######## rs_read_encoder ########
==> rs_read_encoder/metal_stack.png <==
Scale bar: 20 um. Two of the layers only.
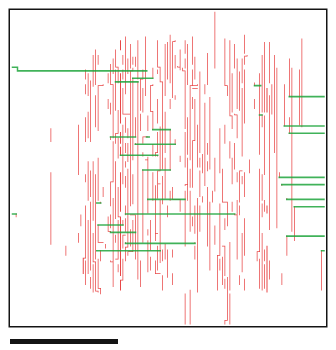

`src/rtl/rs_read_encoder.sv`:
```
// rs_read_encoder
// Streaming systematic Reed-Solomon encoder over GF(16) (x^4+x+1), four parity
// symbols. Message symbols pass straight through; the remainder of
// data(x)*x^4 mod g(x) follows as four parity symbols, highest degree first.
module rs_read_encoder #(
    parameter int K = 11
) (
    input  logic       clk,
    input  logic       rst,
    input  logic       in_valid,
    output logic       in_ready,
    input  logic [3:0] in_sym,
    output logic       out_valid,
    input  logic       out_ready,
    output logic [3:0] out_sym,
    output logic       out_parity,
    output logic       out_last
);

    typedef enum logic [0:0] {
        ST_DATA   = 1'b0,
        ST_PARITY = 1'b1
    } state_t;

    // Generator g(x) = x^4 + D x^3 + C x^2 + 8 x + 7
    localparam logic [3:0] G3     = 4'hD;
    localparam logic [3:0] G2     = 4'hC;
    localparam logic [3:0] G1     = 4'h8;
    localparam logic [3:0] G0     = 4'h7;
    localparam logic [3:0] K_LAST = 4'(K - 1);

    // GF(16) product, reducing by x^4 = x + 1; constant operands fold to XOR trees
    function automatic logic [3:0] gf_mul(input logic [3:0] a, input logic [3:0] b);
        logic [3:0] acc;
        logic [3:0] sh;
        acc = 4'h0;
        sh  = a;
        for (int i = 0; i < 4; i++) begin
            if (b[i]) begin
                acc = acc ^ sh;
            end else begin
                acc = acc;
            end
            if (sh[3]) begin
                sh = {sh[2:0], 1'b0} ^ 4'h3;
            end else begin
                sh = {sh[2:0], 1'b0};
            end
        end
        return acc;
    endfunction

    state_t     state_r, state_s;
    logic [3:0] cnt_r, cnt_s;
    logic [3:0] p3_r, p2_r, p1_r, p0_r;
    logic [3:0] p3_s, p2_s, p1_s, p0_s;
    logic       out_valid_r, out_valid_s;
    logic [3:0] out_sym_r, out_sym_s;
    logic       out_parity_r, out_parity_s;
    logic       out_last_r, out_last_s;
    logic       free_s;
    logic       in_ready_s;
    logic       accept_s;
    logic [3:0] fb_s;

    // Next-state, LFSR update and output-register load decisions
    always_comb begin
        state_s      = state_r;
        cnt_s        = cnt_r;
        p3_s         = p3_r;
        p2_s         = p2_r;
        p1_s         = p1_r;
        p0_s         = p0_r;
        out_valid_s  = out_valid_r;
        out_sym_s    = out_sym_r;
        out_parity_s = out_parity_r;
        out_last_s   = out_last_r;

        free_s     = !out_valid_r || out_ready;
        in_ready_s = (state_r == ST_DATA) && free_s;
        accept_s   = in_valid && in_ready_s;
        fb_s       = in_sym ^ p3_r;

        case (state_r)
            ST_DATA: begin
                if (accept_s) begin
                    p3_s         = p2_r ^ gf_mul(fb_s, G3);
                    p2_s         = p1_r ^ gf_mul(fb_s, G2);
                    p1_s         = p0_r ^ gf_mul(fb_s, G1);
                    p0_s         = gf_mul(fb_s, G0);
                    out_sym_s    = in_sym;
                    out_valid_s  = 1'b1;
                    out_parity_s = 1'b0;
                    out_last_s   = 1'b0;
                    if (cnt_r == K_LAST) begin
                        cnt_s   = 4'd0;
                        state_s = ST_PARITY;
                    end else begin
                        cnt_s = cnt_r + 4'd1;
                    end
                end else if (out_ready) begin
                    out_valid_s = 1'b0;
                end else begin
                    out_valid_s = out_valid_r;
                end
            end
            ST_PARITY: begin
                if (free_s) begin
                    out_sym_s    = p3_r;
                    out_valid_s  = 1'b1;
                    out_parity_s = 1'b1;
                    p3_s         = p2_r;
                    p2_s         = p1_r;
                    p1_s         = p0_r;
                    p0_s         = 4'h0;
                    if (cnt_r == 4'd3) begin
                        out_last_s = 1'b1;
                        cnt_s      = 4'd0;
                        state_s    = ST_DATA;
                    end else begin
                        out_last_s = 1'b0;
                        cnt_s      = cnt_r + 4'd1;
                    end
                end else begin
                    out_valid_s = out_valid_r;
                end
            end
            default: begin
                state_s = ST_DATA;
                cnt_s   = 4'd0;
            end
        endcase
    end

    // State, LFSR and output registers; reset discards any partial frame
    always_ff @(posedge clk or posedge rst) begin
        if (rst) begin
            state_r      <= ST_DATA;
            cnt_r        <= 4'd0;
            p3_r         <= 4'h0;
            p2_r         <= 4'h0;
            p1_r         <= 4'h0;
            p0_r         <= 4'h0;
            out_valid_r  <= 1'b0;
            out_sym_r    <= 4'h0;
            out_parity_r <= 1'b0;
            out_last_r   <= 1'b0;
        end else begin
            state_r      <= state_s;
            cnt_r        <= cnt_s;
            p3_r         <= p3_s;
            p2_r         <= p2_s;
            p1_r         <= p1_s;
            p0_r         <= p0_s;
            out_valid_r  <= out_valid_s;
            out_sym_r    <= out_sym_s;
            out_parity_r <= out_parity_s;
            out_last_r   <= out_last_s;
        end
    end

    assign in_ready   = in_ready_s;
    assign out_valid  = out_valid_r;
    assign out_sym    = out_sym_r;
    assign out_parity = out_parity_r;
    assign out_last   = out_last_r;

endmodule
```
`config.mk`:
```
export PLATFORM = sky130hd
export DESIGN_NAME = rs_read_encoder
export DESIGN_NICKNAME = d
export VERILOG_FILES = /design/src/rtl/rs_read_encoder.sv
export SDC_FILE = /design/constraint.sdc
export NUM_CORES = 1
export LEC_CHECK = 0
export CORE_MARGIN = 4
export CORE_UTILIZATION = 60
export DETAILED_ROUTE_END_ITERATION = 8
export MAX_ROUTING_LAYER = met4
export PLACE_DENSITY = 0.85
export SETUP_SLACK_MARGIN = 0.1
export SYNTH_ARGS = -nofsm -noshare
export SYNTH_HDL_FRONTEND = slang
export SYNTH_SLANG_ARGS = --single-unit
```
`constraint.sdc`:
```
create_clock -name clk -period 4.05 [get_ports clk]
set_clock_uncertainty 0.05 [all_clocks]
set_input_delay 0.405 -clock clk [delete_from_list [all_inputs] [get_ports clk]]
set_output_delay 0.405 -clock clk [all_outputs]
set_load 0.01 [all_outputs]
```
######## switch_logic_led ########
==> src/rtl/switch_logic_led.sv <==
// Switch-to-LED logic stage: 2-flop sync, per-bit debounce, selectable reduction to one LED,
// rising-edge pulse and saturating rise counter.
module switch_logic_led #(
    parameter int unsigned N_SW       = 2,
    parameter int unsigned DEB_CYCLES = 16,
    parameter int unsigned CNT_W      = 8
) (
    input  logic             clk,
    input  logic             rst_n,
    input  logic [N_SW-1:0]  sw,
    input  logic [2:0]       mode,
    input  logic             clr,
    output logic [N_SW-1:0]  sw_db,
    output logic             l,
    output logic             edge_pulse,
    output logic [CNT_W-1:0] cnt
);

    localparam int unsigned DW = $clog2(DEB_CYCLES + 1);
    localparam logic [DW-1:0] DEB_LAST = DW'(DEB_CYCLES - 1);

    logic [N_SW-1:0]  s1, s2, sw_db_prev;
    logic [DW-1:0]    deb_cnt [N_SW];
    logic             l_next, rise, l_rise;
    logic [CNT_W-1:0] cnt_next;

    always_ff @(posedge clk or negedge rst_n) begin
        if (!rst_n) begin
            s1 <= '0;
            s2 <= '0;
        end else begin
            s1 <= sw;
            s2 <= s1;
        end
    end

    // Any return to the accepted level restarts the stability count.
    always_ff @(posedge clk or negedge rst_n) begin
        if (!rst_n) begin
            sw_db <= '0;
            for (int i = 0; i < int'(N_SW); i++) deb_cnt[i] <= '0;
        end else begin
            for (int i = 0; i < int'(N_SW); i++) begin
                if (s2[i] == sw_db[i]) begin
                    deb_cnt[i] <= '0;
                end else if (deb_cnt[i] == DEB_LAST) begin
                    sw_db[i]   <= s2[i];
                    deb_cnt[i] <= '0;
                end else begin
                    deb_cnt[i] <= deb_cnt[i] + DW'(1);
                end
            end
        end
    end

    // Simultaneous rises of several bits collapse into a single toggle.
    assign rise = |(sw_db & ~sw_db_prev);

    always_comb begin
        l_next = l;
        unique case (mode)
            3'd0: l_next = |sw_db;
            3'd1: l_next = ~|sw_db;
            3'd2: l_next = &sw_db;
            3'd3: l_next = ~&sw_db;
            3'd4: l_next = ^sw_db;
            3'd5: l_next = ~^sw_db;
            3'd6: l_next = rise ? ~l : l;
            3'd7: l_next = sw_db[0];
        endcase
    end

    assign l_rise = l_next & ~l;

    always_comb begin
        cnt_next = cnt;
        if (clr) begin
            cnt_next = '0;
        end else if (l_rise && (cnt != {CNT_W{1'b1}})) begin
            cnt_next = cnt + CNT_W'(1);
        end
    end

    always_ff @(posedge clk or negedge rst_n) begin
        if (!rst_n) begin
            sw_db_prev <= '0;
            l          <= 1'b0;
            edge_pulse <= 1'b0;
            cnt        <= '0;
        end else begin
            sw_db_prev <= sw_db;
            l          <= l_next;
            edge_pulse <= l_rise;
            cnt        <= cnt_next;
        end
    end

endmodule

==> config.mk <==
export PLATFORM = sky130hd
export DESIGN_NAME = switch_logic_led
export DESIGN_NICKNAME = d
export VERILOG_FILES = /design/src/rtl/switch_logic_led.sv
export SDC_FILE = /design/constraint.sdc
export NUM_CORES = 1
export LEC_CHECK = 0
export ABC_AREA = 1
export CORE_MARGIN = 1
export CORE_UTILIZATION = 40
export CTS_BUF_LIST = sky130_fd_sc_hd__clkbuf_8
export DETAILED_ROUTE_END_ITERATION = 7
export GPL_ROUTABILITY_DRIVEN = 0
export PLACE_DENSITY_LB_ADDON = 0.1
export SLEW_MARGIN = 20
export SYNTH_ARGS = -nofsm -noshare
export SYNTH_HDL_FRONTEND = slang
export SYNTH_SLANG_ARGS = --single-unit
==> constraint.sdc <==
create_clock -name clk -period 2 [get_ports clk]
set_input_delay 0.5 -clock clk [delete_from_list [all_inputs] [get_ports clk]]
set_output_delay 0.5 -clock clk [all_outputs]
set_load 0.02 [all_outputs]
######## icache ########
==> config.mk <==
export PLATFORM = sky130hd
export DESIGN_NAME = icache
export DESIGN_NICKNAME = d
export VERILOG_FILES = /design/src/rtl/icache.sv
export SDC_FILE = /design/constraint.sdc
export NUM_CORES = 1
export LEC_CHECK = 0
export CAP_MARGIN = 10
export CORE_MARGIN = 4
export CORE_UTILIZATION = 45
export CTS_BUF_LIST = sky130_fd_sc_hd__clkbuf_4 sky130_fd_sc_hd__clkbuf_8
export CTS_CLUSTER_SIZE = 24
export DETAILED_ROUTE_END_ITERATION = 8
export PLACE_DENSITY = 0.64
export SLEW_MARGIN = 20
export SYNTH_ARGS = -nofsm -noshare
export SYNTH_HDL_FRONTEND = slang
export SYNTH_SLANG_ARGS = --single-unit
==> constraint.sdc <==
create_clock -name CLK -period 4.7 [get_ports CLK]
set_input_delay 0.94 -clock CLK [delete_from_list [all_inputs] [get_ports CLK]]
set_output_delay 0.94 -clock CLK [all_outputs]
set_load 0.1 [all_outputs]
==> src/rtl/icache.sv <==
// Direct-mapped, one-word-per-frame instruction cache between fetch and the memory arbiter.
// Latency: hit 0 cycles (combinational); miss 2+N cycles, where N = cycles iwait stays high.
// Backpressure: ihit stays low while filling; iwait stalls the fill; dropping imemREN abandons it.
module icache #(
    parameter int SETS = 16
) (
    input  logic        CLK,
    input  logic        nRST,
    input  logic        imemREN,
    input  logic [31:0] imemaddr,
    output logic        ihit,
    output logic [31:0] imemload,
    input  logic        inval,
    output logic        iREN,
    output logic [31:0] iaddr,
    input  logic        iwait,
    input  logic [31:0] iload
);
    localparam int IDX  = $clog2(SETS);
    localparam int TAGW = 30 - IDX;

    typedef enum logic {IDLE, FETCH} state_t;

    state_t            state_q;
    logic              valid_q [SETS];
    logic [TAGW-1:0]   tag_q   [SETS];
    logic [31:0]       data_q  [SETS];

    logic [IDX-1:0]    idx;
    logic [TAGW-1:0]   tag;
    logic              hit;
    logic              unused_byte_bits;

    assign idx = imemaddr[IDX+1:2];
    assign tag = imemaddr[31:IDX+2];
    assign unused_byte_bits = ^imemaddr[1:0];

    assign hit      = (state_q == IDLE) && imemREN && valid_q[idx] && (tag_q[idx] == tag);
    assign ihit     = hit;
    assign imemload = hit ? data_q[idx] : 32'h0;
    assign iREN     = (state_q == FETCH) && imemREN;
    assign iaddr    = (state_q == FETCH) ? {imemaddr[31:2], 2'b00} : 32'h0;

    // The fill always uses the address present on the completing cycle, so a
    // redirect mid-fetch lands the new word under the new tag.
    always_ff @(posedge CLK or negedge nRST) begin
        if (!nRST) begin
            state_q <= IDLE;
            for (int i = 0; i < SETS; i++) begin
                valid_q[i] <= 1'b0;
                tag_q[i]   <= '0;
                data_q[i]  <= '0;
            end
        end else if (inval) begin
            state_q <= IDLE;
            for (int i = 0; i < SETS; i++) begin
                valid_q[i] <= 1'b0;
            end
        end else begin
            case (state_q)
                IDLE: begin
                    if (imemREN && !hit) begin
                        state_q <= FETCH;
                    end
                end
                FETCH: begin
                    if (!imemREN) begin
                        state_q <= IDLE;
                    end else if (!iwait) begin
                        valid_q[idx] <= 1'b1;
                        tag_q[idx]   <= tag;
                        data_q[idx]  <= iload;
                        state_q      <= IDLE;
                    end
                end
                default: state_q <= IDLE;
            endcase
        end
    end
endmodule

==> icache/final_clocks.png <==
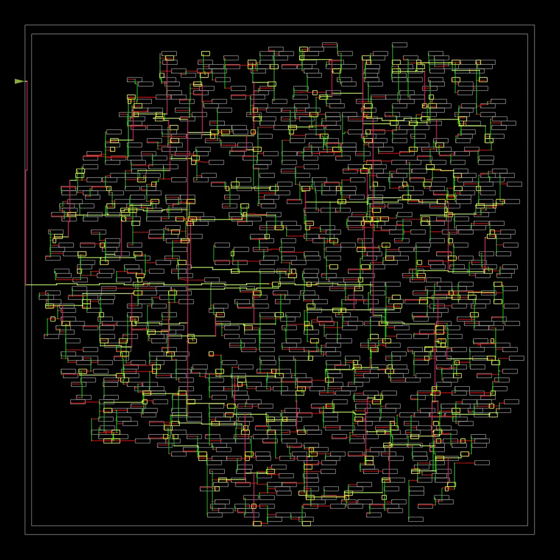
Clock Sinks: 945
CTS buffer count: 160
FFs & Latches: 945

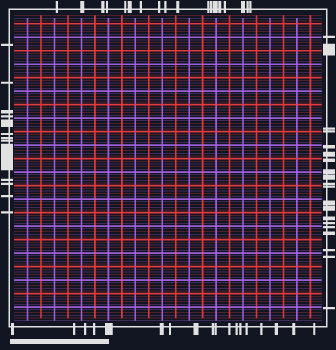
(icache/pdn.png)
Scale bar: 100 um. Pins as bars on the die edge.
Purple stands for VSS. Red stands for VDD.
135 signal pins sit on the boundary. 22 straps on met5. 114 met1 rails follow the rows. 22 straps on met4. The core has 113 rows.
core area: 95300 um2
chip width: 318 um
Die Span Y: 318 um
Max VDD drop: 0.000249 V

==> metrics.cfg, icache <==
[outcome]
outcome = complete, but fails checks
violations = negative setup slack

[drt]
wl_per_cell_um = 25.2
drcViolationCount = 0

[sta]
setup-violations-final = 33
setup_slack_ns = -0.378
hold_slack_ns = 0.292
clock_skew_ns = 0.0183

[synthesis]
synth-edff-count = 0
seq_area_frac_synth = 0.545
flop_cell = dfrtp_1
ys_types = 58

[layout]
lay_top_cells = dfrtp_1 (945), mux2_2 (809), mux4_2 (260)
final_cells = 4519

[worst_setup_path]
slowest_delay_ns = 0.70
reg2reg_from = state_q$_DFF_PN0_
cp-start-kind = input pin
setup.worst_path.end_class = output port

[global_route]
grt_max_degree = 112
grtUsageTotal = 0.227
grt_pass1_vias = 28800

[floorplanning]
dieArea_um2 = 101000

[clock_tree]
post_cts_buffers = 4
hold_buffers = 0

[flow_run]
drv_cap = 0

[icache: layout make-up]
class                      count  area, um2  area share
antenna                        3       7.51    0.000146
timing repair buffer         367       4060      0.0789
sequential                   945      23600       0.460
multi-input combinational   1628      18700       0.363
tap                         1265       1580      0.0308
clock inverter                20        139     0.00270
clock buffer                 265       3250      0.0631
inverter                      26        104     0.00202
[icache: cells by family after synthesis]
kind of cell           count (synthesis)  share of synthesized area
buffers and inverters                296                     0.0306
multiplexers                        1114                      0.356
other                                  1                  0.0000865
XOR/XNOR                              26                    0.00525
AND-OR/OR-AND                        202                     0.0270
flip-flops                           945                      0.545
AND/OR/NAND/NOR                      284                     0.0359
[icache: flip-flops by register name (all words and copies together), names as in the netlist]
name     cells
data_q     512
state_q      1
tag_q      416
valid_q     16
[icache: routing by layer]
| layer | part of all wire | vias to the layer above | global-route usage |
|---|---|---|---|
| met5 | 0.00035 | - | 0 |
| li1 | - | 11100 | - |
| met1 | 0.44 | 14000 | 0.313 |
| met4 | 0.026 | 6 | 0.0673 |
| met3 | 0.051 | 216 | 0.0426 |
| met2 | 0.49 | 713 | 0.370 |
[icache: power breakdown]
part	internal [mW]	switching, mW
logic	0.770	0.840
registers	8.49	0.176
clock network	4.35	3.28
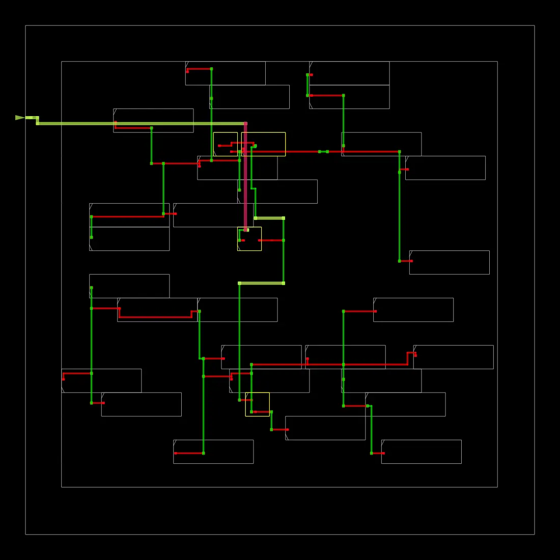
(rs_read_encoder/final_clocks.png)
clock network power: 0.137 mW
Clock Sinks: 28

About rs_read_encoder/metal_stack.png:
Red stands for met2, wire length 1630 um. Green stands for met3, wire length 180 um.

==> metrics.cfg, rs_read_encoder <==
[worst_setup_path]
cp_slowest_cell = dfrtp_1
cp_top_family = flip-flops
critPathMaxFanout = 33
cp-start-kind = flop

[layout]
lay_top_cells = dfrtp_1 (28), o21ai_0 (22), nand2_1 (18)
antenna_cells = 0

[drt]
drtIter0Drc = 34
wl_per_cell_um = 15.9
highest_layer = met4
wl_met3_um = 180

[min_path]
hold_end = out_parity$_DFFE_PP0P_

[pwr]
seq_power_mw = 0.555
comb_power_share = 0.517
irDropWorstVdd_v = 0.000448

[synthesis]
ys_ff = 28
yosys-top-cells-area = dfrtp_1 (46%), o21ai_0 (7.2%), xnor2_1 (5.7%), or3_1 (4.5%), nand2_1 (4.4%)
synth_top_area_share = 0.457
top_cells_by_count = dfrtp_1 (28), o21ai_0 (22), nand2_1 (18), nor2_1 (15), or3_1 (11)
synth.largest_area_cell = dfrtp_1
ys_cells = 154

[floorplanning]
fp.dieH_um = 58.5
ios = 16
fp_util = 0.624

[clock_tree]
cts_resized = 0
root_buffer = clkbuf_4

[outcome]
outcome = finished clean

[global_route]
gr-total-overflow = 0

[sta]
period_needed_ns = 2.47

[placement]
dpl_worst_slack_ns = 1.61
place_area_um2 = 1710

[flow_run]
drv_cap = 0

[rs_read_encoder: layout make-up]
type	instances	area, um2
Multi-Input combinational cell	116	791
Fill cell	193	713
Sequential cell	28	701
Timing Repair Buffer	17	165
Tap cell	30	37.5
Clock buffer	4	36.3
Inverter	3	11.3
[rs_read_encoder: worst max path at each step]
stage / from / endpoint / depth (start not counted)
after global routing: state_r$_DFF_PP0_ / in_ready / 2
after CTS: state_r$_DFF_PP0_ / in_ready / 2
after global placement: in_sym[3] / p2_r[3]$_DFFE_PP0P_ / 5
final: state_r$_DFF_PP0_ / in_ready / 2
after detailed placement: in_sym[3] / p2_r[3]$_DFFE_PP0P_ / 5
after floorplan: p3_r[3]$_DFFE_PP0P_ / p2_r[3]$_DFFE_PP0P_ / 4
[rs_read_encoder: sequential cells by signal (all words and copies together), names as in the netlist, 4 cells and up]
signal	cells
p2_r	4
p0_r	4
cnt_r	4
p3_r	4
p1_r	4
out_sym	4
[rs_read_encoder: cells by family after synthesis]
family | after synthesis | share of synthesized area
simple gates | 52 | 0.162
compound gates | 39 | 0.143
buf+inv | 10 | 0.0269
mux | 4 | 0.0261
flops | 28 | 0.457
fa+ha+maj | 2 | 0.0163
xor+xnor | 19 | 0.168
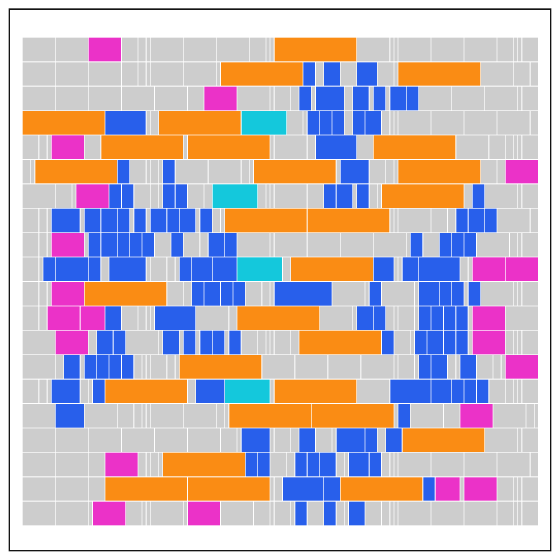
(switch_logic_led/cell_classes.png)
Fill, decap, tap and diode cells in grey.
Blue stands for all other logic, cells 127, share of their area 40%. Magenta stands for other buffers and delay cells, cells 21, share of their area 13%. Cyan stands for clock drivers and dummy loads, cells 4, share of their area 3.4%. Orange stands for flip-flops, cells 28, share of their area 44%.
sequential share of cell area: 0.421
fin area: 1670 um2

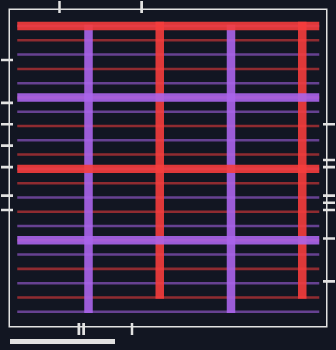
(switch_logic_led/pdn.png)
Scale bar: 20 um. Pins as bars on the die edge.
Red stands for VDD. Purple stands for VSS.
20 signal pins sit on the boundary. The core has 20 rows.
chip width: 60.2 um
Max VDD drop: 0.000335 V
core area: 3130 um2
Die Span Y: 60.2 um

==> metrics.cfg, switch_logic_led <==
[global_route]
antenna_found_initial = 0
grt_pass1_wl_mm = 4.11
gr-total-overflow = 0
grtUsageTotal = 0.152

[clock_tree]
cts_resized = 0

[worst_setup_path]
reg2reg_from = sw_db[0]$_DFFE_PN0P_
r2r_setup_slack_ns = 0.20
critPathMaxFanout = 8

[layout]
flop_area_um2 = 701
largest_class = registers
antenna_cells = 0
largest_register_ff_count = 10

[pwr]
p_sw_frac = 0.250
seq_power_mw = 0.617
power-top-group = registers
internal_power_mw = 0.837

[sta]
relSlewSlack = 0.771
finalHoldViolations = 0

[drt]
dr.pass1.iters = 4

[outcome]
outcome = finished clean

[synthesis]
ys_types = 24

[min_path]
min_path_cells = 0
worstHoldPathType = reg -> reg

[placement]
dp_hpwl_mm = 1.75

switch_logic_led: Yosys cell counts, drive strengths merged:
cell type / count / area (um2)
dfrtp: 28 / 701
nor3b: 1 / 7.51
nor3: 4 / 25.0
nand3: 17 / 97.6
nand2: 43 / 174
clkbuf: 1 / 3.75
a21oi: 5 / 25.0
xnor2: 3 / 26.3
nor2: 17 / 66.3
inv: 19 / 71.3
nand4: 1 / 12.5
ha: 5 / 62.6
o21ai: 3 / 15.0
or2: 1 / 6.26
and3: 2 / 12.5
clkinv: 1 / 3.75
xor2: 5 / 43.8
switch_logic_led: through the flow:
stage	util	cell area (um2)	power (mW)
6_report	0.532	1670	1.11
5_1_grt	0.532	1670	1.16
4_1_cts	0.532	1670	1.13
3_5_place_dp	0.515	1610	0.786
3_3_place_gp	0.515	1610	0.781
2_1_floorplan	-	1350	0.710
switch_logic_led: layer usage:
| layer | up-vias | routed length, um | part of all wire |
|---|---|---|---|
| met3 | 4 | 77 | 0.034 |
| met4 | 0 | 27 | 0.012 |
| li1 | 536 | - | - |
| met2 | 19 | 1030 | 0.45 |
| met1 | 472 | 1150 | 0.50 |
| met5 | - | 0 | 0 |

==> gallery <==
Clock wires, drivers and flops.
picture 1
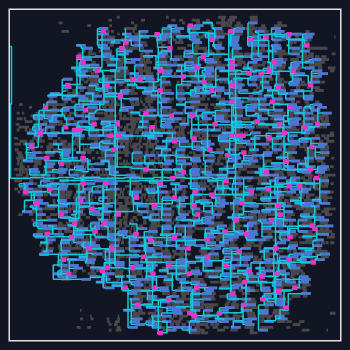
picture 2
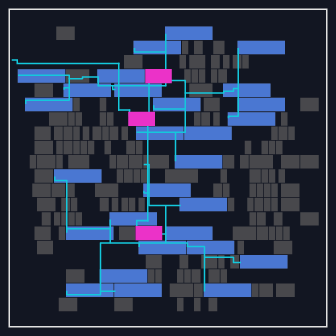
picture 3
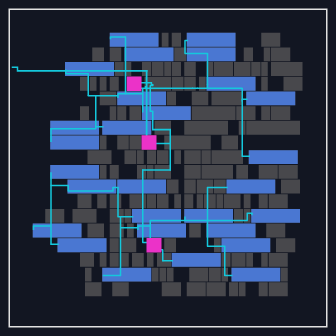
Picture 2 is switch_logic_led.
Picture 3 is rs_read_encoder.
Picture 1 is icache.
The one with the most sequential cells is picture 1.


######## tt_um_alf19185_alu ########
==> tt_um_alf19185_alu/cell_classes.png <==
Fill, decap, tap and diode cells in grey.
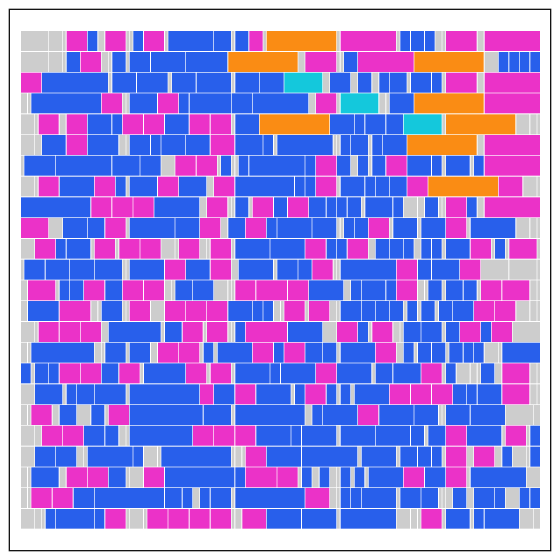

## src/rtl/tt_alu_pkg.sv

```systemverilog
// Shared types and constants for the TinyTapeout 4-bit ALU tile.
// Optional feature macro used by the top: ALU_FLAGS_EN.
package tt_alu_pkg;

    typedef enum logic [2:0] {
        OP_ADD = 3'b000,
        OP_SUB = 3'b001,
        OP_MUL = 3'b010,
        OP_DIV = 3'b011,
        OP_AND = 3'b100,
        OP_OR  = 3'b101,
        OP_XOR = 3'b110,
        OP_CMP = 3'b111
    } opcode_e;

    // Bit positions of the status flags on uio_out
    localparam int FLAG_ZERO  = 4;
    localparam int FLAG_CARRY = 5;
    localparam int FLAG_DIVZ  = 6;
    localparam int FLAG_VALID = 7;

    localparam logic [7:0] DIVZ_RESULT = 8'hFF;

endpackage

```

## src/rtl/alu_div4.sv

```systemverilog
// Combinational 4-bit unsigned restoring divider: a / b -> quotient, remainder.
// divz_o flags b == 0; quotient/remainder are then don't-care for the caller.
module alu_div4 (
    input  logic [3:0] a_i,
    input  logic [3:0] b_i,
    output logic [3:0] quot_o,
    output logic [3:0] rem_o,
    output logic       divz_o
);

    logic [4:0] partial;

    always_comb begin
        // NOTE: combinational logic uses blocking '=' so each loop step sees the
        // previous step's partial remainder; every output is defaulted first so
        // no latch is inferred.
        partial = '0;
        quot_o  = '0;
        for (int i = 3; i >= 0; i--) begin
            partial = {partial[3:0], a_i[i]};
            if (partial >= {1'b0, b_i}) begin
                partial   = partial - {1'b0, b_i};
                quot_o[i] = 1'b1;
            end
        end
        rem_o  = partial[3:0];
        divz_o = (b_i == 4'd0);
    end

endmodule

```

## src/rtl/tt_um_alf19185_alu.sv

```systemverilog
// TinyTapeout 4-bit ALU tile: opcode mux plus registered result and flags.
// Define ALU_FLAGS_EN to drive status flags on uio_out[7:4]; otherwise uio is unused.
module tt_um_alf19185_alu
    import tt_alu_pkg::*;
(
    input  logic       clk,
    input  logic       rst_n,
    input  logic       ena,
    input  logic [7:0] ui_in,
    input  logic [7:0] uio_in,
    output logic [7:0] uo_out,
    output logic [7:0] uio_out,
    output logic [7:0] uio_oe
);

    logic [3:0] op_a;
    logic [3:0] op_b;
    opcode_e    opcode;

    logic [3:0] div_quot;
    logic [3:0] div_rem;
    logic       div_zero;

    logic [4:0] sum;
    logic [7:0] result_d;
    logic [7:0] result_q;
    logic       carry_d;
    logic       divz_d;

    logic       unused_uio_bits;

    assign op_a   = ui_in[3:0];
    assign op_b   = ui_in[7:4];
    assign opcode = opcode_e'(uio_in[2:0]);
    assign unused_uio_bits = ^uio_in[7:3];

    alu_div4 u_div (
        .a_i    (op_a),
        .b_i    (op_b),
        .quot_o (div_quot),
        .rem_o  (div_rem),
        .divz_o (div_zero)
    );

    assign sum = {1'b0, op_a} + {1'b0, op_b};

    always_comb begin
        result_d = '0;
        carry_d  = 1'b0;
        divz_d   = 1'b0;
        case (opcode)
            OP_ADD: begin
                result_d = {3'b000, sum};
                carry_d  = sum[4];
            end
            OP_SUB: begin
                result_d = {4'h0, op_a} - {4'h0, op_b};
                carry_d  = (op_a < op_b);
            end
            OP_MUL: result_d = {4'h0, op_a} * {4'h0, op_b};
            OP_DIV: begin
                result_d = div_zero ? DIVZ_RESULT : {div_rem, div_quot};
                divz_d   = div_zero;
            end
            OP_AND: result_d = {4'h0, op_a & op_b};
            OP_OR:  result_d = {4'h0, op_a | op_b};
            OP_XOR: result_d = {4'h0, op_a ^ op_b};
            OP_CMP: result_d = {5'b00000, op_a < op_b, op_a > op_b, op_a == op_b};
            default: result_d = '0;
        endcase
    end

    // NOTE: sequential state uses non-blocking '<=' with an asynchronous
    // active-low reset so rst_n clears the outputs without waiting for clk.
    always_ff @(posedge clk or negedge rst_n) begin
        if (!rst_n) begin
            result_q <= '0;
        end else if (ena) begin
            result_q <= result_d;
        end
    end

    assign uo_out = result_q;

`ifdef ALU_FLAGS_EN
    logic [7:0] flags_d;
    logic [7:0] flags_q;

    // Flags are computed from result_d so they land on the same edge as uo_out
    always_comb begin
        flags_d             = '0;
        flags_d[FLAG_ZERO]  = (result_d == 8'h00);
        flags_d[FLAG_CARRY] = carry_d;
        flags_d[FLAG_DIVZ]  = divz_d;
        flags_d[FLAG_VALID] = 1'b1;
    end

    always_ff @(posedge clk or negedge rst_n) begin
        if (!rst_n) begin
            flags_q <= '0;
        end else if (ena) begin
            flags_q <= flags_d;
        end
    end

    assign uio_out = flags_q;
    assign uio_oe  = 8'hF0;
`else
    logic unused_flags;

    assign unused_flags = ^{carry_d, divz_d};
    assign uio_out      = 8'h00;
    assign uio_oe       = 8'h00;
`endif

endmodule

```

## config.mk

```make
export PLATFORM = sky130hd
export DESIGN_NAME = tt_um_alf19185_alu
export DESIGN_NICKNAME = d
export VERILOG_FILES = /design/src/rtl/tt_alu_pkg.sv /design/src/rtl/alu_div4.sv /design/src/rtl/tt_um_alf19185_alu.sv
export SDC_FILE = /design/constraint.sdc
export NUM_CORES = 1
export LEC_CHECK = 0
export CAP_MARGIN = 20
export CORE_UTILIZATION = 50
export CTS_BUF_LIST = sky130_fd_sc_hd__clkbuf_8
export DETAILED_ROUTE_END_ITERATION = 8
export PLACE_DENSITY = 0.77
export SETUP_SLACK_MARGIN = 0.4
export SYNTH_ARGS = -nofsm -noshare
export SYNTH_HDL_FRONTEND = slang
export SYNTH_SLANG_ARGS = --single-unit
export TNS_END_PERCENT = 5
```

## constraint.sdc

```tcl
create_clock -name clk -period 0.83 [get_ports clk]
set_input_delay 0.083 -clock clk [delete_from_list [all_inputs] [get_ports clk]]
set_output_delay 0.083 -clock clk [all_outputs]
set_load 0.1 [all_outputs]
```

######## crypto_req_sequencer ########
==> config.mk <==
export PLATFORM = sky130hd
export DESIGN_NAME = crypto_req_sequencer
export DESIGN_NICKNAME = d
export VERILOG_FILES = /design/src/rtl/crypto_req_sequencer.sv
export SDC_FILE = /design/constraint.sdc
export NUM_CORES = 1
export LEC_CHECK = 0
export CORE_MARGIN = 8
export CORE_UTILIZATION = 55
export CTS_CLUSTER_SIZE = 40
export DETAILED_ROUTE_END_ITERATION = 12
export PLACE_DENSITY = 0.9
export SYNTH_ARGS = -nofsm -noshare
export SYNTH_HDL_FRONTEND = slang
export SYNTH_SLANG_ARGS = --single-unit
==> constraint.sdc <==
create_clock -name clk -period 4.54 [get_ports clk]
set_input_delay 0.681 -clock clk [delete_from_list [all_inputs] [get_ports clk]]
set_output_delay 0.681 -clock clk [all_outputs]
set_load 0.01 [all_outputs]
==> src/rtl/crypto_req_sequencer.sv <==
// Request sequencer for a 16-bit crypto core: 2-deep request FIFO,
// bgn strobe generation, done/timeout wait, and a held response.
module crypto_req_sequencer #(
  parameter int BGN_CYCLES = 10,
  parameter int TIMEOUT    = 200
) (
  input  logic        clk,
  input  logic        rst,
  input  logic        req_valid,
  output logic        req_ready,
  input  logic [1:0]  req_mode,
  input  logic [15:0] req_key,
  input  logic [15:0] req_data,
  output logic        rsp_valid,
  input  logic        rsp_ready,
  output logic [15:0] rsp_data,
  output logic [15:0] rsp_key,
  output logic        rsp_err,
  output logic [15:0] key_inbus,
  output logic [15:0] data_inbus,
  output logic [1:0]  cript_or_decript_signal,
  output logic        bgn,
  input  logic        crypto_done,
  input  logic [15:0] crypto_data_out,
  input  logic [15:0] crypto_key_out,
  output logic        busy
);

  typedef enum logic [2:0] {
    IDLE, START, WAIT, CAPTURE, RESP
  } state_t;

  localparam logic [7:0] BGN_LOAD = 8'(BGN_CYCLES);
  localparam logic [9:0] TMO_LAST = 10'(TIMEOUT - 1);

  state_t      state, state_n;
  logic [1:0]  f_mode [2];
  logic [15:0] f_key  [2];
  logic [15:0] f_data [2];
  logic        wr_ptr, rd_ptr;
  logic [1:0]  count;
  logic        push, pop, legal;
  logic        ld_err, ld_cap;
  logic [7:0]  bgn_cnt;
  logic [9:0]  tmo_cnt;

  assign req_ready = (count != 2'd2);
  assign push      = req_valid && req_ready;
  assign legal     = ^f_mode[rd_ptr];
  assign busy      = (state != IDLE);
  assign bgn       = (state == START);
  assign rsp_valid = (state == RESP);

  always_comb begin
    state_n = state;
    pop     = 1'b0;
    ld_err  = 1'b0;
    ld_cap  = 1'b0;
    unique case (state)
      IDLE: begin
        if (count != 2'd0) begin
          pop     = 1'b1;
          ld_err  = !legal;
          state_n = legal ? START : RESP;
        end
      end
      START: begin
        if (bgn_cnt == 8'd1) state_n = WAIT;
      end
      WAIT: begin
        if (crypto_done) begin
          state_n = CAPTURE;
        end else if (tmo_cnt == TMO_LAST) begin
          ld_err  = 1'b1;
          state_n = RESP;
        end
      end
      CAPTURE: begin
        ld_cap  = 1'b1;
        state_n = RESP;
      end
      RESP: begin
        if (rsp_ready) state_n = IDLE;
      end
      default: state_n = IDLE;
    endcase
  end

  always_ff @(posedge clk or negedge rst) begin
    if (!rst) state <= IDLE;
    else      state <= state_n;
  end

  always_ff @(posedge clk or negedge rst) begin
    if (!rst) begin
      wr_ptr <= 1'b0;
      rd_ptr <= 1'b0;
      count  <= 2'd0;
      for (int i = 0; i < 2; i++) begin
        f_mode[i] <= 2'b00;
        f_key[i]  <= 16'h0;
        f_data[i] <= 16'h0;
      end
    end else begin
      if (push) begin
        f_mode[wr_ptr] <= req_mode;
        f_key[wr_ptr]  <= req_key;
        f_data[wr_ptr] <= req_data;
        wr_ptr         <= !wr_ptr;
      end
      if (pop) rd_ptr <= !rd_ptr;
      if (push && !pop)      count <= count + 2'd1;
      else if (pop && !push) count <= count - 2'd1;
    end
  end

  // Core inputs stay on the popped request until the next pop.
  always_ff @(posedge clk or negedge rst) begin
    if (!rst) begin
      key_inbus               <= 16'h0;
      data_inbus              <= 16'h0;
      cript_or_decript_signal <= 2'b00;
    end else if (pop) begin
      key_inbus               <= f_key[rd_ptr];
      data_inbus              <= f_data[rd_ptr];
      cript_or_decript_signal <= f_mode[rd_ptr];
    end
  end

  always_ff @(posedge clk or negedge rst) begin
    if (!rst) begin
      bgn_cnt <= 8'd0;
      tmo_cnt <= 10'd0;
    end else begin
      if (pop && legal)
        bgn_cnt <= BGN_LOAD;
      else if (state == START && bgn_cnt != 8'd0)
        bgn_cnt <= bgn_cnt - 8'd1;
      if (state == WAIT && state_n == WAIT)
        tmo_cnt <= tmo_cnt + 10'd1;
      else
        tmo_cnt <= 10'd0;
    end
  end

  // Core outputs settle on the done edge, so they are taken a cycle later.
  always_ff @(posedge clk or negedge rst) begin
    if (!rst) begin
      rsp_data <= 16'h0;
      rsp_key  <= 16'h0;
      rsp_err  <= 1'b0;
    end else if (ld_err) begin
      rsp_data <= 16'h0;
      rsp_key  <= 16'h0;
      rsp_err  <= 1'b1;
    end else if (ld_cap) begin
      rsp_data <= crypto_data_out;
      rsp_key  <= crypto_key_out;
      rsp_err  <= 1'b0;
    end
  end

endmodule

######## ps2_arrow_decoder ########
`config.mk`:
```
export PLATFORM = sky130hd
export DESIGN_NAME = ps2_arrow_decoder
export DESIGN_NICKNAME = d
export VERILOG_FILES = /design/src/rtl/ps2_pkg.sv /design/src/rtl/ps2_rx.sv /design/src/rtl/ps2_arrow_decoder.sv
export SDC_FILE = /design/constraint.sdc
export NUM_CORES = 1
export LEC_CHECK = 0
export ABC_AREA = 1
export CAP_MARGIN = 40
export CELL_PAD_IN_SITES_DETAIL_PLACEMENT = 1
export CELL_PAD_IN_SITES_GLOBAL_PLACEMENT = 1
export CORE_MARGIN = 5
export CORE_UTILIZATION = 40
export CTS_CLUSTER_DIAMETER = 50
export CTS_CLUSTER_SIZE = 28
export DETAILED_ROUTE_END_ITERATION = 8
export GPL_TIMING_DRIVEN = 0
export PLACE_DENSITY = 0.76
export SLEW_MARGIN = 20
export SYNTH_ARGS = -nofsm -noshare
export SYNTH_HDL_FRONTEND = slang
export SYNTH_HIERARCHICAL = 1
export SYNTH_SLANG_ARGS = --single-unit
```
`constraint.sdc`:
```
create_clock -name clk -period 2.1 [get_ports clk]
set_input_delay 0.42 -clock clk [delete_from_list [all_inputs] [get_ports clk]]
set_output_delay 0.42 -clock clk [all_outputs]
set_load 0.005 [all_outputs]
```
`src/rtl/ps2_pkg.sv`:
```
// Shared scan-code constants, FSM encodings and the arrow-key mask helper
// for the PS/2 arrow-key decoder.
package ps2_pkg;

  localparam int unsigned BYTE_W = 8;

  localparam logic [BYTE_W-1:0] SC_EXT   = 8'hE0;
  localparam logic [BYTE_W-1:0] SC_BRK   = 8'hF0;
  localparam logic [BYTE_W-1:0] SC_UP    = 8'h75;
  localparam logic [BYTE_W-1:0] SC_DOWN  = 8'h72;
  localparam logic [BYTE_W-1:0] SC_LEFT  = 8'h6B;
  localparam logic [BYTE_W-1:0] SC_RIGHT = 8'h74;

  typedef enum logic [1:0] {
    RX_IDLE,
    RX_DATA,
    RX_PARITY,
    RX_STOP
  } rx_state_e;

  typedef enum logic [1:0] {
    DEC_BASE,
    DEC_EXT,
    DEC_BRK,
    DEC_EXT_BRK
  } dec_state_e;

  typedef struct packed {
    logic right;
    logic left;
    logic down;
    logic up;
  } move_t;

  // One-hot move flag for an arrow scan code; zero for anything else.
  function automatic move_t arrow_mask(input logic [BYTE_W-1:0] code);
    move_t m;
    m = '0;
    case (code)
      SC_UP:    m.up    = 1'b1;
      SC_DOWN:  m.down  = 1'b1;
      SC_LEFT:  m.left  = 1'b1;
      SC_RIGHT: m.right = 1'b1;
      default:  m = '0;
    endcase
    return m;
  endfunction

endpackage

```
`src/rtl/ps2_rx.sv`:
```
// PS/2 frame receiver: synchronizer, falling-edge detect, frame FSM with
// odd-parity check, and an inter-edge watchdog that abandons partial frames.
module ps2_rx
  import ps2_pkg::*;
#(
  parameter int unsigned TIMEOUT_CYCLES = 20000,
  parameter int unsigned SYNC_STAGES    = 2
) (
  input  logic              clk,
  input  logic              reset,
  input  logic              ps2_clk,
  input  logic              ps2_data,
  output logic [BYTE_W-1:0] rx_byte,
  output logic              byte_valid,
  output logic              frame_err
);

  localparam int unsigned WD_W = $clog2(TIMEOUT_CYCLES + 1);

  logic [SYNC_STAGES-1:0] clk_sync, data_sync;
  logic [SYNC_STAGES:0]   clk_chain, data_chain;
  logic                   clk_prev;
  logic                   fall, data_bit;

  rx_state_e         state_q, state_d;
  logic [2:0]        cnt_q, cnt_d;
  logic [BYTE_W-1:0] shift_q, shift_d;
  logic              par_q, par_d;
  logic [WD_W-1:0]   wd_q, wd_d;
  logic [BYTE_W-1:0] byte_d;
  logic              bv_d, fe_d;
  logic              timeout;

  assign clk_chain  = {clk_sync, ps2_clk};
  assign data_chain = {data_sync, ps2_data};
  assign fall       = clk_prev & ~clk_sync[SYNC_STAGES-1];
  assign data_bit   = data_sync[SYNC_STAGES-1];
  assign timeout    = (state_q != RX_IDLE) && (wd_q == WD_W'(TIMEOUT_CYCLES));

  // Synchronizer chains idle high so reset never fakes a falling edge.
  always_ff @(posedge clk or posedge reset) begin
    if (reset) begin
      clk_sync  <= '1;
      data_sync <= '1;
      clk_prev  <= 1'b1;
    end else begin
      clk_sync  <= clk_chain[SYNC_STAGES-1:0];
      data_sync <= data_chain[SYNC_STAGES-1:0];
      clk_prev  <= clk_sync[SYNC_STAGES-1];
    end
  end

  always_ff @(posedge clk or posedge reset) begin
    if (reset) begin
      state_q    <= RX_IDLE;
      cnt_q      <= '0;
      shift_q    <= '0;
      par_q      <= 1'b0;
      wd_q       <= '0;
      rx_byte    <= '0;
      byte_valid <= 1'b0;
      frame_err  <= 1'b0;
    end else begin
      state_q    <= state_d;
      cnt_q      <= cnt_d;
      shift_q    <= shift_d;
      par_q      <= par_d;
      wd_q       <= wd_d;
      rx_byte    <= byte_d;
      byte_valid <= bv_d;
      frame_err  <= fe_d;
    end
  end

  // Timeout wins over a coincident edge; the edge still clears the watchdog.
  always_comb begin
    state_d = state_q;
    cnt_d   = cnt_q;
    shift_d = shift_q;
    par_d   = par_q;
    byte_d  = rx_byte;
    bv_d    = 1'b0;
    fe_d    = 1'b0;
    if (fall)                               wd_d = '0;
    else if (wd_q == WD_W'(TIMEOUT_CYCLES)) wd_d = wd_q;
    else                                    wd_d = wd_q + WD_W'(1);

    if (timeout) begin
      state_d = RX_IDLE;
      fe_d    = 1'b1;
    end else if (fall) begin
      case (state_q)
        RX_IDLE: begin
          if (!data_bit) begin
            state_d = RX_DATA;
            cnt_d   = '0;
          end else begin
            fe_d = 1'b1;
          end
        end
        RX_DATA: begin
          shift_d = {data_bit, shift_q[BYTE_W-1:1]};
          cnt_d   = cnt_q + 3'd1;
          if (cnt_q == 3'd7) state_d = RX_PARITY;
        end
        RX_PARITY: begin
          par_d   = data_bit;
          state_d = RX_STOP;
        end
        RX_STOP: begin
          if (data_bit && (^{shift_q, par_q})) begin
            bv_d   = 1'b1;
            byte_d = shift_q;
          end else begin
            fe_d = 1'b1;
          end
          state_d = RX_IDLE;
        end
        default: state_d = RX_IDLE;
      endcase
    end
  end

endmodule

```
`src/rtl/ps2_arrow_decoder.sv`:
```
// PS/2 keyboard arrow-key decoder: tracks E0/F0 prefixes on received bytes
// and holds one level per extended arrow key while it is pressed.
module ps2_arrow_decoder
  import ps2_pkg::*;
#(
  parameter int unsigned TIMEOUT_CYCLES = 20000,
  parameter int unsigned SYNC_STAGES    = 2
) (
  input  logic              clk,
  input  logic              reset,
  input  logic              ps2_clk,
  input  logic              ps2_data,
  output logic              move_up,
  output logic              move_down,
  output logic              move_left,
  output logic              move_right,
  output logic [BYTE_W-1:0] scan_code,
  output logic              byte_valid,
  output logic              frame_err
);

  dec_state_e dec_q, dec_d;
  move_t      move_q, move_d;

  ps2_rx #(
    .TIMEOUT_CYCLES (TIMEOUT_CYCLES),
    .SYNC_STAGES    (SYNC_STAGES)
  ) u_rx (
    .clk        (clk),
    .reset      (reset),
    .ps2_clk    (ps2_clk),
    .ps2_data   (ps2_data),
    .rx_byte    (scan_code),
    .byte_valid (byte_valid),
    .frame_err  (frame_err)
  );

  always_ff @(posedge clk or posedge reset) begin
    if (reset) begin
      dec_q  <= DEC_BASE;
      move_q <= '0;
    end else begin
      dec_q  <= dec_d;
      move_q <= move_d;
    end
  end

  // Only extended codes touch the move levels; keypad arrows fall through BRK/BASE.
  always_comb begin
    dec_d  = dec_q;
    move_d = move_q;
    if (frame_err) begin
      dec_d = DEC_BASE;
    end else if (byte_valid) begin
      case (dec_q)
        DEC_BASE: begin
          if (scan_code == SC_EXT)      dec_d = DEC_EXT;
          else if (scan_code == SC_BRK) dec_d = DEC_BRK;
        end
        DEC_EXT: begin
          if (scan_code == SC_BRK)      dec_d = DEC_EXT_BRK;
          else if (scan_code != SC_EXT) begin
            move_d = move_t'(move_q | arrow_mask(scan_code));
            dec_d  = DEC_BASE;
          end
        end
        DEC_BRK: dec_d = DEC_BASE;
        DEC_EXT_BRK: begin
          move_d = move_t'(move_q & ~arrow_mask(scan_code));
          dec_d  = DEC_BASE;
        end
        default: dec_d = DEC_BASE;
      endcase
    end
  end

  assign move_up    = move_q.up;
  assign move_down  = move_q.down;
  assign move_left  = move_q.left;
  assign move_right = move_q.right;

endmodule

```
######## multicycle_control ########
## config.mk

```make
export PLATFORM = sky130hd
export DESIGN_NAME = multicycle_control
export DESIGN_NICKNAME = d
export VERILOG_FILES = /design/src/rtl/riscv_ctrl_pkg.sv /design/src/rtl/opcode_class_decode.sv /design/src/rtl/multicycle_control.sv
export SDC_FILE = /design/constraint.sdc
export NUM_CORES = 1
export LEC_CHECK = 0
export ABC_AREA = 1
export CORE_MARGIN = 3
export CORE_UTILIZATION = 60
export DETAILED_ROUTE_END_ITERATION = 10
export DONT_BUFFER_PORTS = 1
export PLACE_DENSITY_LB_ADDON = 0.05
export SLEW_MARGIN = 20
export SYNTH_ARGS = -nofsm -noshare
export SYNTH_HDL_FRONTEND = slang
export SYNTH_SLANG_ARGS = --single-unit
export TNS_END_PERCENT = 20
```

## constraint.sdc

```tcl
create_clock -name clk -period 2.94 [get_ports clk]
set_input_delay 0.588 -clock clk [delete_from_list [all_inputs] [get_ports clk]]
set_output_delay 0.588 -clock clk [all_outputs]
set_load 0.02 [all_outputs]
```

## src/rtl/riscv_ctrl_pkg.sv

```systemverilog
// rtl/riscv_ctrl_pkg.sv - shared state, opcode and select encodings for the multicycle control FSM
package riscv_ctrl_pkg;

  typedef enum logic [3:0] {
    ST_FETCH    = 4'd0,
    ST_DECODE   = 4'd1,
    ST_EXEC_R   = 4'd2,
    ST_EXEC_I   = 4'd3,
    ST_MEM_ADDR = 4'd4,
    ST_MEM_RD   = 4'd5,
    ST_MEM_WR   = 4'd6,
    ST_WB_ALU   = 4'd7,
    ST_WB_MEM   = 4'd8,
    ST_BRANCH   = 4'd9,
    ST_JUMP     = 4'd10,
    ST_JALR     = 4'd11,
    ST_TRAP     = 4'd12
  } state_t;

  typedef enum logic [3:0] {
    CLS_R, CLS_IMM, CLS_LUI, CLS_LOAD, CLS_STORE,
    CLS_BRANCH, CLS_JAL, CLS_JALR, CLS_ILLEGAL
  } op_class_t;

  localparam logic [6:0] OP_R      = 7'b0110011;
  localparam logic [6:0] OP_IMM    = 7'b0010011;
  localparam logic [6:0] OP_LUI    = 7'b0110111;
  localparam logic [6:0] OP_LOAD   = 7'b0000011;
  localparam logic [6:0] OP_STORE  = 7'b0100011;
  localparam logic [6:0] OP_BRANCH = 7'b1100011;
  localparam logic [6:0] OP_JAL    = 7'b1101111;
  localparam logic [6:0] OP_JALR   = 7'b1100111;

  localparam logic [1:0] ALUOP_ADD = 2'b00;
  localparam logic [1:0] ALUOP_SUB = 2'b01;
  localparam logic [1:0] ALUOP_RFN = 2'b10;
  localparam logic [1:0] ALUOP_IFN = 2'b11;

  localparam logic [1:0] WB_ALUOUT = 2'd0;
  localparam logic [1:0] WB_MDR    = 2'd1;
  localparam logic [1:0] WB_PC4    = 2'd2;

  localparam logic [1:0] SRCA_PC   = 2'd0;
  localparam logic [1:0] SRCA_RS1  = 2'd1;
  localparam logic [1:0] SRCA_ZERO = 2'd2;

  localparam logic [1:0] SRCB_RS2  = 2'd0;
  localparam logic [1:0] SRCB_FOUR = 2'd1;
  localparam logic [1:0] SRCB_IMM  = 2'd2;

  localparam logic [1:0] PCSRC_ALU    = 2'd0;
  localparam logic [1:0] PCSRC_ALUOUT = 2'd1;
  localparam logic [1:0] PCSRC_JALR   = 2'd2;

endpackage

```

## src/rtl/opcode_class_decode.sv

```systemverilog
// rtl/opcode_class_decode.sv - combinational opcode to instruction-class map with illegal flag
module opcode_class_decode
  import riscv_ctrl_pkg::*;
#(
  parameter int SUPPORT_IMM  = 1,
  parameter int SUPPORT_JUMP = 1
) (
  input  logic [6:0] i_opcode,
  output op_class_t  o_cls,
  output logic       o_illegal
);

  always_comb begin
    o_cls = CLS_ILLEGAL;
    case (i_opcode)
      OP_R:      o_cls = CLS_R;
      OP_IMM:    if (SUPPORT_IMM != 0) o_cls = CLS_IMM;
      OP_LUI:    if (SUPPORT_IMM != 0) o_cls = CLS_LUI;
      OP_LOAD:   o_cls = CLS_LOAD;
      OP_STORE:  o_cls = CLS_STORE;
      OP_BRANCH: o_cls = CLS_BRANCH;
      OP_JAL:    if (SUPPORT_JUMP != 0) o_cls = CLS_JAL;
      OP_JALR:   if (SUPPORT_JUMP != 0) o_cls = CLS_JALR;
      default:   o_cls = CLS_ILLEGAL;
    endcase
  end

  assign o_illegal = (o_cls == CLS_ILLEGAL);

endmodule

```

## src/rtl/multicycle_control.sv

```systemverilog
// rtl/multicycle_control.sv - multicycle RISC-V control FSM with memory wait timeout and sticky faults
module multicycle_control
  import riscv_ctrl_pkg::*;
#(
  parameter int SUPPORT_IMM  = 1,
  parameter int SUPPORT_JUMP = 1,
  parameter int MEM_TIMEOUT  = 0,
  parameter int TW           = 8
) (
  input  logic       clk,
  input  logic       rst,
  input  logic [6:0] opcode,
  input  logic       mem_ready,
  output logic       pc_write,
  output logic       pc_write_cond,
  output logic       ir_write,
  output logic       iord,
  output logic       mem_read,
  output logic       mem_write,
  output logic [1:0] mem_to_reg,
  output logic [1:0] alu_src_a,
  output logic [1:0] alu_src_b,
  output logic [1:0] alu_op,
  output logic [1:0] pc_src,
  output logic       reg_write,
  output logic [3:0] state,
  output logic       illegal,
  output logic       timeout
);

  localparam logic [TW-1:0] L_TIMEOUT = TW'(MEM_TIMEOUT);
  localparam bit            L_TO_EN   = (MEM_TIMEOUT > 0);

  state_t        r_state, w_next;
  op_class_t     r_cls, w_cls;
  logic          w_dec_illegal;
  logic [TW-1:0] r_cnt, w_cnt_inc;
  logic          r_illegal, r_timeout;
  logic          w_wait_state, w_timeout_hit, w_enter_wait;

  opcode_class_decode #(
    .SUPPORT_IMM (SUPPORT_IMM),
    .SUPPORT_JUMP(SUPPORT_JUMP)
  ) u_dec (
    .i_opcode (opcode),
    .o_cls    (w_cls),
    .o_illegal(w_dec_illegal)
  );

  assign w_wait_state  = (r_state == ST_FETCH) || (r_state == ST_MEM_RD) || (r_state == ST_MEM_WR);
  assign w_cnt_inc     = r_cnt + TW'(1);
  // Trap on the waiting cycle that would carry the counter onto the limit.
  assign w_timeout_hit = L_TO_EN && w_wait_state && !mem_ready && (w_cnt_inc == L_TIMEOUT);
  assign w_enter_wait  = (w_next != r_state) &&
                         ((w_next == ST_FETCH) || (w_next == ST_MEM_RD) || (w_next == ST_MEM_WR));

  always_ff @(posedge clk or posedge rst) begin
    if (rst) begin
      r_state   <= ST_FETCH;
      r_cls     <= CLS_ILLEGAL;
      r_cnt     <= '0;
      r_illegal <= 1'b0;
      r_timeout <= 1'b0;
    end else begin
      r_state <= w_next;
      if (w_enter_wait)
        r_cnt <= '0;
      else if (w_wait_state && !mem_ready && (r_cnt != L_TIMEOUT))
        r_cnt <= w_cnt_inc;
      if (r_state == ST_DECODE) r_cls <= w_cls;
      if ((r_state == ST_DECODE) && w_dec_illegal) r_illegal <= 1'b1;
      if (w_timeout_hit) r_timeout <= 1'b1;
    end
  end

  always_comb begin
    w_next        = r_state;
    pc_write      = 1'b0;
    pc_write_cond = 1'b0;
    ir_write      = 1'b0;
    iord          = 1'b0;
    mem_read      = 1'b0;
    mem_write     = 1'b0;
    mem_to_reg    = WB_ALUOUT;
    alu_src_a     = SRCA_PC;
    alu_src_b     = SRCB_RS2;
    alu_op        = ALUOP_ADD;
    pc_src        = PCSRC_ALU;
    reg_write     = 1'b0;
    case (r_state)
      ST_FETCH: begin
        mem_read  = 1'b1;
        alu_src_b = SRCB_FOUR;
        if (mem_ready) begin
          ir_write = 1'b1;
          pc_write = 1'b1;
          w_next   = ST_DECODE;
        end else if (w_timeout_hit) begin
          w_next = ST_TRAP;
        end
      end
      ST_DECODE: begin
        alu_src_b = SRCB_IMM;
        case (w_cls)
          CLS_R:               w_next = ST_EXEC_R;
          CLS_IMM, CLS_LUI:    w_next = ST_EXEC_I;
          CLS_LOAD, CLS_STORE: w_next = ST_MEM_ADDR;
          CLS_BRANCH:          w_next = ST_BRANCH;
          CLS_JAL:             w_next = ST_JUMP;
          CLS_JALR:            w_next = ST_JALR;
          default:             w_next = ST_TRAP;
        endcase
      end
      ST_EXEC_R: begin
        alu_src_a = SRCA_RS1;
        alu_op    = ALUOP_RFN;
        w_next    = ST_WB_ALU;
      end
      ST_EXEC_I: begin
        alu_src_a = (r_cls == CLS_LUI) ? SRCA_ZERO : SRCA_RS1;
        alu_src_b = SRCB_IMM;
        alu_op    = ALUOP_IFN;
        w_next    = ST_WB_ALU;
      end
      ST_WB_ALU: begin
        reg_write = 1'b1;
        w_next    = ST_FETCH;
      end
      ST_MEM_ADDR: begin
        alu_src_a = SRCA_RS1;
        alu_src_b = SRCB_IMM;
        w_next    = (r_cls == CLS_LOAD) ? ST_MEM_RD : ST_MEM_WR;
      end
      ST_MEM_RD: begin
        iord     = 1'b1;
        mem_read = 1'b1;
        if (mem_ready)          w_next = ST_WB_MEM;
        else if (w_timeout_hit) w_next = ST_TRAP;
      end
      ST_MEM_WR: begin
        iord      = 1'b1;
        mem_write = 1'b1;
        if (mem_ready)          w_next = ST_FETCH;
        else if (w_timeout_hit) w_next = ST_TRAP;
      end
      ST_WB_MEM: begin
        reg_write  = 1'b1;
        mem_to_reg = WB_MDR;
        w_next     = ST_FETCH;
      end
      ST_BRANCH: begin
        alu_src_a     = SRCA_RS1;
        alu_op        = ALUOP_SUB;
        pc_write_cond = 1'b1;
        pc_src        = PCSRC_ALUOUT;
        w_next        = ST_FETCH;
      end
      ST_JUMP: begin
        pc_write   = 1'b1;
        pc_src     = PCSRC_ALUOUT;
        reg_write  = 1'b1;
        mem_to_reg = WB_PC4;
        w_next     = ST_FETCH;
      end
      ST_JALR: begin
        alu_src_a  = SRCA_RS1;
        alu_src_b  = SRCB_IMM;
        pc_write   = 1'b1;
        pc_src     = PCSRC_JALR;
        reg_write  = 1'b1;
        mem_to_reg = WB_PC4;
        w_next     = ST_FETCH;
      end
      default: w_next = ST_TRAP;
    endcase
    // Reset must silence every strobe immediately, not one edge later.
    if (rst) begin
      pc_write  = 1'b0;
      ir_write  = 1'b0;
      mem_read  = 1'b0;
      mem_write = 1'b0;
      alu_src_b = SRCB_RS2;
    end
  end

  assign state   = r_state;
  assign illegal = r_illegal;
  assign timeout = r_timeout;

endmodule

```


==> screenshots <==
Metal layers overlaid.
image #1
Scale bar: 20 um. Two of the layers only.
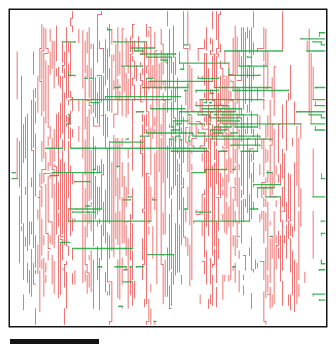
image #2
Scale bar: 20 um. Two of the layers only.
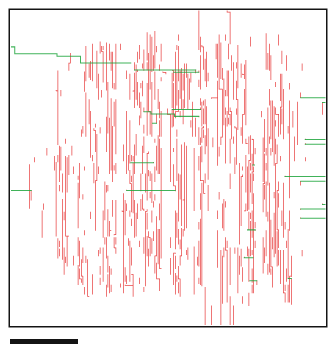
image #3
Scale bar: 10 um. Two of the layers only.
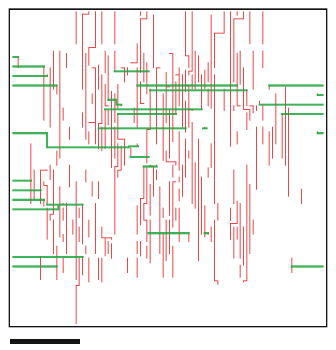
image #4
Scale bar: 50 um. Two of the layers only.
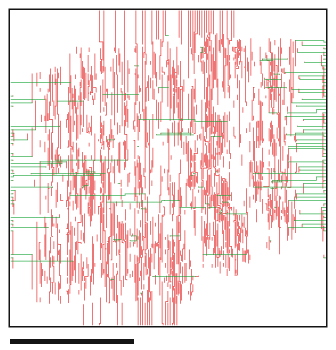
For multicycle_control, see image #3.
For ps2_arrow_decoder, see image #2.
For tt_um_alf19185_alu, see image #1.
For crypto_req_sequencer, see image #4.

==> ps2_arrow_decoder/final_clocks.png <==
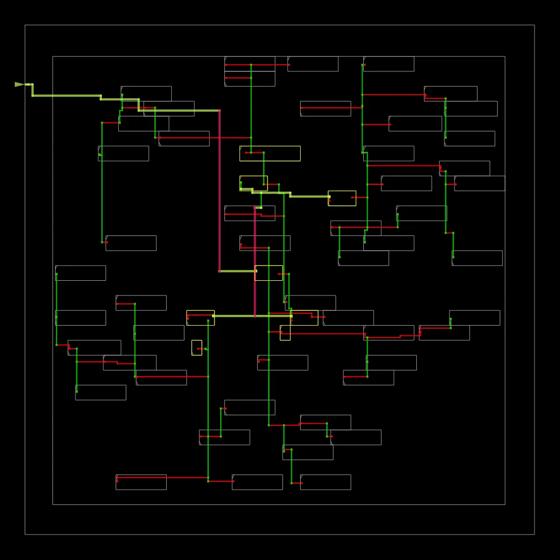
Clock Sinks: 50
Setup Skew: 0.00426 ns
clock network power: 0.683 mW

==> metrics.cfg, ps2_arrow_decoder <==
[placement]
gp_congestion = 0.773

[clock_tree]
cts_tree = yes
cts.path.max_buffers = 2
cts.htree.levels = 2

[flow_run]
log.warning_count = 31

[worst_setup_path]
crit_top_cell = nand2_1
crit_chain = inv_1, nor2_1, nand2_1, nor2_4, buf_4, nand3_1, nand2_1
slowest_delay_ns = 0.53
worstReg2RegEnd = u_rx/cnt_q[2]$_DFFE_PP0P_

[sta]
relSlewSlack = 0.648
worstMarginPinSlew_ns = 0.527

[floorplanning]
ios = 18
fp.dieH_um = 92.8

[synthesis]
ys_ff = 50
synth_top_area_share = 0.411
syn_inst = 360
synth-edff-count = 0

[outcome]
outcome = finished clean

[drt]
dr_wl_met2_mm = 3.31

[global_route]
grtUsageMet2 = 0.293

[min_path]
hold_end = u_rx/data_sync[1]$_DFF_PP1_

[pwr]
p_leak_nw = 1.56

## ps2_arrow_decoder: kinds of logic after synthesis
family | share of synthesized area
adder cells (fa/ha/maj) | 0.0411
XOR/XNOR | 0.00639
AND-OR/OR-AND | 0.0749
flip-flops | 0.459
buffers and inverters | 0.0772
AND/OR/NAND/NOR | 0.337
multiplexers | 0.00411
## ps2_arrow_decoder: what timing repair did
action,in CTS,in global routing
endpoints found under the setup margin,0,1
buffers inserted,0,0
gates resized,0,1
endpoints found under the hold margin,0,0
## ps2_arrow_decoder: cells in the final DEF, fill, tap and decap left out, drive strengths merged
cell type	instances
nand2	127
inv	52
dfrtp	45
nor2	31
nand3	28
o21ai	20
clkdlybuf4s50	17
a21oi	13
nand4	13
ha	9
clkbuf	6
dfstp	5
buf	3
nor4	2
clkinv	2
nor3	2
o211ai	2
or2	1
o21bai	1
bufinv	1
and2	1
o21ba	1
xnor2	1
xor2	1
mux2	1
o21a	1
## ps2_arrow_decoder: final cells by class
class                      instances  area (um2)
inverter                          52         195
fill                             860        3570
sequential                        50        1260
clock inverter                     3        40.0
clock buffer                       5        68.8
multi-input combinational        255        1280
timing repair buffer              18         198
buffer                             3        16.3
tap                               80         100
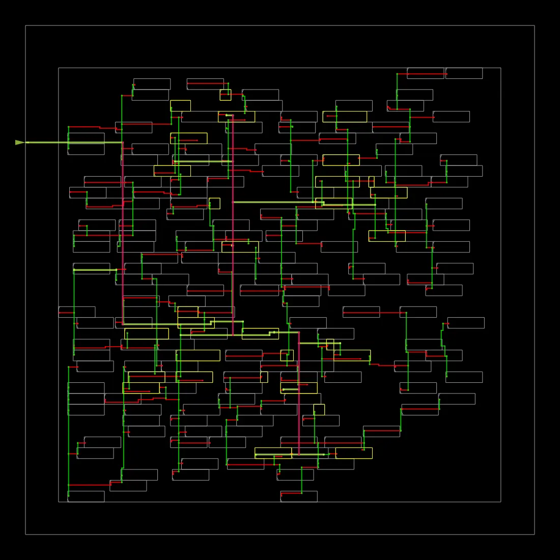
(crypto_req_sequencer/final_clocks.png)
Setup Skew: 0.00798 ns
clock network power: 1.49 mW
FFs & Latches: 160
clock buffers: 20

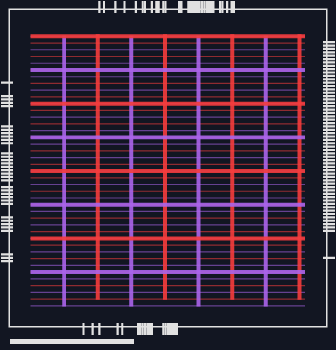
(crypto_req_sequencer/pdn.png)
Scale bar: 50 um. Pins as bars on the die edge.
Purple stands for VSS. Red stands for VDD.
41 met1 rails follow the rows. The core has 40 rows. 8 straps on met5.

==> metrics.cfg, crypto_req_sequencer <==
[synthesis]
ys_types = 45
synthArstFlopShare = 1.00
flop_cell = dfrtp_1
synth_top_area_share = 0.585
synthSimpleGateAreaFrac = 0.107
synth.largest_area_cell = dfrtp_1

[drt]
ant_nets = 0
wl_per_cell_um = 18.3
wirelength_mm = 16.2
vias = 4858

[sta]
rsz0062_at_grt = false
setup-violations-final = 0

[placement]
place_area_um2 = 8340
dp_hpwl_mm = 10.8
place_inst = 852
io_buffers = 141

[layout]
buffers = 144
antenna_cells = 0
lay_top_cells = dfrtp_1 (159), clkdlybuf4s50_1 (140), nand2_1 (107)
logic_gates = 375
largest_class = registers
final_area_um2 = 8960
layout.area.comb_um2 = 2680
inv_count = 5
fin_util = 0.743

[clock_tree]
path_clk_slew_ns = 0.06
post_cts_buffers = 0

[worst_setup_path]
worstSetupPathType = reg -> reg
setup.worst_path.end_class = flop
r2r_setup_slack_ns = 1.62
worstReg2RegEnd = rsp_data[15]$_DFFE_PN0P_
reg2reg_depth = 5
worstPathRequired_ns = 4.77
crit_chain = or3_4, nor2_4, inv_2, o21ai_4, a21oi_1
cp_slowest_cell = o21ai_4
worstPathArrival_ns = 3.15

[flow_run]
log.warning_count = 28

[global_route]
grt_max_degree = 89

[min_path]
worstHoldPathType = in -> async

[floorplanning]
taps = 168
core_area_um2 = 12100
dieArea_um2 = 16300
fp.dieH_um = 128

[outcome]
outcome = finished clean

[crypto_req_sequencer: power by group]
group	switching [mW]	total, mW	internal, mW
Sequential	0.406	2.46	2.06
Clock	0.545	1.49	0.942
Combinational	1.24	2.51	1.27
[crypto_req_sequencer: routing by layer]
layer	up-vias	share of wire	wire length, um	global-route usage
li1	2219	-	-	-
met1	2440	0.42	6750	0.245
met2	170	0.49	7950	0.334
met3	29	0.071	1150	0.0582
met4	0	0.019	308	0.0769
met5	-	0	0	0
[crypto_req_sequencer: worst register-to-register path: cells and delay by family (launching register included)]
family	cells	cell delay, ns
compound gates	2	1.27
flops	1	0.49
simple gates	2	0.59
buf+inv	1	0.40
[crypto_req_sequencer: state kept, by name, indices dropped and copies added (netlist names), 2 cells and up]
name,cells
f_data,32
f_key,32
data_inbus,16
key_inbus,16
rsp_data,16
rsp_key,16
tmo_cnt,10
bgn_cnt,8
f_mode,4
state,3
count,2
cript_or_decript_signal,2
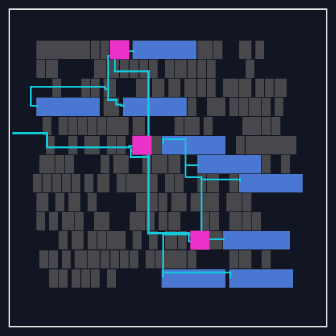
(multicycle_control/clock_map.png)
Cyan stands for clock wires, length 144 um. Blue stands for flip-flops, count 9. Magenta stands for cells driving clock nets, count 3.
There are 4 routed clock nets.
Setup Skew: 0.0114 ns
clock network power: 0.104 mW
Late-Pin Clk Latency: 0.28 ns

==> metrics.cfg, multicycle_control <==
[clock_tree]
cts_buffers = 3
post_cts_buffers = 0
root_buffer = clkbuf_4

[synthesis]
ys_types = 24
floorplan.nets = 167
synth.largest_area_cell = dfrtp_1
ys_sh_mux = 0

[drt]
vias = 950
ant_nets = 0

[floorplanning]
fp_util = 0.672
core_area_um2 = 1370
dieArea_um2 = 2040

[global_route]
grtUsageTotal = 0.228

[layout]
drive_above_1_share = 0.139

[worst_setup_path]
worstPathRequired_ns = 2.35

[pwr]
irDropWorstVdd_v = 0.000568
power_density_nw_per_um2 = 933

[outcome]
outcome = finished clean

[min_path]
worstHoldPathType = in -> async

[multicycle_control: through the flow]
stage	hold slack [ns]	power (mW)
floorplan	0.432	0.700
global placement	0.478	0.770
detailed placement	0.481	0.785
CTS	0.180	0.890
global route	0.204	0.957
finish	0.166	0.893
[multicycle_control: layer usage]
layer	global-route usage	up-vias
li1	-	492
met1	0.303	413
met2	0.350	40
met3	0.0438	5
met4	0.111	0
met5	0	-
[multicycle_control: final timing paths]
path,end,slack (ns),cells past startpoint
max,pc_write,0.42,6
min,state[1]$_DFFE_PP0P_,0.17,1
max reg2reg,state[1]$_DFFE_PP0P_,1.33,4
min reg2reg,r_cls[3]$_DFFE_PP1P_,0.50,2
max in group asynchronous,r_cls[3]$_DFFE_PP1P_,2.46,1
min in group clk,state[2]$_DFFE_PP0P_,0.48,2
[multicycle_control: power by group through the flow]
stage / combinational (mW) / clock (mW) / sequential (mW)
after floorplan: 0.433 / 0 / 0.267
after global placement: 0.489 / 0 / 0.281
after detailed placement: 0.501 / 0 / 0.284
after CTS: 0.506 / 0.103 / 0.281
after global routing: 0.561 / 0.106 / 0.289
final: 0.508 / 0.104 / 0.281
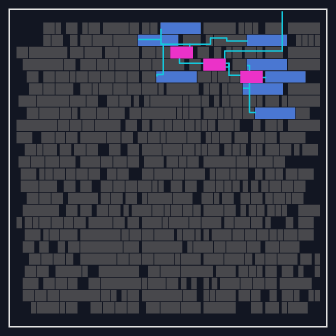
(tt_um_alf19185_alu/clock_map.png)
Magenta stands for cells driving clock nets, count 3. Cyan stands for clock wires, length 119 um. Blue stands for flip-flops, count 8.
There are 4 routed clock nets. Position of the flops: north-east.
clock share of power: 0.076
clock network power: 0.462 mW
Late-Pin Clk Latency: 0.23 ns
Setup Skew: 0 ns

Notes on tt_um_alf19185_alu/cell_classes.png above:
Orange stands for flip-flops, cells 8, share of their area 5.2%. Cyan stands for cells driving clock nets, cells 3, share of their area 1.1%. Magenta stands for other buffers and delay cells, cells 146, share of their area 32%. Blue stands for all other logic, cells 285, share of their area 61%.
Rows: 24
sequential share of cell area: 0.0513
fin area: 3900 um2

==> metrics.cfg, tt_um_alf19185_alu <==
[worst_setup_path]
cp-endpoint = uo_out[7]$_DFFE_PN0P_
r2r_setup_slack_ns = -0.19
worstSetupPathType = in -> reg
critPathMaxFanout = 4

[layout]
logic_gates = 253
layout.nets = 511
clock_cell_area_share = 0.0106
antenna_cells = 0
largest_class = logic gates
final_cells = 494
layout.area.comb_um2 = 2220
area_share_nonclk_buffers = 0.318
drive_above_1_share = 0.439

[outcome]
violations = design-rule violations, negative hold slack, negative setup slack
outcome = complete, but fails checks

[synthesis]
synthSimpleGateAreaFrac = 0.190
seq_area_frac_synth = 0.0848
ys_types = 70

[drt]
drcViolationCount = 6
wirelength_mm = 9.03

[sta]
hold_slack_ns = -0.134
setup_slack_ns = -4.07
finalHoldViolations = 8
setup-violations-final = 16

[floorplanning]
die_w_um = 70.7

[global_route]
gr-max-usage-layer = met2
gr-total-overflow = 0

[placement]
dpl_worst_slack_ns = -4.76
io_buffers = 21

[pwr]
irDropWorstVdd_v = 0.00148

[tt_um_alf19185_alu: cells by family after synthesis]
family | count (synthesis)
AOI/OAI and AO/OA | 91
and+or+nand+nor | 84
buffers and inverters | 54
adders and majority gates | 48
xor gates and xnor gates | 9
DFF | 8
muxes | 5
other | 1
[tt_um_alf19185_alu: cell usage after synthesis, drive strengths merged, types with 8 or more instances]
cell type	number	share of area
buf	17	0.052
fa	9	0.076
a21oi	26	0.055
ha	39	0.21
o21ai	15	0.035
nand2	18	0.029
dfrtp	8	0.085
nor2	23	0.040
inv	32	0.051
nand3	8	0.021
[tt_um_alf19185_alu: where the power goes]
group / total, mW / leakage [nW] / internal [mW] / switching (mW)
clock network: 0.462 / 0.0216 / 0.314 / 0.148
registers: 0.560 / 0.0977 / 0.478 / 0.0824
logic: 5.02 / 1.79 / 2.28 / 2.74
[tt_um_alf19185_alu: worst max-delay path, delay by kind of cell]
family	cells	cell delay, ns
AND/OR/NAND/NOR	7	0.99
AND-OR/OR-AND	6	1.33
XOR/XNOR	1	0.19
multiplexers	1	0.33
buffers and inverters	10	1.15
adder cells (fa/ha/maj)	4	1.00


==> layout pictures side by side <==
Floorplan with the power grid.
(a)
Scale bar: 20 um. Pins as bars on the die edge.
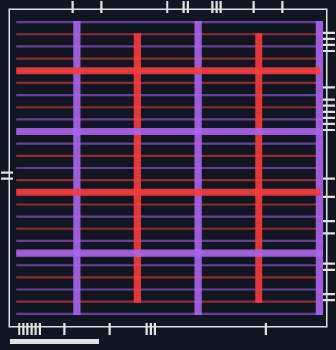
(b)
Scale bar: 20 um. Pins as bars on the die edge.
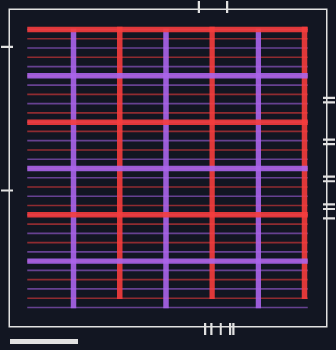
(c)
Scale bar: 20 um. Pins as bars on the die edge.
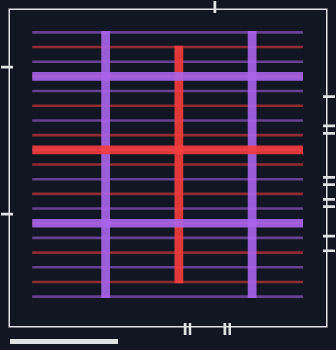
(d)
Scale bar: 10 um. Pins as bars on the die edge.
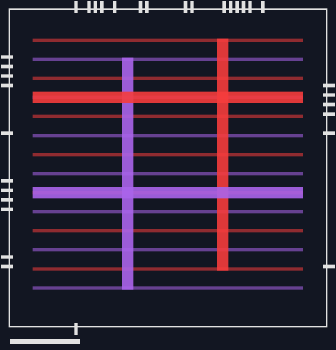
ps2_arrow_decoder -> (b)
multicycle_control -> (d)
rs_read_encoder -> (c)
tt_um_alf19185_alu -> (a)
Of these, most pins: (a)
Of these, smallest die: (d)


## Gallery

Clock wiring as the flow saved it.
panel A
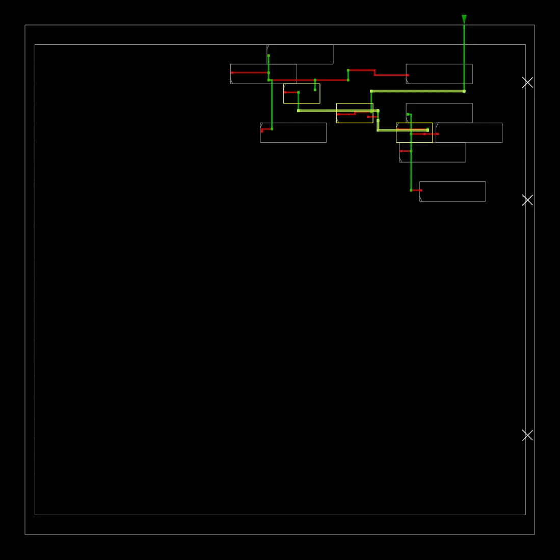
panel B
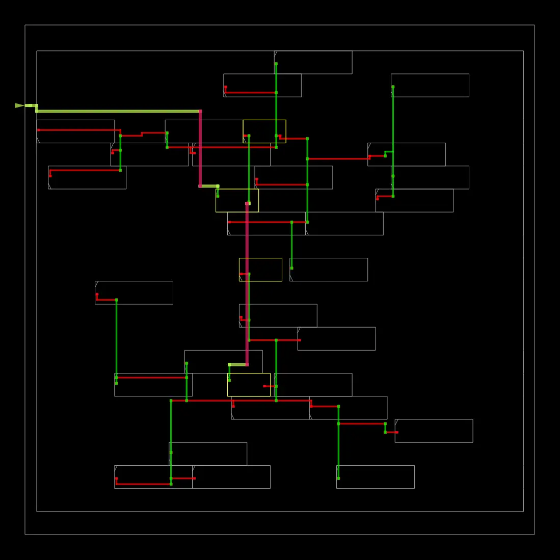
panel C
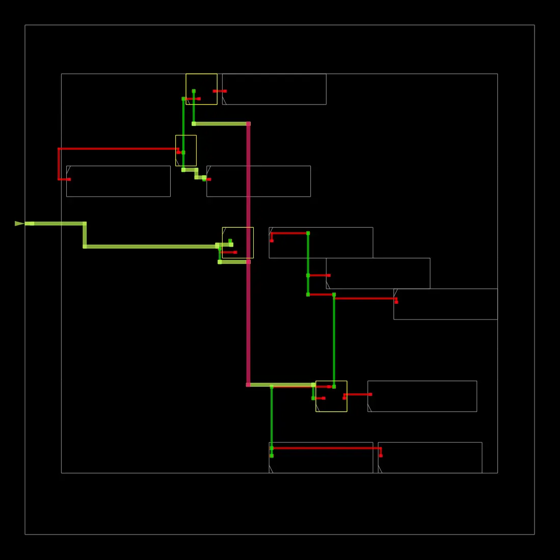
Of these, most sequential cells: panel B
multicycle_control is panel C.
switch_logic_led is panel B.
tt_um_alf19185_alu is panel A.

Power figures rest on the tool's default switching activity, not on a simulated workload.
